######## block 1 ########
### Met2 routing, block 1

Drawn at 4 px/µm.
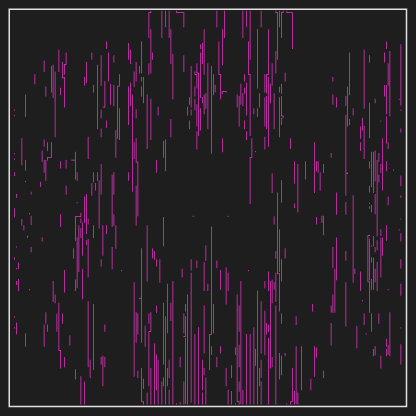

$ cat config.mk
export PLATFORM = sky130hd
export DESIGN_NAME = id_ex_stage_reg
export DESIGN_NICKNAME = d
export VERILOG_FILES = /design/src/rtl/id_ex_stage_reg_pkg.sv /design/src/rtl/id_ex_stage_reg_hazard_fwd_unit.sv /design/src/rtl/id_ex_stage_reg.sv
export SDC_FILE = /design/constraint.sdc
export NUM_CORES = 1
export LEC_CHECK = 0
export CELL_PAD_IN_SITES_DETAIL_PLACEMENT = 0
export CELL_PAD_IN_SITES_GLOBAL_PLACEMENT = 1
export CORE_UTILIZATION = 30
export CTS_BUF_LIST = sky130_fd_sc_hd__clkbuf_16
export CTS_CLUSTER_SIZE = 14
export DETAILED_ROUTE_END_ITERATION = 8
export PLACE_DENSITY_LB_ADDON = 0.1
export SYNTH_ARGS = -nofsm -noshare
export SYNTH_HDL_FRONTEND = slang
export SYNTH_SLANG_ARGS = --single-unit
$ cat constraint.sdc
create_clock -name clk -period 2.97 [get_ports clk]
set_input_delay 0.4455 -clock clk [delete_from_list [all_inputs] [get_ports clk]]
set_output_delay 0.4455 -clock clk [all_outputs]
set_load 0.005 [all_outputs]
$ cat src/rtl/id_ex_stage_reg_pkg.sv
// id_ex_stage_reg_pkg: shared widths, alu_16b op encodings and EX control bundle
// for the ID/EX stage register and its hazard/forwarding unit.
package id_ex_stage_reg_pkg;

    localparam int W_DEF     = 16;
    localparam int RW_DEF    = 3;
    localparam int CNT_W_DEF = 16;
    localparam int OP_W      = 4;

    typedef enum logic [OP_W-1:0] {
        OP_SHL  = 4'b0000,
        OP_SHR  = 4'b0001,
        OP_ROL  = 4'b0010,
        OP_ROR  = 4'b0011,
        OP_ADD  = 4'b0100,
        OP_SUB  = 4'b0101,
        OP_AND  = 4'b0110,
        OP_OR   = 4'b0111,
        OP_BTR  = 4'b1000,
        OP_SLBI = 4'b1100
    } alu_op_e;

    typedef enum logic [1:0] {
        FWD_ID,
        FWD_WB,
        FWD_MEM,
        FWD_EX
    } fwd_sel_e;

    typedef struct packed {
        logic valid;
        logic wr_en;
        logic mem_rd;
    } ex_ctrl_t;

    // A bubble only needs its control bits cleared; data fields are left as-is.
    localparam ex_ctrl_t BUBBLE = '0;

endpackage

$ cat src/rtl/id_ex_stage_reg_hazard_fwd_unit.sv
// hazard_fwd_unit: combinational RAW dependency check, operand forwarding and hazard stall.
// ID_EX_FWD_EN selects forwarding (load-use stall only); otherwise stall on EX/MEM producers.
module hazard_fwd_unit
    import id_ex_stage_reg_pkg::*;
#(
    parameter int W  = W_DEF,
    parameter int RW = RW_DEF
) (
    input  logic          id_rs1_used_i,
    input  logic          id_rs2_used_i,
    input  logic [RW-1:0] id_rs1_i,
    input  logic [RW-1:0] id_rs2_i,
    input  logic [W-1:0]  id_in1_i,
    input  logic [W-1:0]  id_in2_i,
    input  logic          ex_valid_i,
    input  logic          ex_wr_en_i,
    input  logic          ex_mem_rd_i,
    input  logic [RW-1:0] ex_rd_i,
    input  logic [W-1:0]  ex_alu_out_i,
    input  logic          mem_valid_i,
    input  logic          mem_wr_en_i,
    input  logic [RW-1:0] mem_rd_i,
    input  logic [W-1:0]  mem_data_i,
    input  logic          wb_valid_i,
    input  logic          wb_wr_en_i,
    input  logic [RW-1:0] wb_rd_i,
    input  logic [W-1:0]  wb_data_i,
    output logic [W-1:0]  fwd_in1_o,
    output logic [W-1:0]  fwd_in2_o,
    output logic          hazard_stall_o
);

    function automatic logic dep(input logic used, input logic [RW-1:0] src,
                                 input logic pv, input logic pwe, input logic [RW-1:0] prd);
        return used & pv & pwe & (src == prd);
    endfunction

    logic ex1, ex2, mem1, mem2;

    assign ex1  = dep(id_rs1_used_i, id_rs1_i, ex_valid_i, ex_wr_en_i, ex_rd_i);
    assign ex2  = dep(id_rs2_used_i, id_rs2_i, ex_valid_i, ex_wr_en_i, ex_rd_i);
    assign mem1 = dep(id_rs1_used_i, id_rs1_i, mem_valid_i, mem_wr_en_i, mem_rd_i);
    assign mem2 = dep(id_rs2_used_i, id_rs2_i, mem_valid_i, mem_wr_en_i, mem_rd_i);

`ifdef ID_EX_FWD_EN
    logic wb1, wb2;
    fwd_sel_e sel1, sel2;

    assign wb1 = dep(id_rs1_used_i, id_rs1_i, wb_valid_i, wb_wr_en_i, wb_rd_i);
    assign wb2 = dep(id_rs2_used_i, id_rs2_i, wb_valid_i, wb_wr_en_i, wb_rd_i);

    // A load in EX has no data yet, so its match falls through and the stall covers it.
    function automatic fwd_sel_e pick(input logic e, input logic m, input logic w);
        return (e & ~ex_mem_rd_i) ? FWD_EX : m ? FWD_MEM : w ? FWD_WB : FWD_ID;
    endfunction

    always_comb begin
        sel1           = pick(ex1, mem1, wb1);
        sel2           = pick(ex2, mem2, wb2);
        fwd_in1_o      = sel1 == FWD_EX  ? ex_alu_out_i :
                         sel1 == FWD_MEM ? mem_data_i   :
                         sel1 == FWD_WB  ? wb_data_i    : id_in1_i;
        fwd_in2_o      = sel2 == FWD_EX  ? ex_alu_out_i :
                         sel2 == FWD_MEM ? mem_data_i   :
                         sel2 == FWD_WB  ? wb_data_i    : id_in2_i;
        hazard_stall_o = ex_mem_rd_i & (ex1 | ex2);
    end
`else
    logic unused_fwd;

    // Regfile writes before read, so WB needs no handling; EX/MEM producers stall.
    assign unused_fwd     = ^{ex_mem_rd_i, ex_alu_out_i, mem_data_i,
                              wb_valid_i, wb_wr_en_i, wb_rd_i, wb_data_i};
    assign fwd_in1_o      = id_in1_i;
    assign fwd_in2_o      = id_in2_i;
    assign hazard_stall_o = ex1 | ex2 | mem1 | mem2;
`endif

endmodule

$ cat src/rtl/id_ex_stage_reg.sv
// id_ex_stage_reg: ID/EX pipeline register feeding alu_16b with flush/hold/bubble priority and
// a saturating stall counter. Define ID_EX_FWD_EN to enable EX/MEM/WB operand forwarding.
module id_ex_stage_reg
    import id_ex_stage_reg_pkg::*;
#(
    parameter int W     = W_DEF,
    parameter int RW    = RW_DEF,
    parameter int CNT_W = CNT_W_DEF
) (
    input  logic             clk,
    input  logic             rst_n,
    input  logic             id_valid_i,
    input  logic [W-1:0]     id_in1_i,
    input  logic [W-1:0]     id_in2_i,
    input  logic [RW-1:0]    id_rs1_i,
    input  logic [RW-1:0]    id_rs2_i,
    input  logic             id_rs1_used_i,
    input  logic             id_rs2_used_i,
    input  logic [OP_W-1:0]  id_op_i,
    input  logic             id_neg1_i,
    input  logic             id_neg2_i,
    input  logic [RW-1:0]    id_rd_i,
    input  logic             id_wr_en_i,
    input  logic             id_mem_rd_i,
    input  logic [W-1:0]     ex_alu_out_i,
    input  logic             mem_valid_i,
    input  logic             mem_wr_en_i,
    input  logic [RW-1:0]    mem_rd_i,
    input  logic [W-1:0]     mem_data_i,
    input  logic             wb_valid_i,
    input  logic             wb_wr_en_i,
    input  logic [RW-1:0]    wb_rd_i,
    input  logic [W-1:0]     wb_data_i,
    input  logic             flush_i,
    input  logic             ex_hold_i,
    output logic             ex_valid_o,
    output logic [W-1:0]     ex_in1_o,
    output logic [W-1:0]     ex_in2_o,
    output logic [OP_W-1:0]  ex_op_o,
    output logic             ex_neg1_o,
    output logic             ex_neg2_o,
    output logic [RW-1:0]    ex_rd_o,
    output logic             ex_wr_en_o,
    output logic             ex_mem_rd_o,
    output logic             stall_id_o,
    output logic [CNT_W-1:0] stall_cnt_o
);

    ex_ctrl_t         ctrl_q, ctrl_d;
    logic [W-1:0]     in1_q, in1_d, in2_q, in2_d;
    logic [OP_W-1:0]  op_q, op_d;
    logic             neg1_q, neg1_d, neg2_q, neg2_d;
    logic [RW-1:0]    rd_q, rd_d;
    logic [CNT_W-1:0] cnt_q, cnt_d;
    logic [W-1:0]     fwd_in1, fwd_in2;
    logic             hazard_stall;

    hazard_fwd_unit #(.W(W), .RW(RW)) u_hazard (
        .id_rs1_used_i  (id_rs1_used_i),
        .id_rs2_used_i  (id_rs2_used_i),
        .id_rs1_i       (id_rs1_i),
        .id_rs2_i       (id_rs2_i),
        .id_in1_i       (id_in1_i),
        .id_in2_i       (id_in2_i),
        .ex_valid_i     (ctrl_q.valid),
        .ex_wr_en_i     (ctrl_q.wr_en),
        .ex_mem_rd_i    (ctrl_q.mem_rd),
        .ex_rd_i        (rd_q),
        .ex_alu_out_i   (ex_alu_out_i),
        .mem_valid_i    (mem_valid_i),
        .mem_wr_en_i    (mem_wr_en_i),
        .mem_rd_i       (mem_rd_i),
        .mem_data_i     (mem_data_i),
        .wb_valid_i     (wb_valid_i),
        .wb_wr_en_i     (wb_wr_en_i),
        .wb_rd_i        (wb_rd_i),
        .wb_data_i      (wb_data_i),
        .fwd_in1_o      (fwd_in1),
        .fwd_in2_o      (fwd_in2),
        .hazard_stall_o (hazard_stall)
    );

    assign stall_id_o = ex_hold_i | (id_valid_i & hazard_stall);

    always_comb begin
        ctrl_d = ctrl_q;
        in1_d  = in1_q;
        in2_d  = in2_q;
        op_d   = op_q;
        neg1_d = neg1_q;
        neg2_d = neg2_q;
        rd_d   = rd_q;
        if (flush_i) begin
            ctrl_d = BUBBLE;
        end else if (!ex_hold_i) begin
            if (id_valid_i & hazard_stall) begin
                ctrl_d = BUBBLE;
            end else begin
                ctrl_d = '{valid: id_valid_i, wr_en: id_valid_i & id_wr_en_i,
                           mem_rd: id_valid_i & id_mem_rd_i};
                in1_d  = fwd_in1;
                in2_d  = fwd_in2;
                op_d   = id_op_i;
                neg1_d = id_neg1_i;
                neg2_d = id_neg2_i;
                rd_d   = id_rd_i;
            end
        end
        cnt_d = (stall_id_o && cnt_q != {CNT_W{1'b1}}) ? cnt_q + CNT_W'(1) : cnt_q;
    end

    always_ff @(posedge clk or negedge rst_n) begin
        if (!rst_n) begin
            ctrl_q <= BUBBLE;
            in1_q  <= '0;
            in2_q  <= '0;
            op_q   <= '0;
            neg1_q <= 1'b0;
            neg2_q <= 1'b0;
            rd_q   <= '0;
            cnt_q  <= '0;
        end else begin
            ctrl_q <= ctrl_d;
            in1_q  <= in1_d;
            in2_q  <= in2_d;
            op_q   <= op_d;
            neg1_q <= neg1_d;
            neg2_q <= neg2_d;
            rd_q   <= rd_d;
            cnt_q  <= cnt_d;
        end
    end

    assign ex_valid_o  = ctrl_q.valid;
    assign ex_wr_en_o  = ctrl_q.wr_en;
    assign ex_mem_rd_o = ctrl_q.mem_rd;
    assign ex_in1_o    = in1_q;
    assign ex_in2_o    = in2_q;
    assign ex_op_o     = op_q;
    assign ex_neg1_o   = neg1_q;
    assign ex_neg2_o   = neg2_q;
    assign ex_rd_o     = rd_q;
    assign stall_cnt_o = cnt_q;

endmodule

######## block 2 ########
===== src/rtl/surf_pkg.sv =====
// ============================================================================
// Module   : surf_pkg
// Brief    : Shared constants, FSM encoding and saturation helper for the
//            SURF determinant-of-Hessian engine.
// Revision : 1.0 - initial release
// ============================================================================
`default_nettype none

package surf_pkg;

    localparam int unsigned c_default_d_width   = 16;
    localparam int unsigned c_default_a_width   = 15;
    localparam int unsigned c_default_out_width = 32;
    // 0.81 in unsigned Q0.8
    localparam int unsigned c_w2_q8_0p81        = 207;

    typedef enum logic [1:0] {
        ST_IDLE  = 2'd0,
        ST_RUN   = 2'd1,
        ST_DRAIN = 2'd2,
        ST_DONE  = 2'd3
    } surf_state_t;

    // Clip a signed value to the range of a WIDTH-bit two's complement word.
    function automatic longint surf_sat(input longint value, input int unsigned width);
        longint hi;
        longint lo;
        hi = (64'sd1 <<< (width - 1)) - 64'sd1;
        lo = -hi - 64'sd1;
        if (value > hi) begin
            return hi;
        end
        if (value < lo) begin
            return lo;
        end
        return value;
    endfunction

endpackage

`default_nettype wire


===== src/rtl/surf_hessian_det_if.sv =====
// ============================================================================
// Module   : surf_hessian_det_if
// Brief    : Control, SRAM read/write and status bundle of surf_hessian_det.
// Revision : 1.0 - initial release
// ============================================================================
`default_nettype none

interface surf_hessian_det_if #(
    parameter int unsigned D_WIDTH   = 16,
    parameter int unsigned A_WIDTH   = 15,
    parameter int unsigned OUT_WIDTH = 32
);
    logic                        Go;
    logic [A_WIDTH-1:0]          Start_Addr;
    logic [A_WIDTH:0]            Count;
    logic signed [OUT_WIDTH-1:0] Thresh;

    logic [A_WIDTH-1:0]          Rd_Addr;
    logic                        Rd_En;
    logic signed [D_WIDTH-1:0]   Dxx_Data;
    logic signed [D_WIDTH-1:0]   Dyy_Data;
    logic signed [D_WIDTH-1:0]   Dxy_Data;

    logic [A_WIDTH-1:0]          Wr_Addr;
    logic signed [OUT_WIDTH-1:0] Wr_Data;
    logic                        Wr_En;

    logic                        Busy;
    logic                        Done;
    logic signed [OUT_WIDTH-1:0] Max_Det;
    logic [A_WIDTH-1:0]          Max_Addr;
    logic [A_WIDTH:0]            Hit_Cnt;

    // Controller / SRAM side
    modport master (
        output Go, Start_Addr, Count, Thresh, Dxx_Data, Dyy_Data, Dxy_Data,
        input  Rd_Addr, Rd_En, Wr_Addr, Wr_Data, Wr_En,
        input  Busy, Done, Max_Det, Max_Addr, Hit_Cnt
    );

    // Engine side
    modport slave (
        input  Go, Start_Addr, Count, Thresh, Dxx_Data, Dyy_Data, Dxy_Data,
        output Rd_Addr, Rd_En, Wr_Addr, Wr_Data, Wr_En,
        output Busy, Done, Max_Det, Max_Addr, Hit_Cnt
    );
endinterface

`default_nettype wire


===== src/rtl/surf_hessian_det_pipe.sv =====
// ============================================================================
// Module   : surf_det_pipe
// Brief    : Three-stage det = Dxx*Dyy - w^2*Dxy^2 datapath with saturation,
//            optional negative clamp and a valid/address sideband.
// Revision : 1.0 - initial release
// ============================================================================
`default_nettype none

module surf_det_pipe
    import surf_pkg::*;
#(
    parameter int unsigned D_WIDTH   = c_default_d_width,
    parameter int unsigned A_WIDTH   = c_default_a_width,
    parameter int unsigned OUT_WIDTH = c_default_out_width,
    parameter int unsigned W2_Q8     = c_w2_q8_0p81,
    parameter bit          CLAMP_NEG = 1'b1
) (
    input  wire logic                        Clk,
    input  wire logic                        Rst,
    input  wire logic                        i_valid,
    input  wire logic [A_WIDTH-1:0]          i_addr,
    input  wire logic signed [D_WIDTH-1:0]   i_dxx,
    input  wire logic signed [D_WIDTH-1:0]   i_dyy,
    input  wire logic signed [D_WIDTH-1:0]   i_dxy,
    output logic                             o_valid,
    output logic [A_WIDTH-1:0]               o_addr,
    output logic signed [OUT_WIDTH-1:0]      o_det
);

    localparam int unsigned c_pw = 2 * D_WIDTH;
    localparam logic [c_pw+7:0] c_w2 = (c_pw + 8)'(W2_Q8);

    // S1 aligns the sideband with the SRAM data returning one cycle after the read
    logic                  r_s1_valid;
    logic [A_WIDTH-1:0]    r_s1_addr;

    logic                  r_s2_valid;
    logic [A_WIDTH-1:0]    r_s2_addr;
    logic signed [c_pw-1:0] r_p;
    logic [c_pw-1:0]       r_q;

    logic                  r_s3_valid;
    logic [A_WIDTH-1:0]    r_s3_addr;
    logic signed [OUT_WIDTH-1:0] r_det;

    logic signed [c_pw-1:0] w_p;
    logic signed [c_pw-1:0] w_sq;
    logic [c_pw-1:0]       w_sq_u;
    logic [c_pw+7:0]       w_wq;
    logic [c_pw-1:0]       w_q;
    logic signed [c_pw:0]  w_det;
    longint                w_sat;
    longint                w_fin;

    always_comb begin
        w_p    = i_dxx * i_dyy;
        w_sq   = i_dxy * i_dxy;
        w_sq_u = w_sq;
        w_wq   = {8'd0, w_sq_u} * c_w2;
        w_q    = c_pw'(w_wq >> 8);
        w_det  = $signed({r_p[c_pw-1], r_p}) - $signed({1'b0, r_q});
        w_sat  = surf_sat(longint'(w_det), OUT_WIDTH);
        w_fin  = w_sat;
        if (CLAMP_NEG && (w_sat < 64'sd0)) begin
            w_fin = 64'sd0;
        end
    end

    always_ff @(posedge Clk or posedge Rst) begin
        if (Rst) begin
            r_s1_valid <= 1'b0;
            r_s1_addr  <= '0;
            r_s2_valid <= 1'b0;
            r_s2_addr  <= '0;
            r_p        <= '0;
            r_q        <= '0;
            r_s3_valid <= 1'b0;
            r_s3_addr  <= '0;
            r_det      <= '0;
        end else begin
            r_s1_valid <= i_valid;
            r_s1_addr  <= i_addr;
            r_s2_valid <= r_s1_valid;
            r_s3_valid <= r_s2_valid;
            if (r_s1_valid) begin
                r_s2_addr <= r_s1_addr;
                r_p       <= w_p;
                r_q       <= w_q;
            end
            if (r_s2_valid) begin
                r_s3_addr <= r_s2_addr;
                r_det     <= OUT_WIDTH'(w_fin);
            end
        end
    end

    assign o_valid = r_s3_valid;
    assign o_addr  = r_s3_addr;
    assign o_det   = r_det;

endmodule

`default_nettype wire


===== src/rtl/surf_hessian_det.sv =====
// ============================================================================
// Module   : surf_hessian_det
// Brief    : Streaming determinant-of-Hessian engine: run FSM, read address
//            generator, strongest-response tracker and threshold hit counter.
// Revision : 1.0 - initial release
// ============================================================================
`default_nettype none

module surf_hessian_det
    import surf_pkg::*;
#(
    parameter int unsigned D_WIDTH   = c_default_d_width,
    parameter int unsigned A_WIDTH   = c_default_a_width,
    parameter int unsigned OUT_WIDTH = c_default_out_width,
    parameter int unsigned W2_Q8     = c_w2_q8_0p81,
    parameter bit          CLAMP_NEG = 1'b1
) (
    input  wire logic          Clk,
    input  wire logic          Rst,
    surf_hessian_det_if.slave  bus
);

    localparam logic [A_WIDTH:0] c_one_count = (A_WIDTH + 1)'(1);
    localparam logic signed [OUT_WIDTH-1:0] c_max_floor =
        CLAMP_NEG ? '0 : {1'b1, {(OUT_WIDTH - 1){1'b0}}};

    surf_state_t                 r_state;
    surf_state_t                 w_next_state;
    logic [A_WIDTH-1:0]          r_rd_addr;
    logic [A_WIDTH:0]            r_remaining;
    logic [1:0]                  r_drain;
    logic signed [OUT_WIDTH-1:0] r_thresh;
    logic signed [OUT_WIDTH-1:0] r_max_det;
    logic [A_WIDTH-1:0]          r_max_addr;
    logic [A_WIDTH:0]            r_hit_cnt;

    logic                        w_accept;
    logic                        w_rd_en;
    logic                        w_busy;
    logic                        w_done;
    logic                        w_wr_en;
    logic [A_WIDTH-1:0]          w_wr_addr;
    logic signed [OUT_WIDTH-1:0] w_wr_data;

    always_comb begin
        w_next_state = r_state;
        w_accept     = 1'b0;
        w_rd_en      = 1'b0;
        w_busy       = 1'b0;
        w_done       = 1'b0;
        case (r_state)
            ST_IDLE: begin
                if (bus.Go) begin
                    w_accept     = 1'b1;
                    w_next_state = (bus.Count == '0) ? ST_DONE : ST_RUN;
                end
            end
            ST_RUN: begin
                w_rd_en = 1'b1;
                w_busy  = 1'b1;
                if (r_remaining == c_one_count) begin
                    w_next_state = ST_DRAIN;
                end
            end
            ST_DRAIN: begin
                w_busy = 1'b1;
                // Third DRAIN cycle carries the final write of the run
                if (r_drain == 2'd2) begin
                    w_next_state = ST_DONE;
                end
            end
            ST_DONE: begin
                w_busy       = 1'b1;
                w_done       = 1'b1;
                w_next_state = ST_IDLE;
            end
            default: w_next_state = ST_IDLE;
        endcase
    end

    always_ff @(posedge Clk or posedge Rst) begin
        if (Rst) begin
            r_state     <= ST_IDLE;
            r_rd_addr   <= '0;
            r_remaining <= '0;
            r_drain     <= '0;
            r_thresh    <= '0;
            r_max_det   <= '0;
            r_max_addr  <= '0;
            r_hit_cnt   <= '0;
        end else begin
            r_state <= w_next_state;
            case (r_state)
                ST_IDLE: begin
                    if (bus.Go) begin
                        r_rd_addr   <= bus.Start_Addr;
                        r_remaining <= bus.Count;
                        r_thresh    <= bus.Thresh;
                    end
                end
                ST_RUN: begin
                    r_rd_addr   <= r_rd_addr + A_WIDTH'(1);
                    r_remaining <= r_remaining - c_one_count;
                    r_drain     <= '0;
                end
                ST_DRAIN: r_drain <= r_drain + 2'd1;
                default: ;
            endcase

            if (w_accept) begin
                r_max_det  <= c_max_floor;
                r_max_addr <= '0;
                r_hit_cnt  <= '0;
            end else if (w_wr_en) begin
                // Strictly greater keeps the earliest address on ties
                if (w_wr_data > r_max_det) begin
                    r_max_det  <= w_wr_data;
                    r_max_addr <= w_wr_addr;
                end
                if ((w_wr_data > r_thresh) && (r_hit_cnt != '1)) begin
                    r_hit_cnt <= r_hit_cnt + c_one_count;
                end
            end
        end
    end

    surf_det_pipe #(
        .D_WIDTH   (D_WIDTH),
        .A_WIDTH   (A_WIDTH),
        .OUT_WIDTH (OUT_WIDTH),
        .W2_Q8     (W2_Q8),
        .CLAMP_NEG (CLAMP_NEG)
    ) u_pipe (
        .Clk     (Clk),
        .Rst     (Rst),
        .i_valid (w_rd_en),
        .i_addr  (r_rd_addr),
        .i_dxx   (bus.Dxx_Data),
        .i_dyy   (bus.Dyy_Data),
        .i_dxy   (bus.Dxy_Data),
        .o_valid (w_wr_en),
        .o_addr  (w_wr_addr),
        .o_det   (w_wr_data)
    );

    assign bus.Rd_Addr  = r_rd_addr;
    assign bus.Rd_En    = w_rd_en;
    assign bus.Wr_Addr  = w_wr_addr;
    assign bus.Wr_Data  = w_wr_data;
    assign bus.Wr_En    = w_wr_en;
    assign bus.Busy     = w_busy;
    assign bus.Done     = w_done;
    assign bus.Max_Det  = r_max_det;
    assign bus.Max_Addr = r_max_addr;
    assign bus.Hit_Cnt  = r_hit_cnt;

endmodule

`default_nettype wire


===== src/flat_wrapper.sv =====
// flat-port wrapper written by rule: the top's interface ports become plain ports
module surf_hessian_det_flat import surf_pkg::*;
#(
    parameter int unsigned D_WIDTH   = c_default_d_width,
    parameter int unsigned A_WIDTH   = c_default_a_width,
    parameter int unsigned OUT_WIDTH = c_default_out_width,
    parameter int unsigned W2_Q8     = c_w2_q8_0p81,
    parameter bit          CLAMP_NEG = 1'b1
)
  (Clk, Rst, bus_Go, bus_Start_Addr, bus_Count, bus_Thresh, bus_Dxx_Data, bus_Dyy_Data, bus_Dxy_Data, bus_Rd_Addr, bus_Rd_En, bus_Wr_Addr, bus_Wr_Data, bus_Wr_En, bus_Busy, bus_Done, bus_Max_Det, bus_Max_Addr, bus_Hit_Cnt);
  surf_hessian_det_if #(.D_WIDTH(D_WIDTH), .A_WIDTH(A_WIDTH), .OUT_WIDTH(OUT_WIDTH)) bus_i ();
  input  wire logic Clk;
  input  wire logic Rst;
  input wire logic [$bits(bus_i.Go)-1:0] bus_Go;
  input wire logic [$bits(bus_i.Start_Addr)-1:0] bus_Start_Addr;
  input wire logic [$bits(bus_i.Count)-1:0] bus_Count;
  input wire logic [$bits(bus_i.Thresh)-1:0] bus_Thresh;
  input wire logic [$bits(bus_i.Dxx_Data)-1:0] bus_Dxx_Data;
  input wire logic [$bits(bus_i.Dyy_Data)-1:0] bus_Dyy_Data;
  input wire logic [$bits(bus_i.Dxy_Data)-1:0] bus_Dxy_Data;
  output wire logic [$bits(bus_i.Rd_Addr)-1:0] bus_Rd_Addr;
  output wire logic [$bits(bus_i.Rd_En)-1:0] bus_Rd_En;
  output wire logic [$bits(bus_i.Wr_Addr)-1:0] bus_Wr_Addr;
  output wire logic [$bits(bus_i.Wr_Data)-1:0] bus_Wr_Data;
  output wire logic [$bits(bus_i.Wr_En)-1:0] bus_Wr_En;
  output wire logic [$bits(bus_i.Busy)-1:0] bus_Busy;
  output wire logic [$bits(bus_i.Done)-1:0] bus_Done;
  output wire logic [$bits(bus_i.Max_Det)-1:0] bus_Max_Det;
  output wire logic [$bits(bus_i.Max_Addr)-1:0] bus_Max_Addr;
  output wire logic [$bits(bus_i.Hit_Cnt)-1:0] bus_Hit_Cnt;
  assign bus_i.Go = bus_Go;
  assign bus_i.Start_Addr = bus_Start_Addr;
  assign bus_i.Count = bus_Count;
  assign bus_i.Thresh = bus_Thresh;
  assign bus_i.Dxx_Data = bus_Dxx_Data;
  assign bus_i.Dyy_Data = bus_Dyy_Data;
  assign bus_i.Dxy_Data = bus_Dxy_Data;
  assign bus_Rd_Addr = bus_i.Rd_Addr;
  assign bus_Rd_En = bus_i.Rd_En;
  assign bus_Wr_Addr = bus_i.Wr_Addr;
  assign bus_Wr_Data = bus_i.Wr_Data;
  assign bus_Wr_En = bus_i.Wr_En;
  assign bus_Busy = bus_i.Busy;
  assign bus_Done = bus_i.Done;
  assign bus_Max_Det = bus_i.Max_Det;
  assign bus_Max_Addr = bus_i.Max_Addr;
  assign bus_Hit_Cnt = bus_i.Hit_Cnt;
  surf_hessian_det #(.D_WIDTH(D_WIDTH), .A_WIDTH(A_WIDTH), .OUT_WIDTH(OUT_WIDTH), .W2_Q8(W2_Q8), .CLAMP_NEG(CLAMP_NEG)) u_core (.Clk(Clk), .Rst(Rst), .bus(bus_i));
endmodule

===== config.mk =====
export PLATFORM = sky130hd
export DESIGN_NAME = surf_hessian_det_flat
export DESIGN_NICKNAME = d
export VERILOG_FILES = /design/src/rtl/surf_pkg.sv /design/src/rtl/surf_hessian_det_if.sv /design/src/rtl/surf_hessian_det_pipe.sv /design/src/rtl/surf_hessian_det.sv /design/src/flat_wrapper.sv
export SDC_FILE = /design/constraint.sdc
export NUM_CORES = 2
export LEC_CHECK = 0
export ABC_AREA = 0
export CELL_PAD_IN_SITES_DETAIL_PLACEMENT = 0
export CELL_PAD_IN_SITES_GLOBAL_PLACEMENT = 2
export CORE_ASPECT_RATIO = 0.5
export CORE_MARGIN = 3
export CORE_UTILIZATION = 40
export DETAILED_ROUTE_END_ITERATION = 16
export GPL_TIMING_DRIVEN = 0
export PLACE_DENSITY_LB_ADDON = 0.1
export SYNTH_ARGS = -nofsm -noshare
export SYNTH_HDL_FRONTEND = slang
export SYNTH_HIERARCHICAL = 1
export SYNTH_SLANG_ARGS = --single-unit

===== constraint.sdc =====
create_clock -name Clk -period 5.95 [get_ports Clk]
set_input_delay 1.19 -clock Clk [delete_from_list [all_inputs] [get_ports Clk]]
set_output_delay 1.19 -clock Clk [all_outputs]
set_load 0.01 [all_outputs]

### Congestion heat map, block 2

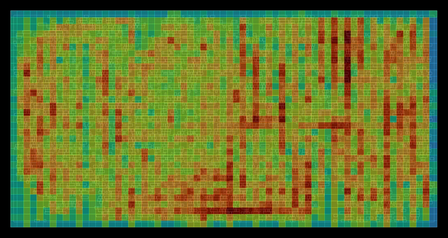
grt met2 use: 0.364
routed len/inst: 19.1 µm
met3 usage: 0.0296
GRT busiest layer: met2

==> results.txt, block 2 <==
run results: status finished with violations, failing checks setup timing, Slowest-stage cell, CP fa_1, relative slew slack 0.257, Die W 450 µm, fin crit share 1.77, Residual DRC 0, Fillers 9259, grt ovf 0, Setup WS post-layout -4610 ps, Ports 243, drt first pass iters 5, HPWL Detailed 95100 µm, Synth flops 274, largest area contributor in the netlist fa_1, Largest area class, layout logic gates, GRT Util Overall 0.228, Top cells by area fa_1 30%, dfrtp_1 17%, ha_1 12%, final setup fails 44, design area 49300 µm², clock buffers 46, via count 30213, min-delay worst type reg2reg, first-pass GRT wire length 186000 µm, endpoints failing hold 0, Critical Path AT 10980 ps, Non-clock buffer share 0.115, Layout Nets 5820
## block 2: final timing paths
check,slack (ps),start,to
min in group asynchronous,1230,Rst,u_core/u_pipe/o_det[0]
max,-4610,bus_Dxy_Data[1],u_core/u_pipe/r_q[30]
min reg2reg,470,u_core/u_pipe/r_s1_addr[9],u_core/u_pipe/r_s2_addr[9]
max in group asynchronous,3860,Rst,u_core/u_pipe/r_s2_addr[2]
min,470,u_core/u_pipe/r_s1_addr[9],u_core/u_pipe/r_s2_addr[9]
max reg2reg,2140,u_core/u_pipe/r_p[0],u_core/u_pipe/o_det[11]
### Metal 4, block 1

Drawn at 4 px/µm. Supply wires on this layer in gray.
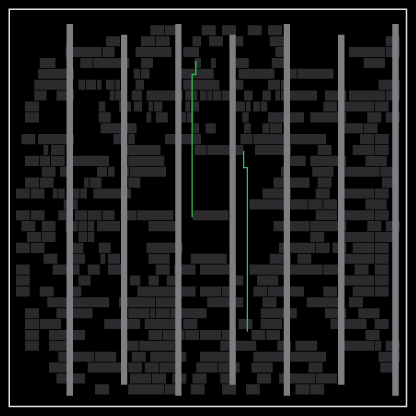
main direction: vertical
longest straight run: 40.8 µm
wire length on this layer: 85.5 µm
share of all routed wire: 1.4%

Notes on 'Met2 routing' of block 1 above:
wire length on this layer: 2690 µm
share of all routed wire: 43%
longest straight run: 32.3 µm
main direction: vertical
nets with wire on the layer: 339
via count: 1967
grt met2 use: 0.199

==> results.txt, block 1 <==
run results: status complete, no violations, worst setup path endpoint stall_id_o, pre-CTS setup slack 228 ps, TritonCTS clock tree yes, MI comb area 1200 µm², Synth flops 60, Bufs and invs on worst path 3, PostCTS Resize Cnt 0, placed cell area 4140 µm², HPWL Detailed 4580 µm, Late-Pin Clk Latency 320 ps, Ports 175, endpoints failing hold 0
block 1: synthesized netlist by cell type:
master	count
xor2_1	15
buf_12	4
nor4b_1	2
buf_6	1
dfrtp_1	60
nor3_1	6
xnor2_1	11
ha_1	1
o32ai_2	1
nor3b_1	1
a311oi_4	1
nand3_1	9
buf_2	2
nand4_1	4
inv_1	3
or3_1	1
a21oi_1	3
nand2b_1	1
nor2_1	5
mux2_4	40
a2111oi_0	1
and3_1	2
a22oi_1	2
nor4_1	5
mux2_2	3
nand2_1	8
nor3_2	1
and2b_1	1

==> layout pictures side by side <==
Met3 routing.
panel A
Drawn at 6 px/µm.
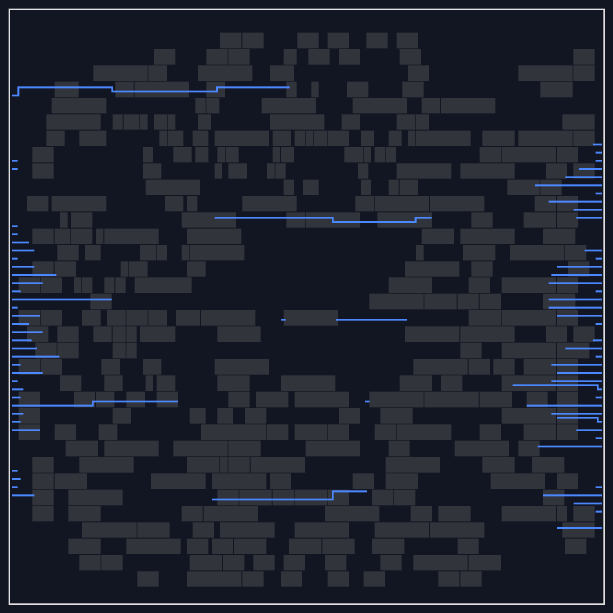
panel B
Drawn at 1.5 px/µm.
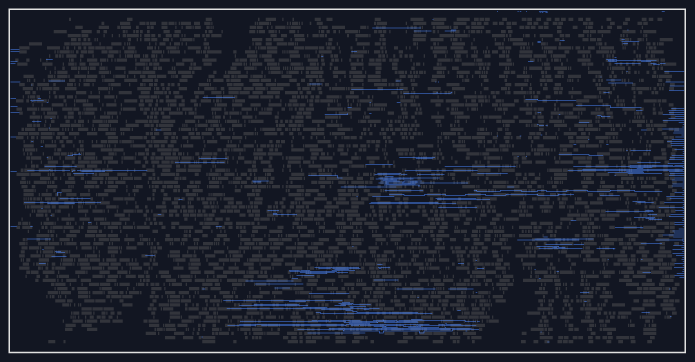
For block 1, see panel A.
For block 2, see panel B.


######## block 3 ########
### Metal 4, block 3

Drawn at 2 px/µm. Supply wires on this layer in gray.
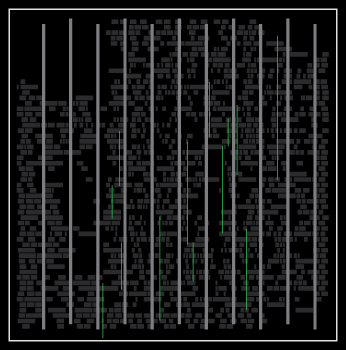

--- config.mk ---
export PLATFORM = sky130hd
export DESIGN_NAME = fetch_unit
export DESIGN_NICKNAME = d
export VERILOG_FILES = /design/src/rtl/fetch_unit.sv
export SDC_FILE = /design/constraint.sdc
export NUM_CORES = 1
export LEC_CHECK = 0
export CELL_PAD_IN_SITES_DETAIL_PLACEMENT = 0
export CELL_PAD_IN_SITES_GLOBAL_PLACEMENT = 1
export CORE_AREA = 3 3 160 162
export CTS_CLUSTER_SIZE = 12
export DETAILED_ROUTE_END_ITERATION = 16
export DIE_AREA = 0 0 163 165
export GPL_TIMING_DRIVEN = 0
export PLACE_DENSITY = 0.79
export SLEW_MARGIN = 20
export SYNTH_ARGS = -nofsm -noshare
export SYNTH_HDL_FRONTEND = slang
export SYNTH_SLANG_ARGS = --single-unit
export TNS_END_PERCENT = 5
--- constraint.sdc ---
create_clock -name clock -period 4.6 [get_ports clock]
set_clock_uncertainty 0.1 [all_clocks]
set_input_delay 0.92 -clock clock [delete_from_list [all_inputs] [get_ports clock]]
set_output_delay 0.92 -clock clock [all_outputs]
set_load 0.02 [all_outputs]
--- src/rtl/fetch_unit.sv ---
// Instruction fetch unit: FETCH/WAIT/HOLD/RESOLVE sequencer with branch-resolved pc update.
// Optional link register and taken-branch counter when FETCH_LINK_REG_EN is defined.
module fetch_unit #(
  parameter logic [63:0] RESET_PC = 64'h0
) (
  input  logic        clock,
  input  logic        reset,
  output logic [63:0] imemAddr,
  output logic        imemReq,
  input  logic        imemAck,
  input  logic [31:0] imemData,
  output logic [31:0] instruction,
  output logic        instrValid,
  input  logic        instrReady,
  input  logic        branchResolve,
  input  logic        unconditionalBranch,
  input  logic        branch,
  input  logic        zeroFlag,
  input  logic [63:0] branchOffset,
  output logic [63:0] pc
`ifdef FETCH_LINK_REG_EN
  ,
  output logic [63:0] linkAddr,
  output logic [31:0] takenCount
`endif
);

  typedef enum logic [1:0] {FETCH, WAIT, HOLD, RESOLVE} state_t;

  state_t      state;
  logic        taken;
  logic [63:0] next_pc;

  always_comb begin
    taken   = unconditionalBranch | (branch & zeroFlag);
    next_pc = taken ? pc + (branchOffset << 2) : pc + 64'd4;
  end

  assign imemAddr = pc;

  always_ff @(posedge clock or posedge reset) begin
    if (reset) begin
      state       <= FETCH;
      pc          <= RESET_PC;
      imemReq     <= 1'b0;
      instrValid  <= 1'b0;
      instruction <= '0;
    end else begin
      case (state)
        FETCH: begin
          if (imemAck) begin
            instruction <= imemData;
            instrValid  <= 1'b1;
            imemReq     <= 1'b0;
            state       <= HOLD;
          end else begin
            imemReq <= 1'b1;
            state   <= WAIT;
          end
        end
        WAIT: begin
          if (imemAck) begin
            instruction <= imemData;
            instrValid  <= 1'b1;
            imemReq     <= 1'b0;
            state       <= HOLD;
          end
        end
        HOLD: begin
          if (instrValid && instrReady) begin
            instrValid <= 1'b0;
            state      <= RESOLVE;
          end
        end
        RESOLVE: begin
          // Raising imemReq here gives a request one cycle after the resolve edge.
          if (branchResolve) begin
            pc      <= next_pc;
            imemReq <= 1'b1;
            state   <= FETCH;
          end
        end
        default: state <= FETCH;
      endcase
    end
  end

`ifdef FETCH_LINK_REG_EN
  always_ff @(posedge clock or posedge reset) begin
    if (reset) begin
      linkAddr   <= '0;
      takenCount <= '0;
    end else if (state == RESOLVE && branchResolve) begin
      if (unconditionalBranch) linkAddr <= pc + 64'd4;
      if (taken) takenCount <= takenCount + 32'd1;
    end
  end
`endif

endmodule

######## block 4 ########
[src/rtl/seq_wide_adder_pkg.sv]
// Shared definitions for the sequential wide adder: slice width, FSM state
// type and a helper that sizes the slice index counter.
package seq_wide_adder_pkg;

    // Width of one adder slice; matches the csa_8 building block.
    localparam int unsigned SLICE_W = 32'd8;

    // Controller states.
    typedef enum logic [1:0] {
        IDLE = 2'd0,
        RUN  = 2'd1,
        DONE = 2'd2
    } state_t;

    // Width of a counter that indexes n slices; never narrower than one bit
    // so that a single-slice build still has a legal index register.
    function automatic int unsigned idx_width(input int unsigned n);
        if (n <= 32'd1) begin
            return 32'd1;
        end else begin
            return $clog2(n);
        end
    endfunction

endpackage

[src/rtl/csa_8.sv]
// 8-bit carry-select adder without carry-in. The low nibble is added
// directly; the high nibble is computed for both possible nibble carries and
// the low-nibble carry picks the right one.
module csa_8 (
    input  logic [7:0] a,
    input  logic [7:0] b,
    output logic [7:0] sum,
    output logic       carry
);

    logic [4:0] lo_s;
    logic [4:0] hi0_s;
    logic [4:0] hi1_s;

    // Nibble sums and carry-select multiplexing.
    always_comb begin
        lo_s  = {1'b0, a[3:0]} + {1'b0, b[3:0]};
        hi0_s = {1'b0, a[7:4]} + {1'b0, b[7:4]};
        hi1_s = hi0_s + 5'd1;
        sum[3:0] = lo_s[3:0];
        if (lo_s[4]) begin
            {carry, sum[7:4]} = hi1_s;
        end else begin
            {carry, sum[7:4]} = hi0_s;
        end
    end

endmodule

[src/rtl/seq_wide_adder.sv]
// Sequential W-bit adder: one 8-bit slice per clock, LSB slice first, with a
// registered carry between slices. Operands are latched on the input
// handshake so the producer may change them while the sum is being built.
// Optional build macro SEQ_WIDE_ADDER_OVF_EN adds a signed-overflow output.
module seq_wide_adder
    import seq_wide_adder_pkg::*;
#(
    parameter int W = 32
) (
    input  logic         clk,
    input  logic         rst_n,
    input  logic         in_valid,
    output logic         in_ready,
    input  logic [W-1:0] a,
    input  logic [W-1:0] b,
    input  logic         cin,
    output logic         out_valid,
    input  logic         out_ready,
    output logic [W-1:0] sum,
    output logic         cout
`ifdef SEQ_WIDE_ADDER_OVF_EN
    ,
    output logic         ovf
`endif
);

    localparam int unsigned NSLICE = W / SLICE_W;
    localparam int unsigned IDXW   = idx_width(NSLICE);
    localparam logic [IDXW-1:0] LAST_IDX = IDXW'(NSLICE - 32'd1);
    localparam logic [IDXW-1:0] IDX_ONE  = IDXW'(32'd1);

    // Reject widths the slice datapath cannot cover exactly.
    if ((W < 8) || ((W % 8) != 0)) begin : g_bad_width
        $error("seq_wide_adder: W must be a multiple of 8 and at least 8");
    end

    state_t          state_q, state_d;
    logic [IDXW-1:0] idx_q, idx_d;
    logic            carry_q, carry_d;
    logic [W-1:0]    a_q, a_d;
    logic [W-1:0]    b_q, b_d;
    logic [W-1:0]    sum_q, sum_d;
    logic            cout_q, cout_d;
    logic            in_ready_q, in_ready_d;
    logic            out_valid_q, out_valid_d;
`ifdef SEQ_WIDE_ADDER_OVF_EN
    logic            ovf_q, ovf_d;
`endif

    int unsigned        base_s;
    logic [SLICE_W-1:0] a_sl_s;
    logic [SLICE_W-1:0] b_sl_s;
    logic [SLICE_W-1:0] s1_s;
    logic [SLICE_W-1:0] s2_s;
    logic               c1_s;
    logic               c2_s;
    logic               slice_carry_s;

    // Pick the latched operand slice addressed by the current index.
    always_comb begin
        base_s = 32'(idx_q) * SLICE_W;
        a_sl_s = a_q[base_s +: SLICE_W];
        b_sl_s = b_q[base_s +: SLICE_W];
    end

    // First adder: slice of A plus slice of B.
    csa_8 u_csa_ab (
        .a     (a_sl_s),
        .b     (b_sl_s),
        .sum   (s1_s),
        .carry (c1_s)
    );

    // Second adder: fold in the registered inter-slice carry.
    csa_8 u_csa_cin (
        .a     (s1_s),
        .b     ({7'b0000000, carry_q}),
        .sum   (s2_s),
        .carry (c2_s)
    );

    // The two carries are mutually exclusive, so OR gives the slice carry.
    assign slice_carry_s = c1_s | c2_s;

    // Controller and datapath next-state logic.
    always_comb begin
        state_d     = state_q;
        idx_d       = idx_q;
        carry_d     = carry_q;
        a_d         = a_q;
        b_d         = b_q;
        sum_d       = sum_q;
        cout_d      = cout_q;
        in_ready_d  = in_ready_q;
        out_valid_d = out_valid_q;
`ifdef SEQ_WIDE_ADDER_OVF_EN
        ovf_d       = ovf_q;
`endif
        case (state_q)
            IDLE: begin
                out_valid_d = 1'b0;
                if (in_valid && in_ready_q) begin
                    a_d        = a;
                    b_d        = b;
                    carry_d    = cin;
                    idx_d      = {IDXW{1'b0}};
                    in_ready_d = 1'b0;
                    state_d    = RUN;
                end else begin
                    in_ready_d = 1'b1;
                end
            end
            RUN: begin
                in_ready_d = 1'b0;
                sum_d[base_s +: SLICE_W] = s2_s;
                carry_d = slice_carry_s;
                if (idx_q == LAST_IDX) begin
                    cout_d      = slice_carry_s;
`ifdef SEQ_WIDE_ADDER_OVF_EN
                    // Top slice MSB is the result sign bit.
                    ovf_d       = (a_q[W-1] == b_q[W-1]) && (s2_s[SLICE_W-1] != a_q[W-1]);
`endif
                    idx_d       = {IDXW{1'b0}};
                    out_valid_d = 1'b1;
                    state_d     = DONE;
                end else begin
                    idx_d       = idx_q + IDX_ONE;
                    out_valid_d = 1'b0;
                end
            end
            DONE: begin
                in_ready_d = 1'b0;
                if (out_ready) begin
                    out_valid_d = 1'b0;
                    in_ready_d  = 1'b1;
                    state_d     = IDLE;
                end else begin
                    out_valid_d = 1'b1;
                end
            end
            default: begin
                state_d     = IDLE;
                in_ready_d  = 1'b1;
                out_valid_d = 1'b0;
            end
        endcase
    end

    // State and datapath registers; reset discards any partial sum.
    always_ff @(posedge clk or negedge rst_n) begin
        if (!rst_n) begin
            state_q     <= IDLE;
            idx_q       <= {IDXW{1'b0}};
            carry_q     <= 1'b0;
            a_q         <= {W{1'b0}};
            b_q         <= {W{1'b0}};
            sum_q       <= {W{1'b0}};
            cout_q      <= 1'b0;
            in_ready_q  <= 1'b1;
            out_valid_q <= 1'b0;
`ifdef SEQ_WIDE_ADDER_OVF_EN
            ovf_q       <= 1'b0;
`endif
        end else begin
            state_q     <= state_d;
            idx_q       <= idx_d;
            carry_q     <= carry_d;
            a_q         <= a_d;
            b_q         <= b_d;
            sum_q       <= sum_d;
            cout_q      <= cout_d;
            in_ready_q  <= in_ready_d;
            out_valid_q <= out_valid_d;
`ifdef SEQ_WIDE_ADDER_OVF_EN
            ovf_q       <= ovf_d;
`endif
        end
    end

    assign in_ready  = in_ready_q;
    assign out_valid = out_valid_q;
    assign sum       = sum_q;
    assign cout      = cout_q;
`ifdef SEQ_WIDE_ADDER_OVF_EN
    assign ovf       = ovf_q;
`endif

endmodule

[config.mk]
export PLATFORM = sky130hd
export DESIGN_NAME = seq_wide_adder
export DESIGN_NICKNAME = d
export VERILOG_FILES = /design/src/rtl/seq_wide_adder_pkg.sv /design/src/rtl/csa_8.sv /design/src/rtl/seq_wide_adder.sv
export SDC_FILE = /design/constraint.sdc
export NUM_CORES = 1
export LEC_CHECK = 0
export CAP_MARGIN = 20
export CELL_PAD_IN_SITES_DETAIL_PLACEMENT = 0
export CELL_PAD_IN_SITES_GLOBAL_PLACEMENT = 1
export CORE_MARGIN = 2
export CORE_UTILIZATION = 35
export DETAILED_ROUTE_END_ITERATION = 8
export GPL_TIMING_DRIVEN = 0
export PLACE_DENSITY_LB_ADDON = 0.1
export SETUP_SLACK_MARGIN = 0.2
export SYNTH_ARGS = -nofsm -noshare
export SYNTH_HDL_FRONTEND = slang
export SYNTH_HIERARCHICAL = 1
export SYNTH_SLANG_ARGS = --single-unit
[constraint.sdc]
create_clock -name clk -period 5 [get_ports clk]
set_input_delay 1.5 -clock clk [delete_from_list [all_inputs] [get_ports clk]]
set_output_delay 1.5 -clock clk [all_outputs]
set_load 0.01 [all_outputs]
### Met3 routing, block 4

Drawn at 4 px/µm.
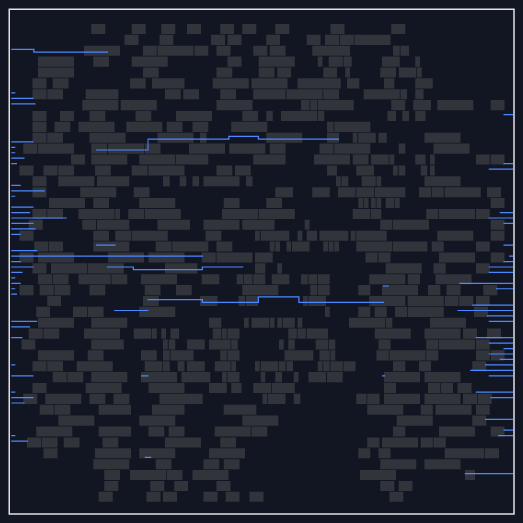
wire length on this layer: 551 µm
longest straight run: 47.6 µm
main direction: horizontal
share of all routed wire: 4.7%
nets with wire on the layer: 70

### Met2 routing, block 4

Drawn at 4 px/µm.
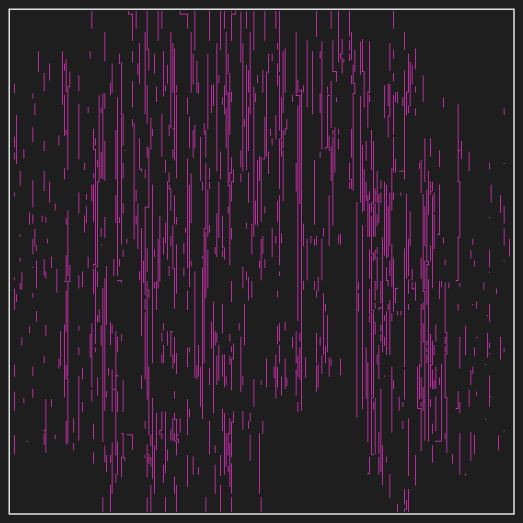
share of all routed wire: 48%
wire length on this layer: 5590 µm
grt met2 use: 0.253
Routed WL: 11700 µm
via count: 3374

==> results.txt, block 4 <==
run results: mux share 0.215, status complete, no violations, Post-CTS Setup Bufs 0, synth unique cells 43, Synth Instances 370, endpoints failing hold 0, Die W 126 µm, drt via density 4.95, MI comb area 2490 µm², critical path's most frequent cell ha_1, CP Launch Type register, GPL Wtd Cong 0.752, Bufs and invs on worst path 2, GRT Util Overall 0.158, drt initial violations 165, Max Clk Rate 224 MHz, Top-area cell share 0.497, cell area after synthesis 5190 µm²
## block 4: metal layers
layer,track usage,part of all wire
met2,0.253,0.48
met1,0.215,0.47
met5,0,0
met3,0.0412,0.047
met4,0.0427,0.011
## block 4: cell type report
class                      instances  area share
sequential                       104       0.381
multi-input combinational        246       0.364
timing repair buffer             104       0.155
tap                              184      0.0337
clock buffer                      10      0.0335
clock inverter                     6      0.0136
buffer                            12      0.0104
inverter                          16     0.00879
### Met3 routing, block 3

Drawn at 3 px/µm.
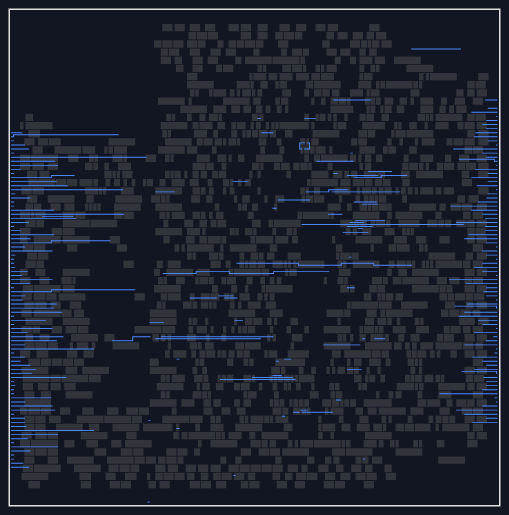
nets with wire on the layer: 206
longest straight run: 53.8 µm
share of all routed wire: 7.1%
Routed WL: 25900 µm
met3 usage: 0.0492
via count: 7966

Notes on 'Metal 4' of block 3 above:
wire length on this layer: 447 µm
nets with wire on the layer: 10
main direction: vertical
longest straight run: 72.1 µm
share of all routed wire: 1.7%

==> results.txt, block 3 <==
run results: Largest area class, layout logic gates, sequential share of cell area 0.208, Post-synth seq share 0.299, CP Launch Type input port, Crit path max-delay family AND-OR/OR-AND gates, Fillers 2384, Die W 163 µm, CTS Sinks 98, status complete, no violations, critical path cell sequence clkdlybuf4s50_1, a21o_4, clkbuf_4, and2_1, ha_4, o21ai_2, o21a_1, o41a_1, a211oi_4, o21ai_4, o41ai_4, a31oi_4, or4_1, nand3_1, async set or reset register ratio after synthesis 1.00, CTS buffer count 9, Bufs and invs on worst path 2, top cells by count 121 x nand2_1, 98 x dfrtp_1, 79 x o21ai_0, endpoints failing hold 0, M1 wire length 11700 µm, Critical Path AT 4700 ps
[block 3: registers in the layout, summed over array words and instances (netlist names)]
| signal | cells |
|---|---|
| imemAddr | 62 |
| imemReq | 1 |
| instrValid | 1 |
| instruction | 32 |
| state | 2 |
[block 3: worst min path at each step]
stage / start / slack (ps) / end
after floorplan: instrValid / 500 / instrValid
after global placement: instruction[9] / 390 / instruction[9]
after detailed placement: instruction[29] / 390 / instruction[29]
after CTS: instruction[29] / 410 / instruction[29]
after global routing: instruction[27] / 420 / instruction[27]
final: instruction[30] / 410 / instruction[30]

######## block 5 ########
**src/rtl/riscv_pipe_pkg.sv**
```systemverilog
// Shared RV32 pipeline definitions: opcodes, the canonical NOP, fetch FSM states
// and the register-usage decode used by the hazard logic.
package riscv_pipe_pkg;

    localparam logic [6:0] OP_R      = 7'b0110011;
    localparam logic [6:0] OP_IMM    = 7'b0010011;
    localparam logic [6:0] OP_LOAD   = 7'b0000011;
    localparam logic [6:0] OP_STORE  = 7'b0100011;
    localparam logic [6:0] OP_BRANCH = 7'b1100011;
    localparam logic [6:0] OP_JAL    = 7'b1101111;
    localparam logic [6:0] OP_JALR   = 7'b1100111;
    localparam logic [6:0] OP_LUI    = 7'b0110111;
    localparam logic [6:0] OP_AUIPC  = 7'b0010111;

    localparam logic [31:0] NOP_INSTR = 32'h0000_0013;

    typedef enum logic [1:0] {
        ST_RUN        = 2'd0,
        ST_LOAD_STALL = 2'd1,
        ST_FLUSH      = 2'd2
    } fetch_state_t;

    function automatic logic uses_rs1(input logic [6:0] opcode);
        logic used;
        case (opcode)
            OP_JAL, OP_LUI, OP_AUIPC: used = 1'b0;
            default:                  used = 1'b1;
        endcase
        return used;
    endfunction

    function automatic logic uses_rs2(input logic [6:0] opcode);
        logic used;
        case (opcode)
            OP_R, OP_STORE, OP_BRANCH: used = 1'b1;
            default:                   used = 1'b0;
        endcase
        return used;
    endfunction

endpackage

```
**src/rtl/fetch_hazard_unit_hazard_detect.sv**
```systemverilog
// Load-use hazard detection: does the instruction in IF/ID read the register
// that the load currently in ID/EX is about to write?
import riscv_pipe_pkg::*;

module hazard_detect (
    input  logic       i_ifid_valid,
    input  logic [6:0] i_opcode,
    input  logic [4:0] i_rs1,
    input  logic [4:0] i_rs2,
    input  logic       i_idex_mem_read,
    input  logic [4:0] i_idex_rd,
    output logic       o_hazard
);

    logic w_rs1_hit;
    logic w_rs2_hit;

    // Source-operand match against the pending load destination; x0 never blocks.
    always_comb begin
        w_rs1_hit = uses_rs1(i_opcode) && (i_rs1 == i_idex_rd);
        w_rs2_hit = uses_rs2(i_opcode) && (i_rs2 == i_idex_rd);
        if (i_ifid_valid && i_idex_mem_read && (i_idex_rd != 5'd0)) begin
            o_hazard = w_rs1_hit || w_rs2_hit;
        end else begin
            o_hazard = 1'b0;
        end
    end

endmodule

```
**src/rtl/fetch_hazard_unit.sv**
```systemverilog
// Fetch stage: PC register, IF/ID register, redirect/flush on jumps and taken
// branches, load-use bubble insertion and saturating debug counters.
import riscv_pipe_pkg::*;

module fetch_hazard_unit #(
    parameter int              WIDTH_PC    = 32,
    parameter int              WIDTH_INSTR = 32,
    parameter logic [WIDTH_PC-1:0] RESET_PC = 32'h0000_0000,
    parameter int              WIDTH_CNT   = 16
) (
    input  logic                   clk,
    input  logic                   rst,
    input  logic                   branch,
    input  logic                   salta_registro,
    input  logic                   flush,
    input  logic [WIDTH_PC-1:0]    branch_target,
    input  logic [WIDTH_PC-1:0]    jalr_target,
    input  logic                   idex_mem_read,
    input  logic [4:0]             idex_rd,
    input  logic [WIDTH_INSTR-1:0] imem_instr,
    input  logic                   imem_ready,
    output logic [WIDTH_PC-1:0]    pc_out,
    output logic [WIDTH_PC-1:0]    ifid_pc,
    output logic [WIDTH_PC-1:0]    ifid_pc_plus4,
    output logic [WIDTH_INSTR-1:0] ifid_instr,
    output logic                   ifid_valid,
    output logic                   idex_bubble,
    output logic [WIDTH_CNT-1:0]   stall_count,
    output logic [WIDTH_CNT-1:0]   flush_count
);

    localparam logic [WIDTH_PC-1:0]    PC_STEP  = {{(WIDTH_PC-3){1'b0}}, 3'b100};
    localparam logic [WIDTH_PC-1:0]    JALR_MSK = {{(WIDTH_PC-1){1'b1}}, 1'b0};
    localparam logic [WIDTH_CNT-1:0]   CNT_ONE  = {{(WIDTH_CNT-1){1'b0}}, 1'b1};
    localparam logic [WIDTH_CNT-1:0]   CNT_MAX  = {WIDTH_CNT{1'b1}};
    localparam logic [WIDTH_INSTR-1:0] NOP_W    = WIDTH_INSTR'(NOP_INSTR);

    fetch_state_t r_state;
    fetch_state_t w_next_state;

    logic [WIDTH_PC-1:0]    r_pc;
    logic [WIDTH_PC-1:0]    r_ifid_pc;
    logic [WIDTH_INSTR-1:0] r_ifid_instr;
    logic                   r_ifid_valid;
    logic [WIDTH_CNT-1:0]   r_stall_cnt;
    logic [WIDTH_CNT-1:0]   r_flush_cnt;

    logic                   w_hazard;
    logic                   w_redirect;
    logic [WIDTH_PC-1:0]    w_pc_next;
    logic [WIDTH_PC-1:0]    w_ifid_pc_next;
    logic [WIDTH_INSTR-1:0] w_ifid_instr_next;
    logic                   w_ifid_valid_next;

    hazard_detect u_hazard_detect (
        .i_ifid_valid    (r_ifid_valid),
        .i_opcode        (r_ifid_instr[6:0]),
        .i_rs1           (r_ifid_instr[19:15]),
        .i_rs2           (r_ifid_instr[24:20]),
        .i_idex_mem_read (idex_mem_read),
        .i_idex_rd       (idex_rd),
        .o_hazard        (w_hazard)
    );

    // A stall wins over a redirect: the branch re-resolves next cycle with forwarded data.
    assign w_redirect = branch && flush && !w_hazard;

    // State register.
    always_ff @(posedge clk) begin
        if (rst) begin
            r_state <= ST_RUN;
        end else begin
            r_state <= w_next_state;
        end
    end

    // Next-state decode.
    always_comb begin
        w_next_state = ST_RUN;
        if (w_hazard) begin
            w_next_state = ST_LOAD_STALL;
        end else if (w_redirect) begin
            w_next_state = ST_FLUSH;
        end else begin
            w_next_state = ST_RUN;
        end
    end

    // Datapath steering: next PC and IF/ID contents in priority order.
    always_comb begin
        w_pc_next         = r_pc;
        w_ifid_pc_next    = r_ifid_pc;
        w_ifid_instr_next = r_ifid_instr;
        w_ifid_valid_next = r_ifid_valid;
        if (w_hazard) begin
            w_pc_next = r_pc;
        end else if (w_redirect) begin
            w_pc_next         = salta_registro ? (jalr_target & JALR_MSK) : branch_target;
            w_ifid_pc_next    = {WIDTH_PC{1'b0}};
            w_ifid_instr_next = NOP_W;
            w_ifid_valid_next = 1'b0;
        end else if (!imem_ready) begin
            w_ifid_pc_next    = {WIDTH_PC{1'b0}};
            w_ifid_instr_next = NOP_W;
            w_ifid_valid_next = 1'b0;
        end else begin
            w_pc_next         = r_pc + PC_STEP;
            w_ifid_pc_next    = r_pc;
            w_ifid_instr_next = imem_instr;
            w_ifid_valid_next = 1'b1;
        end
    end

    // PC, IF/ID and saturating event counters.
    always_ff @(posedge clk) begin
        if (rst) begin
            r_pc         <= RESET_PC;
            r_ifid_pc    <= {WIDTH_PC{1'b0}};
            r_ifid_instr <= NOP_W;
            r_ifid_valid <= 1'b0;
            r_stall_cnt  <= {WIDTH_CNT{1'b0}};
            r_flush_cnt  <= {WIDTH_CNT{1'b0}};
        end else begin
            r_pc         <= w_pc_next;
            r_ifid_pc    <= w_ifid_pc_next;
            r_ifid_instr <= w_ifid_instr_next;
            r_ifid_valid <= w_ifid_valid_next;
            if (w_hazard && (r_stall_cnt != CNT_MAX)) begin
                r_stall_cnt <= r_stall_cnt + CNT_ONE;
            end
            if (w_redirect && (r_flush_cnt != CNT_MAX)) begin
                r_flush_cnt <= r_flush_cnt + CNT_ONE;
            end
        end
    end

    assign pc_out        = r_pc;
    assign ifid_pc       = r_ifid_pc;
    assign ifid_pc_plus4 = r_ifid_pc + PC_STEP;
    assign ifid_instr    = r_ifid_instr;
    assign ifid_valid    = r_ifid_valid;
    assign idex_bubble   = w_hazard && !rst;
    assign stall_count   = r_stall_cnt;
    assign flush_count   = r_flush_cnt;

endmodule

```
**config.mk**
```make
export PLATFORM = sky130hd
export DESIGN_NAME = fetch_hazard_unit
export DESIGN_NICKNAME = d
export VERILOG_FILES = /design/src/rtl/riscv_pipe_pkg.sv /design/src/rtl/fetch_hazard_unit_hazard_detect.sv /design/src/rtl/fetch_hazard_unit.sv
export SDC_FILE = /design/constraint.sdc
export NUM_CORES = 1
export LEC_CHECK = 0
export CORE_ASPECT_RATIO = 1.5
export CORE_MARGIN = 4
export CORE_UTILIZATION = 49
export CTS_BUF_LIST = sky130_fd_sc_hd__clkbuf_4 sky130_fd_sc_hd__clkbuf_8
export CTS_CLUSTER_SIZE = 30
export DETAILED_ROUTE_END_ITERATION = 12
export DONT_BUFFER_PORTS = 1
export HOLD_SLACK_MARGIN = 0.02
export PLACE_DENSITY = 0.64
export SLEW_MARGIN = 20
export SYNTH_ARGS = -nofsm -noshare
export SYNTH_HDL_FRONTEND = slang
export SYNTH_SLANG_ARGS = --single-unit
```
**constraint.sdc**
```tcl
create_clock -name clk -period 3 [get_ports clk]
set_clock_uncertainty 0.2 [all_clocks]
set_input_delay 0.45 -clock clk [delete_from_list [all_inputs] [get_ports clk]]
set_output_delay 0.45 -clock clk [all_outputs]
set_load 0.005 [all_outputs]
```
######## block 6 ########
### src/rtl/mips_ctrl_pkg.sv
// -----------------------------------------------------------------------------
// mips_ctrl_pkg
// Shared definitions for the multi-cycle MIPS controller: FSM state encoding,
// opcode/function constants, datapath select encodings and the one-hot
// instruction-class record produced by mips_instr_decode.
// -----------------------------------------------------------------------------
package mips_ctrl_pkg;

  // The encoding is visible on the debug 'state' port, so it is fixed.
  typedef enum logic [2:0] {
    S_FETCH  = 3'd0,
    S_DECODE = 3'd1,
    S_EXEC   = 3'd2,
    S_MEM    = 3'd3,
    S_WB     = 3'd4
  } state_t;

  // Primary opcodes (instr[31:26])
  localparam logic [5:0] OP_RTYPE = 6'b000000;
  localparam logic [5:0] OP_ORI   = 6'b001101;
  localparam logic [5:0] OP_LW    = 6'b100011;
  localparam logic [5:0] OP_SW    = 6'b101011;
  localparam logic [5:0] OP_BEQ   = 6'b000100;
  localparam logic [5:0] OP_LUI   = 6'b001111;
  localparam logic [5:0] OP_J     = 6'b000010;
  localparam logic [5:0] OP_JAL   = 6'b000011;

  // R-type function codes (instr[5:0])
  localparam logic [5:0] FN_ADDU  = 6'b100001;
  localparam logic [5:0] FN_SUBU  = 6'b100011;
  localparam logic [5:0] FN_JR    = 6'b001000;

  // ALU operation
  localparam logic [2:0] ALU_ADD  = 3'b000;
  localparam logic [2:0] ALU_SUB  = 3'b001;
  localparam logic [2:0] ALU_OR   = 3'b011;
  localparam logic [2:0] ALU_LUI  = 3'b100;

  // Next-PC source
  localparam logic [1:0] NPC_PC4    = 2'b00;
  localparam logic [1:0] NPC_BRANCH = 2'b01;
  localparam logic [1:0] NPC_JUMP   = 2'b10;
  localparam logic [1:0] NPC_RS     = 2'b11;

  // Register-file destination
  localparam logic [1:0] REG_RD   = 2'b00;
  localparam logic [1:0] REG_RT   = 2'b01;
  localparam logic [1:0] REG_RA   = 2'b10;

  // Register-file write-data source
  localparam logic [1:0] WD_ALU   = 2'b00;
  localparam logic [1:0] WD_MEM   = 2'b01;
  localparam logic [1:0] WD_PC    = 2'b10;

  // Exactly one bit is set for any instruction word; 'nop' also absorbs
  // every undefined opcode/function so the FSM never sees an empty class.
  typedef struct packed {
    logic addu;
    logic subu;
    logic ori;
    logic lui;
    logic lw;
    logic sw;
    logic beq;
    logic j;
    logic jal;
    logic jr;
    logic nop;
  } instr_class_t;

  localparam int CLASS_W = $bits(instr_class_t);

endpackage

### src/rtl/mips_instr_decode.sv
// -----------------------------------------------------------------------------
// mips_instr_decode
// Combinational instruction classifier: maps the IR word onto a one-hot
// instruction-class vector (layout of mips_ctrl_pkg::instr_class_t).
//   instr        in  32       IR contents
//   instr_class  out CLASS_W  one-hot class; nop bit covers undefined encodings
// -----------------------------------------------------------------------------
module mips_instr_decode
  import mips_ctrl_pkg::*;
(
  input  logic [31:0]        instr,
  output logic [CLASS_W-1:0] instr_class
);

  instr_class_t cls;

  always_comb begin
    // NOTE: every bit gets a default before the case, so no path can leave a
    // bit unassigned and infer a latch.
    cls = '0;
    case (instr[31:26])
      OP_RTYPE: begin
        case (instr[5:0])
          FN_ADDU: cls.addu = 1'b1;
          FN_SUBU: cls.subu = 1'b1;
          FN_JR:   cls.jr   = 1'b1;
          default: cls.nop  = 1'b1;
        endcase
      end
      OP_ORI:  cls.ori = 1'b1;
      OP_LUI:  cls.lui = 1'b1;
      OP_LW:   cls.lw  = 1'b1;
      OP_SW:   cls.sw  = 1'b1;
      OP_BEQ:  cls.beq = 1'b1;
      OP_J:    cls.j   = 1'b1;
      OP_JAL:  cls.jal = 1'b1;
      default: cls.nop = 1'b1;
    endcase
  end

  assign instr_class = cls;

  // Register and immediate fields are consumed by the datapath, not here.
  logic unused_fields;
  assign unused_fields = ^instr[25:6];

endmodule

### src/rtl/multicycle_ctrl.sv
// -----------------------------------------------------------------------------
// multicycle_ctrl
// Multi-cycle MIPS controller. Steps a shared-memory datapath through
// FETCH/DECODE/EXEC/MEM/WB one instruction at a time; every memory step waits
// on a mem_req/mem_ready handshake with a variable-latency unified memory.
// Supports addu, subu, ori, lw, sw, beq, lui, j, jal, jr and nop.
//
// Parameters
//   WAIT_LIMIT  stalled-request cycles before mem_err sets (0 = never)
//   CNT_W       perf counter width (perf build only)
// Ports
//   clk, reset_n            clock (rising edge), async active-low reset
//   instr[31:0]             IR contents
//   eq                      rs==rt from datapath, used in EXEC of beq
//   mem_ready               memory acknowledge
//   mem_req, mem_wr         memory request / write qualifier
//   ir_we, pc_we, grf_we    IR, PC, register-file write enables
//   npc_sel, reg_dst,
//   wd_sel, alu_src,
//   alu_op, ext_sign        datapath selects (encodings in mips_ctrl_pkg)
//   state[2:0]              debug view of the FSM state
//   mem_err                 sticky memory-timeout flag
// Optional build macro MULTICYCLE_CTRL_PERF_EN adds
//   cycle_cnt[CNT_W]        cycles since reset
//   instr_cnt[CNT_W]        returns to FETCH (completed instructions)
// -----------------------------------------------------------------------------
module multicycle_ctrl
  import mips_ctrl_pkg::*;
#(
  parameter int WAIT_LIMIT = 255,
  parameter int CNT_W      = 32
) (
  input  logic             clk,
  input  logic             reset_n,
  input  logic [31:0]      instr,
  input  logic             eq,
  input  logic             mem_ready,
  output logic             mem_req,
  output logic             mem_wr,
  output logic             ir_we,
  output logic             pc_we,
  output logic [1:0]       npc_sel,
  output logic             grf_we,
  output logic [1:0]       reg_dst,
  output logic [1:0]       wd_sel,
  output logic             alu_src,
  output logic [2:0]       alu_op,
  output logic             ext_sign,
  output logic [2:0]       state,
  output logic             mem_err
`ifdef MULTICYCLE_CTRL_PERF_EN
  ,
  output logic [CNT_W-1:0] cycle_cnt,
  output logic [CNT_W-1:0] instr_cnt
`endif
);

  localparam int WAIT_W = (WAIT_LIMIT > 1) ? $clog2(WAIT_LIMIT + 1) : 1;
  localparam logic [WAIT_W-1:0] WAIT_MAX = WAIT_W'(WAIT_LIMIT);

  state_t       cur_state;
  state_t       next_state;
  instr_class_t cls;
  logic [WAIT_W-1:0] wait_cnt;

  mips_instr_decode u_decode (
    .instr       (instr),
    .instr_class (cls)
  );

  assign state = cur_state;

  // ---------------------------------------------------------------------------
  // State register
  // ---------------------------------------------------------------------------
  always_ff @(posedge clk or negedge reset_n) begin
    // NOTE: non-blocking assignments so every flop samples pre-edge values.
    if (!reset_n) cur_state <= S_FETCH;
    else          cur_state <= next_state;
  end

  // ---------------------------------------------------------------------------
  // Next state, handshake and write enables
  // ---------------------------------------------------------------------------
  always_comb begin
    next_state = cur_state;
    mem_req    = 1'b0;
    mem_wr     = 1'b0;
    ir_we      = 1'b0;
    pc_we      = 1'b0;
    npc_sel    = NPC_PC4;
    grf_we     = 1'b0;
    reg_dst    = REG_RD;
    wd_sel     = WD_ALU;

    unique case (cur_state)
      S_FETCH: begin
        mem_req = 1'b1;
        if (mem_ready) begin
          ir_we      = 1'b1;
          pc_we      = 1'b1;
          npc_sel    = NPC_PC4;
          next_state = S_DECODE;
        end
      end

      S_DECODE: begin
        if (cls.addu || cls.subu || cls.ori || cls.lui ||
            cls.lw || cls.sw || cls.beq) begin
          next_state = S_EXEC;
        end else if (cls.j) begin
          pc_we      = 1'b1;
          npc_sel    = NPC_JUMP;
          next_state = S_FETCH;
        end else if (cls.jr) begin
          pc_we      = 1'b1;
          npc_sel    = NPC_RS;
          next_state = S_FETCH;
        end else if (cls.jal) begin
          next_state = S_WB;
        end else begin
          next_state = S_FETCH;  // nop / undefined: no side effects
        end
      end

      S_EXEC: begin
        if (cls.beq) begin
          pc_we      = eq;
          npc_sel    = NPC_BRANCH;
          next_state = S_FETCH;
        end else if (cls.lw || cls.sw) begin
          next_state = S_MEM;
        end else begin
          next_state = S_WB;
        end
      end

      S_MEM: begin
        mem_req = 1'b1;
        mem_wr  = cls.sw;
        if (mem_ready) next_state = cls.sw ? S_FETCH : S_WB;
      end

      S_WB: begin
        grf_we     = 1'b1;
        next_state = S_FETCH;
        if (cls.jal) begin
          reg_dst = REG_RA;
          wd_sel  = WD_PC;
          pc_we   = 1'b1;
          npc_sel = NPC_JUMP;
        end else if (cls.lw) begin
          reg_dst = REG_RT;
          wd_sel  = WD_MEM;
        end else if (cls.ori || cls.lui) begin
          reg_dst = REG_RT;
        end
      end

      default: next_state = S_FETCH;
    endcase

    // The state register is already FETCH while reset is low, but nothing may
    // request memory or write state until reset is released.
    if (!reset_n) begin
      mem_req = 1'b0;
      mem_wr  = 1'b0;
      ir_we   = 1'b0;
      pc_we   = 1'b0;
      grf_we  = 1'b0;
    end
  end

  // ---------------------------------------------------------------------------
  // ALU controls: set up in EXEC and held through MEM/WB so the address and
  // result seen by the datapath stay stable.
  // ---------------------------------------------------------------------------
  always_comb begin
    alu_src  = 1'b0;
    alu_op   = ALU_ADD;
    ext_sign = 1'b0;
    if (cur_state == S_EXEC || cur_state == S_MEM || cur_state == S_WB) begin
      if (cls.subu) begin
        alu_op = ALU_SUB;
      end else if (cls.ori) begin
        alu_src = 1'b1;
        alu_op  = ALU_OR;
      end else if (cls.lui) begin
        alu_src = 1'b1;
        alu_op  = ALU_LUI;
      end else if (cls.lw || cls.sw) begin
        alu_src  = 1'b1;
        ext_sign = 1'b1;
      end else if (cls.beq) begin
        alu_op   = ALU_SUB;
        ext_sign = 1'b1;
      end
    end
  end

  // ---------------------------------------------------------------------------
  // Memory timeout: count consecutive unacknowledged request cycles. The
  // counter saturates at the limit; mem_err is set on the edge the count
  // reaches it and only reset clears it. The FSM is never aborted.
  // ---------------------------------------------------------------------------
  always_ff @(posedge clk or negedge reset_n) begin
    if (!reset_n) begin
      wait_cnt <= '0;
      mem_err  <= 1'b0;
    end else if (mem_req && !mem_ready) begin
      if (wait_cnt != WAIT_MAX) wait_cnt <= wait_cnt + 1'b1;
      if (WAIT_LIMIT != 0 && wait_cnt == WAIT_MAX - 1'b1) mem_err <= 1'b1;
    end else begin
      wait_cnt <= '0;
    end
  end

`ifdef MULTICYCLE_CTRL_PERF_EN
  // ---------------------------------------------------------------------------
  // Performance counters (wrap naturally)
  // ---------------------------------------------------------------------------
  always_ff @(posedge clk or negedge reset_n) begin
    if (!reset_n) begin
      cycle_cnt <= '0;
      instr_cnt <= '0;
    end else begin
      cycle_cnt <= cycle_cnt + 1'b1;
      if (cur_state != S_FETCH && next_state == S_FETCH)
        instr_cnt <= instr_cnt + 1'b1;
    end
  end
`else
  localparam int unused_cnt_w = CNT_W;
`endif

endmodule

### config.mk
export PLATFORM = sky130hd
export DESIGN_NAME = multicycle_ctrl
export DESIGN_NICKNAME = d
export VERILOG_FILES = /design/src/rtl/mips_ctrl_pkg.sv /design/src/rtl/mips_instr_decode.sv /design/src/rtl/multicycle_ctrl.sv
export SDC_FILE = /design/constraint.sdc
export NUM_CORES = 1
export LEC_CHECK = 0
export CAP_MARGIN = 10
export CORE_UTILIZATION = 30
export CTS_CLUSTER_SIZE = 25
export DETAILED_ROUTE_END_ITERATION = 8
export GPL_TIMING_DRIVEN = 0
export PLACE_DENSITY = 0.67
export SLEW_MARGIN = 20
export SYNTH_ARGS = -nofsm -noshare
export SYNTH_HDL_FRONTEND = slang
export SYNTH_SLANG_ARGS = --single-unit
export TNS_END_PERCENT = 100
### constraint.sdc
create_clock -name clk -period 2.25 [get_ports clk]
set_input_delay 0.45 -clock clk [delete_from_list [all_inputs] [get_ports clk]]
set_output_delay 0.45 -clock clk [all_outputs]
set_load 0.005 [all_outputs]
######## block 7 ########
**config.mk**
```make
export PLATFORM = sky130hd
export DESIGN_NAME = branch_predictor
export DESIGN_NICKNAME = d
export VERILOG_FILES = /design/src/rtl/bp_pkg.sv /design/src/rtl/bp_bht.sv /design/src/rtl/branch_predictor.sv
export SDC_FILE = /design/constraint.sdc
export NUM_CORES = 1
export LEC_CHECK = 0
export CAP_MARGIN = 10
export CORE_UTILIZATION = 54
export CTS_BUF_LIST = sky130_fd_sc_hd__clkbuf_8
export DETAILED_ROUTE_END_ITERATION = 10
export PLACE_DENSITY = 0.78
export SYNTH_ARGS = -nofsm -noshare
export SYNTH_HDL_FRONTEND = slang
export SYNTH_SLANG_ARGS = --single-unit
```
**constraint.sdc**
```tcl
create_clock -name clk -period 2.4 [get_ports clk]
set_input_delay 0.36 -clock clk [delete_from_list [all_inputs] [get_ports clk]]
set_output_delay 0.36 -clock clk [all_outputs]
set_load 0.1 [all_outputs]
```
**src/rtl/bp_pkg.sv**
```systemverilog
// Shared constants, record type and counter helper for the branch predictor.
package bp_pkg;

   localparam int unsigned BHT_BITS = 6;

   localparam logic [5:0] OP_BEQ = 6'b000100;
   localparam logic [5:0] OP_J   = 6'b000010;

   localparam logic [1:0] SNT = 2'd0;
   localparam logic [1:0] WNT = 2'd1;
   localparam logic [1:0] WT  = 2'd2;
   localparam logic [1:0] ST  = 2'd3;

   typedef struct packed {
      logic                valid;
      logic                pred_taken;
      logic [BHT_BITS-1:0] idx;
   } bp_rec_t;

   // Two-bit saturating counter step toward the resolved direction.
   function automatic logic [1:0] sat_update(input logic [1:0] cnt, input logic taken);
      logic [1:0] res;
      if (taken) res = (cnt == ST)  ? ST  : 2'(cnt + 2'd1);
      else       res = (cnt == SNT) ? SNT : 2'(cnt - 2'd1);
      return res;
   endfunction

endpackage

```
**src/rtl/bp_bht.sv**
```systemverilog
// Branch history table: 2-bit counters, one combinational read port and one
// synchronous saturating-update port; synchronous active-low reset.
module bp_bht
   import bp_pkg::*;
#(
   parameter int unsigned IDX_W      = BHT_BITS,
   parameter logic [1:0]  INIT_STATE = WNT
) (
   input  logic             clk_i,
   input  logic             rst_ni,
   input  logic [IDX_W-1:0] rd_idx_i,
   output logic [1:0]       rd_cnt_o,
   input  logic             upd_en_i,
   input  logic [IDX_W-1:0] upd_idx_i,
   input  logic             upd_taken_i
);

   localparam int unsigned ENTRIES = 1 << IDX_W;

   logic [1:0] bht_q [ENTRIES];

   always_ff @(posedge clk_i) begin
      if (!rst_ni) begin
         for (int unsigned i = 0; i < ENTRIES; i++) bht_q[i] <= INIT_STATE;
      end else if (upd_en_i) begin
         bht_q[upd_idx_i] <= sat_update(bht_q[upd_idx_i], upd_taken_i);
      end
   end

   // Read returns the pre-update value when read and update hit the same entry.
   assign rd_cnt_o = bht_q[rd_idx_i];

endmodule

```
**src/rtl/branch_predictor.sv**
```systemverilog
// PC-indexed 2-bit BHT predictor for beq with EX-stage mispredict flush.
// Optional statistics counters are built when BP_STATS_EN is defined.
module branch_predictor
   import bp_pkg::*;
#(
   parameter int unsigned DEPTH      = 2,
   parameter logic [1:0]  INIT_STATE = WNT
) (
   input  logic        clk,
   input  logic        reset,
   input  logic        stall,
   input  logic [31:0] if_ins,
   input  logic [31:0] if_pc,
   input  logic        ex_branch,
   input  logic        ex_zero,
   output logic        predict1,
   output logic        flush,
   output logic        ex_pred_taken
`ifdef BP_STATS_EN
   ,
   output logic [31:0] stat_branches,
   output logic [31:0] stat_mispredicts
`endif
);

   bp_rec_t             rec_q [DEPTH];
   bp_rec_t             rec_d [DEPTH];
   bp_rec_t             ex_rec;
   logic [BHT_BITS-1:0] if_idx;
   logic [1:0]          rd_cnt;
   logic                is_beq;
   logic                actual;
   logic                upd_en;
   logic                unused_bits;

   assign if_idx      = if_pc[BHT_BITS+1:2];
   assign ex_rec      = rec_q[DEPTH-1];
   assign unused_bits = ^{if_pc[31:BHT_BITS+2], if_pc[1:0], if_ins[25:0]};

   bp_bht #(
      .IDX_W      (BHT_BITS),
      .INIT_STATE (INIT_STATE)
   ) u_bht (
      .clk_i       (clk),
      .rst_ni      (reset),
      .rd_idx_i    (if_idx),
      .rd_cnt_o    (rd_cnt),
      .upd_en_i    (upd_en),
      .upd_idx_i   (ex_rec.idx),
      .upd_taken_i (actual)
   );

   // Fetch lookup and EX resolution.
   always_comb begin
      is_beq        = (if_ins[31:26] == OP_BEQ);
      actual        = ex_zero & ex_branch;
      flush         = ex_rec.valid & ex_branch & (actual != ex_rec.pred_taken) & ~stall;
      predict1      = is_beq & rd_cnt[1] & ~flush;
      ex_pred_taken = ex_rec.valid & ex_rec.pred_taken;
      upd_en        = ex_rec.valid & ex_branch & ~stall;
   end

   // Record shift; a flush invalidates everything younger than the EX record.
   always_comb begin
      for (int unsigned k = 0; k < DEPTH; k++) rec_d[k] = rec_q[k];
      if (!stall) begin
         rec_d[0] = '{valid: is_beq, pred_taken: predict1, idx: if_idx};
         for (int unsigned k = 1; k < DEPTH; k++) rec_d[k] = rec_q[k-1];
         if (flush) begin
            for (int unsigned k = 0; k < DEPTH; k++) rec_d[k].valid = 1'b0;
         end
      end
   end

   always_ff @(posedge clk) begin
      if (!reset) begin
         for (int unsigned k = 0; k < DEPTH; k++) rec_q[k] <= '0;
      end else begin
         for (int unsigned k = 0; k < DEPTH; k++) rec_q[k] <= rec_d[k];
      end
   end

`ifdef BP_STATS_EN
   logic [31:0] stat_br_q;
   logic [31:0] stat_mis_q;

   always_ff @(posedge clk) begin
      if (!reset) begin
         stat_br_q  <= '0;
         stat_mis_q <= '0;
      end else begin
         if (upd_en) stat_br_q  <= 32'(stat_br_q + 32'd1);
         if (flush)  stat_mis_q <= 32'(stat_mis_q + 32'd1);
      end
   end

   assign stat_branches    = stat_br_q;
   assign stat_mispredicts = stat_mis_q;
`endif

endmodule
```
######## block 8 ########
$ cat config.mk
export PLATFORM = sky130hd
export DESIGN_NAME = pc_fetch_unit_flat
export DESIGN_NICKNAME = d
export VERILOG_FILES = /design/src/rtl/pc_fetch_unit_if.sv /design/src/rtl/pc_fetch_unit.sv /design/src/flat_wrapper.sv
export SDC_FILE = /design/constraint.sdc
export NUM_CORES = 1
export LEC_CHECK = 0
export ABC_AREA = 0
export CORE_MARGIN = 4
export CORE_UTILIZATION = 41
export DETAILED_ROUTE_END_ITERATION = 8
export PLACE_DENSITY = 0.85
export SLEW_MARGIN = 15
export SYNTH_ARGS = -nofsm -noshare
export SYNTH_HDL_FRONTEND = slang
export SYNTH_SLANG_ARGS = --single-unit
$ cat constraint.sdc
create_clock -name clk -period 12.3 [get_ports clk]
set_input_delay 3.69 -clock clk [delete_from_list [all_inputs] [get_ports clk]]
set_output_delay 3.69 -clock clk [all_outputs]
set_load 0.1 [all_outputs]
$ cat src/rtl/pc_fetch_unit_if.sv
// Fetch-unit bus: next-PC/redirect inputs, instruction-memory req/ack and decode valid/ready.
// master = fetch unit side, slave = memory/decode/next-PC side.
interface pc_fetch_unit_if #(
  parameter int unsigned MAX = 31
);
  logic [MAX:0] next_pc;
  logic         flush;
  logic         id_ready;
  logic         imem_req;
  logic [MAX:0] imem_addr;
  logic         imem_ack;
  logic [MAX:0] imem_rdata;
  logic         instr_valid;
  logic [MAX:0] instr;
  logic [MAX:0] pc_out;
  logic [MAX:0] pc_plus4;
  logic         pc_misalign;

  modport master (
    input  next_pc, flush, id_ready, imem_ack, imem_rdata,
    output imem_req, imem_addr, instr_valid, instr, pc_out, pc_plus4, pc_misalign
  );

  modport slave (
    output next_pc, flush, id_ready, imem_ack, imem_rdata,
    input  imem_req, imem_addr, instr_valid, instr, pc_out, pc_plus4, pc_misalign
  );
endinterface

$ cat src/rtl/pc_fetch_unit.sv
// PC register and req/ack instruction-fetch sequencer feeding decode over valid/ready.
// Optional feature macro: PC_ALIGN_CHECK_EN (force loaded PC to word alignment, sticky pc_misalign).
module pc_fetch_unit #(
  parameter int unsigned   MAX      = 31,
  parameter logic [MAX:0]  RESET_PC = '0
) (
  input  logic             clk,
  input  logic             reset,
  pc_fetch_unit_if.master  bus
);

  localparam int unsigned W = MAX + 1;

  localparam logic [1:0] IDLE  = 2'd0;
  localparam logic [1:0] REQ   = 2'd1;
  localparam logic [1:0] HOLD  = 2'd2;
  localparam logic [1:0] DRAIN = 2'd3;

  logic [1:0]   state_q, state_d;
  logic [MAX:0] pc_q, pc_d;
  logic [MAX:0] pc_plus4_q, pc_plus4_d;
  logic [MAX:0] addr_q, addr_d;
  logic [MAX:0] instr_q, instr_d;
  logic         req_q, req_d;
  logic         valid_q, valid_d;
  logic         misalign_q, misalign_d;
  logic         load_c;
  logic [MAX:0] npc_c;
  logic         npc_bad_c;

`ifdef PC_ALIGN_CHECK_EN
  assign npc_c     = {bus.next_pc[MAX:2], 2'b00};
  assign npc_bad_c = |bus.next_pc[1:0];
`else
  assign npc_c     = bus.next_pc;
  assign npc_bad_c = 1'b0;
`endif

  // Next-state logic; load_c marks every cycle that samples next_pc.
  always_comb begin
    state_d = state_q;
    pc_d    = pc_q;
    addr_d  = addr_q;
    instr_d = instr_q;
    load_c  = 1'b0;
    case (state_q)
      IDLE: begin
        state_d = REQ;
        addr_d  = pc_q;
      end
      REQ: begin
        if (bus.flush) begin
          load_c = 1'b1;
          pc_d   = npc_c;
          if (bus.imem_ack) addr_d  = npc_c;
          else              state_d = DRAIN;
        end else if (bus.imem_ack) begin
          instr_d = bus.imem_rdata;
          state_d = HOLD;
        end
      end
      DRAIN: begin
        if (bus.flush) begin
          load_c = 1'b1;
          pc_d   = npc_c;
        end
        // Stale response is dropped; refetch from the (possibly just redirected) PC.
        if (bus.imem_ack) begin
          addr_d  = pc_d;
          state_d = REQ;
        end
      end
      HOLD: begin
        if (bus.id_ready || bus.flush) begin
          load_c  = 1'b1;
          pc_d    = npc_c;
          addr_d  = npc_c;
          state_d = REQ;
        end
      end
      default: state_d = IDLE;
    endcase
    pc_plus4_d = pc_d + W'(4);
    req_d      = (state_d == REQ) || (state_d == DRAIN);
    valid_d    = (state_d == HOLD);
    misalign_d = misalign_q | (load_c & npc_bad_c);
  end

  always_ff @(posedge clk) begin
    if (reset) begin
      state_q    <= IDLE;
      pc_q       <= RESET_PC;
      pc_plus4_q <= RESET_PC + W'(4);
      addr_q     <= RESET_PC;
      instr_q    <= '0;
      req_q      <= 1'b0;
      valid_q    <= 1'b0;
      misalign_q <= 1'b0;
    end else begin
      state_q    <= state_d;
      pc_q       <= pc_d;
      pc_plus4_q <= pc_plus4_d;
      addr_q     <= addr_d;
      instr_q    <= instr_d;
      req_q      <= req_d;
      valid_q    <= valid_d;
      misalign_q <= misalign_d;
    end
  end

  assign bus.imem_req    = req_q;
  assign bus.imem_addr   = addr_q;
  assign bus.instr_valid = valid_q;
  assign bus.instr       = instr_q;
  assign bus.pc_out      = pc_q;
  assign bus.pc_plus4    = pc_plus4_q;
  assign bus.pc_misalign = misalign_q;

endmodule

$ cat src/flat_wrapper.sv
// flat-port wrapper written by rule: the top's interface ports become plain ports
module pc_fetch_unit_flat 
#(
  parameter int unsigned   MAX      = 31,
  parameter logic [MAX:0]  RESET_PC = '0
)
  (clk, reset, bus_next_pc, bus_flush, bus_id_ready, bus_imem_ack, bus_imem_rdata, bus_imem_req, bus_imem_addr, bus_instr_valid, bus_instr, bus_pc_out, bus_pc_plus4, bus_pc_misalign);
  pc_fetch_unit_if #(.MAX(MAX)) bus_i ();
  input  logic clk;
  input  logic reset;
  input wire logic [$bits(bus_i.next_pc)-1:0] bus_next_pc;
  input wire logic [$bits(bus_i.flush)-1:0] bus_flush;
  input wire logic [$bits(bus_i.id_ready)-1:0] bus_id_ready;
  input wire logic [$bits(bus_i.imem_ack)-1:0] bus_imem_ack;
  input wire logic [$bits(bus_i.imem_rdata)-1:0] bus_imem_rdata;
  output wire logic [$bits(bus_i.imem_req)-1:0] bus_imem_req;
  output wire logic [$bits(bus_i.imem_addr)-1:0] bus_imem_addr;
  output wire logic [$bits(bus_i.instr_valid)-1:0] bus_instr_valid;
  output wire logic [$bits(bus_i.instr)-1:0] bus_instr;
  output wire logic [$bits(bus_i.pc_out)-1:0] bus_pc_out;
  output wire logic [$bits(bus_i.pc_plus4)-1:0] bus_pc_plus4;
  output wire logic [$bits(bus_i.pc_misalign)-1:0] bus_pc_misalign;
  assign bus_i.next_pc = bus_next_pc;
  assign bus_i.flush = bus_flush;
  assign bus_i.id_ready = bus_id_ready;
  assign bus_i.imem_ack = bus_imem_ack;
  assign bus_i.imem_rdata = bus_imem_rdata;
  assign bus_imem_req = bus_i.imem_req;
  assign bus_imem_addr = bus_i.imem_addr;
  assign bus_instr_valid = bus_i.instr_valid;
  assign bus_instr = bus_i.instr;
  assign bus_pc_out = bus_i.pc_out;
  assign bus_pc_plus4 = bus_i.pc_plus4;
  assign bus_pc_misalign = bus_i.pc_misalign;
  pc_fetch_unit #(.MAX(MAX), .RESET_PC(RESET_PC)) u_core (.clk(clk), .reset(reset), .bus(bus_i));
endmodule
### Metal 4, block 8

Drawn at 3 px/µm. Supply wires on this layer in gray.
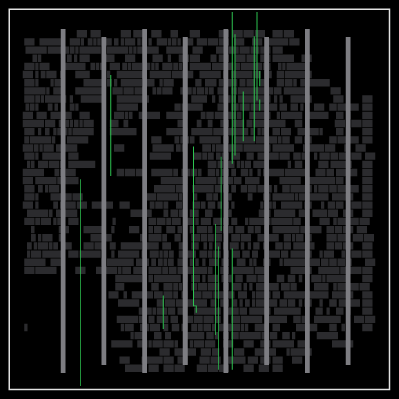
main direction: vertical
wire length on this layer: 490 µm

==> results.txt, block 8 <==
run results: kind of critical path in2reg, FP Util 0.426, Leak Pwr 2.93 nW, worst hold slack 452 ps, routed len/inst 17.8 µm, xor/xnor share 0.0153, Reg2Reg Depth 8, status complete, no violations, largest net degree at the start of global routing 96, routed wl met2 8340 µm, largest area contributor in the netlist dfxtp_1, Root Buffer Master clkbuf_16, Worst VDD drop 0.0777 mV, yosys synthesis chip area 5730 µm², via count 5684, drt initial violations 560, Reg power frac 0.356, GRT Util Overall 0.224, met3 usage 0.0838, Seq. pwr 0.449 mW, Syn Area/Cell 8.59 µm², CP Launch Type input port, worst r2r dst u_core.bus.pc_plus4[28], initial antenna violation count 0, mux share 0.0234
## block 8: cell type report
type | instances | area (µm²)
clock buffer | 25 | 495
fill | 1157 | 5110
sequential | 129 | 2580
timing repair buffer | 204 | 2020
clock inverter | 7 | 124
tap | 176 | 220
multi-input combinational | 469 | 2850
inverter | 11 | 41.3
## block 8: state kept, by name, indices dropped and copies added, names as in the netlist, named ones only
signal / cells
u_core.bus.imem_addr: 32
u_core.bus.instr: 32
u_core.bus.instr_valid: 1
u_core.bus.pc_out: 30
u_core.bus.pc_plus4: 30
u_core.state_q: 2
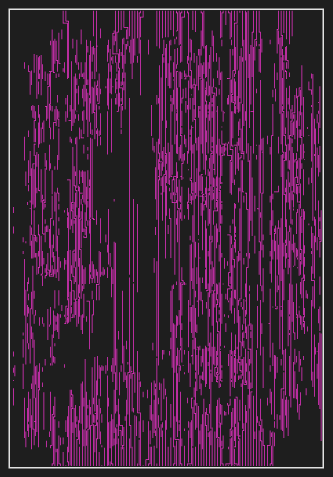
*Met2 routing, block 5*
Drawn at 3 px/µm.
nets with wire on the layer: 805
wire length on this layer: 11400 µm
share of all routed wire: 54%
main direction: vertical

==> results.txt, block 5 <==
run results: Routed WL 21200 µm, routed len/inst 21.5 µm, Clk. pwr 1.63 mW, failing checks setup timing, mux share 0.0576, worst setup path endpoint ifid_pc_plus4[26], n_diodes 0, Crit. End Element primary output, Synth Instances 791, Reg2Reg Depth 8, max incr delay on CP 520 ps, Synth flops 129, multi-input gates 586, Rows 52, status finished with violations, Setup WS post-layout -18.9 ps, drt initial violations 297, met3 routed wirelength 1600 µm, cell area after synthesis 6800 µm², final setup fails 3
-- block 5: stage by stage --
| step | hold WS (ps) | worst slack (ps) |
|---|---|---|
| 3_3_place_gp | 300 | 261 |
| 3_5_place_dp | 297 | 203 |
| 5_1_grt | 39.2 | -94.1 |
| 2_1_floorplan | 274 | 407 |
| 4_1_cts | 32.3 | -55.0 |
| 6_report | 61.6 | -18.9 |
-- block 5: repair_timing --
action                                 4_1_cts  5_1_grt
setup buffers                                0        6
pin swaps                                    1        5
gates resized                                8       19
endpoints found under the hold margin       87        0
setup endpoints to repair                   13       10
hold buffers                                35        0
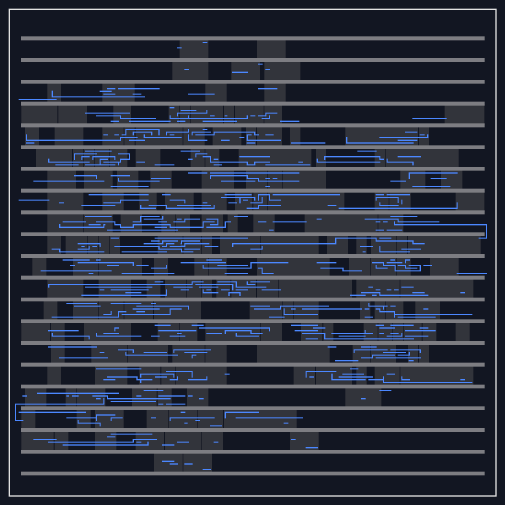
*The metal 1 layer, block 6*
Drawn at 8 px/µm. Supply wires on this layer in gray.
main direction: horizontal
share of all routed wire: 41%
nets with wire on the layer: 174
wire length on this layer: 1250 µm
Routed WL: 3050 µm
via count: 1158
global routing usage on met1: 0.196

### Clock wires, drivers and flops, block 6

Drawn at 4 px/µm.
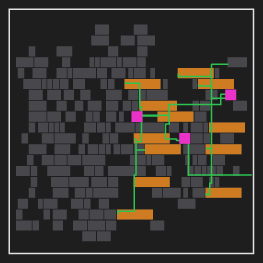
legend:
  clock drivers:
    color: magenta
    count: 3
  flip-flops:
    color: orange
    count: 12
  clock wires:
    color: green
    length: 176 µm
routed clock nets: 4

==> results.txt, block 6 <==
run results: MI comb area 787 µm², Max Clk Rate 448 MHz, met3 routed wirelength 138 µm, seq_cells 12, Residual DRC 0, Reg clk slew, reported paths 80 ps, met3 usage 0.0299, xor/xnor share 0.0594, switching pwr 0.170 mW, Clk. pwr 0.174 mW, TritonCTS clock tree yes, grt met2 use 0.339, hold buffers post-CTS 0, Synth Instances 128, Root Buffer Master clkbuf_4, # port buffers 33, endpoints failing hold 0, pre-CTS setup slack -574 ps, Rows 20, highest-count logic cell in the final layout buf_4, min-delay worst type in2async, sequential share of cell area 0.177, Critical Path AT 1780 ps, Post-DRT Antenna Nets 0, worst hold slack 49.4 ps, status complete, no violations
block 6: through the flow:
step                      utilization  instances
final                           0.539        226
after global routing            0.539        226
after CTS                       0.493        217
after detailed placement        0.450        205
after global placement          0.450        205
after floorplan                     -        128
block 6: worst max-delay path, delay by kind of cell:
kind / cells / cell delay, ps
AND-OR/OR-AND: 1 / 230
buffers and inverters: 3 / 720
AND/OR/NAND/NOR: 3 / 390
block 6: state kept, by name (all words and copies together), names as in the netlist:
signal	count
wait_cnt	8
mem_err	1
state	3
### Congestion heat map, block 7

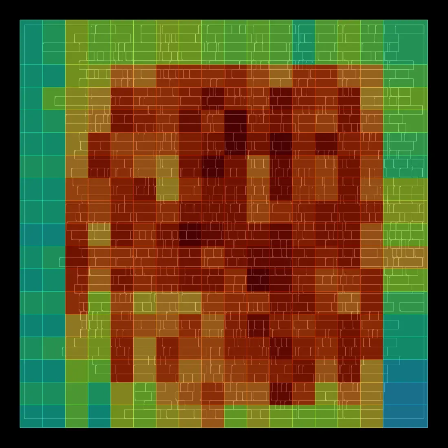
routed len/inst: 30.2 µm
met3 usage: 0.0989
Final Core Density: 0.741
GRT busiest layer: met2

==> results.txt, block 7 <==
run results: worst r2r dst u_bht.bht_q[7][0], die footprint 15400 µm², routed wl met2 13300 µm, hold_sp rec_q[0][0], most frequent cells in the layout 128 x edfxtp_1, 94 x buf_4, 53 x nor2_1, 53 x o21ai_0, 40 x nor3_4, failing checks setup timing, Setup WS post-layout -898 ps, hold buffers post-CTS 0, final setup fails 130, Post-Synth Adder-Cell Area 0, count leader, synth edfxtp_1, min-delay worst type reg2reg, Synth Instances 681, Final TNS setup -82150 ps, unrepaired setup endpoints after global routing true, status finished with violations, Residual DRC 0
==> block 7: final cells by class <==
| type | instances | area (µm²) | area share |
|---|---|---|---|
| flip-flops and latches | 144 | 4170 | 0.387 |
| multi-input cells | 455 | 4050 | 0.376 |
| repair buffers | 162 | 1900 | 0.176 |
| clock buffers | 17 | 234 | 0.0217 |
| well taps | 184 | 230 | 0.0214 |
| clock inverters | 14 | 168 | 0.0156 |
| inverters | 4 | 15.0 | 0.00139 |
| diodes | 2 | 5.00 | 0.000465 |
==> block 7: state kept, by name, summed over array words and instances (netlist names) <==
register and flops:
rec_q 16, u_bht.bht_q 128


==> screenshots <==
Met2 routing.
picture 1
Drawn at 3 px/µm.
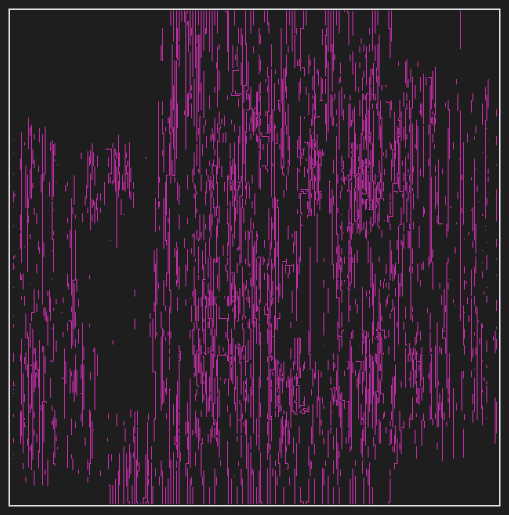
picture 2
Drawn at 4 px/µm.
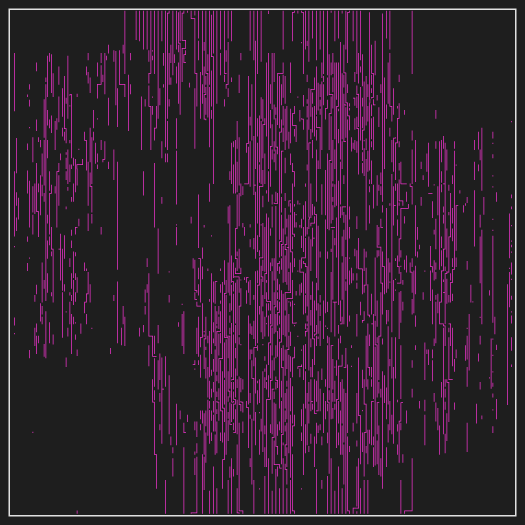
picture 3
Drawn at 8 px/µm.
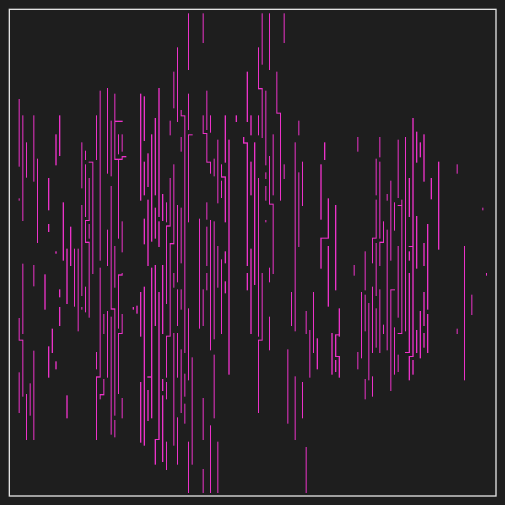
picture 4
Drawn at 4 px/µm.
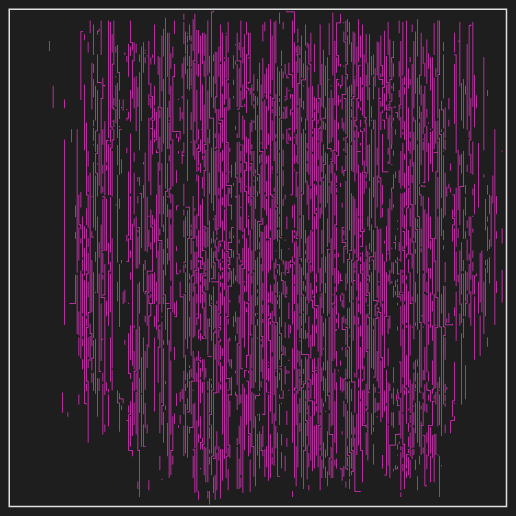
picture 5
Drawn at 1.5 px/µm.
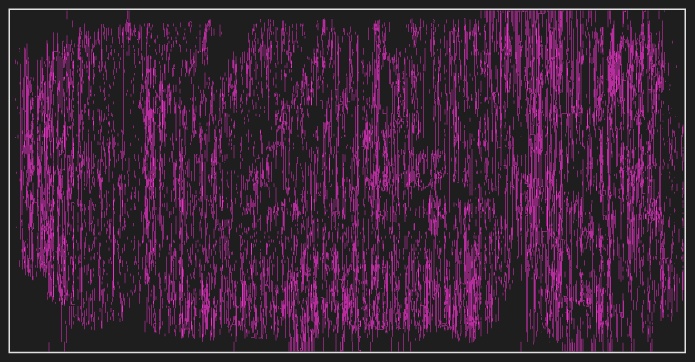
The one with the smallest die is picture 3.
- picture 1 = block 3
- picture 3 = block 6
- picture 5 = block 2
- picture 2 = block 8
- picture 4 = block 7

Key to picture 4:
nets with wire on the layer: 763
share of all routed wire: 45%
main direction: vertical


==> layout pictures side by side <==
Congestion heat map.
(a)
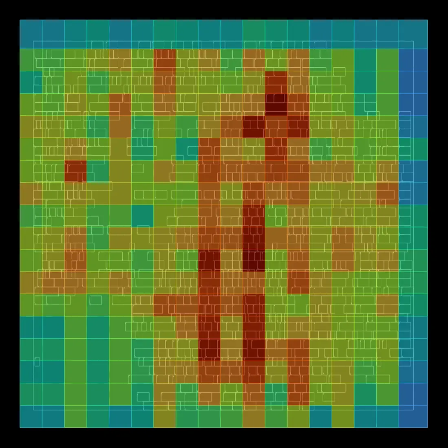
(b)
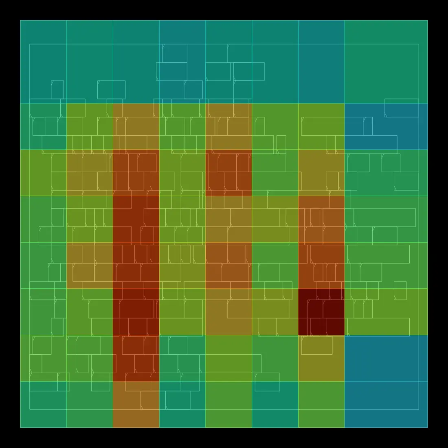
(c)
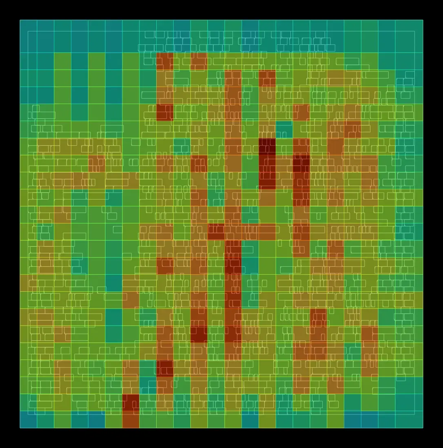
(d)
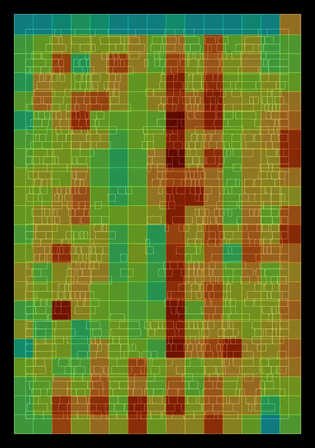
(e)
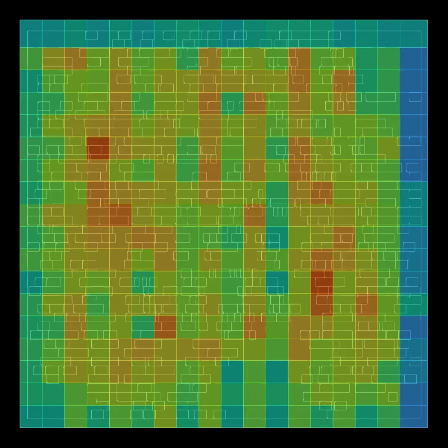
(f)
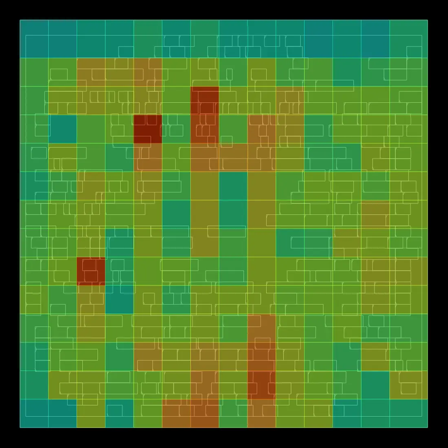
block 4: (e)
block 1: (f)
block 5: (d)
block 6: (b)
block 3: (c)
block 8: (a)

No activity file was given, so power comes from the tool's default toggle rates.
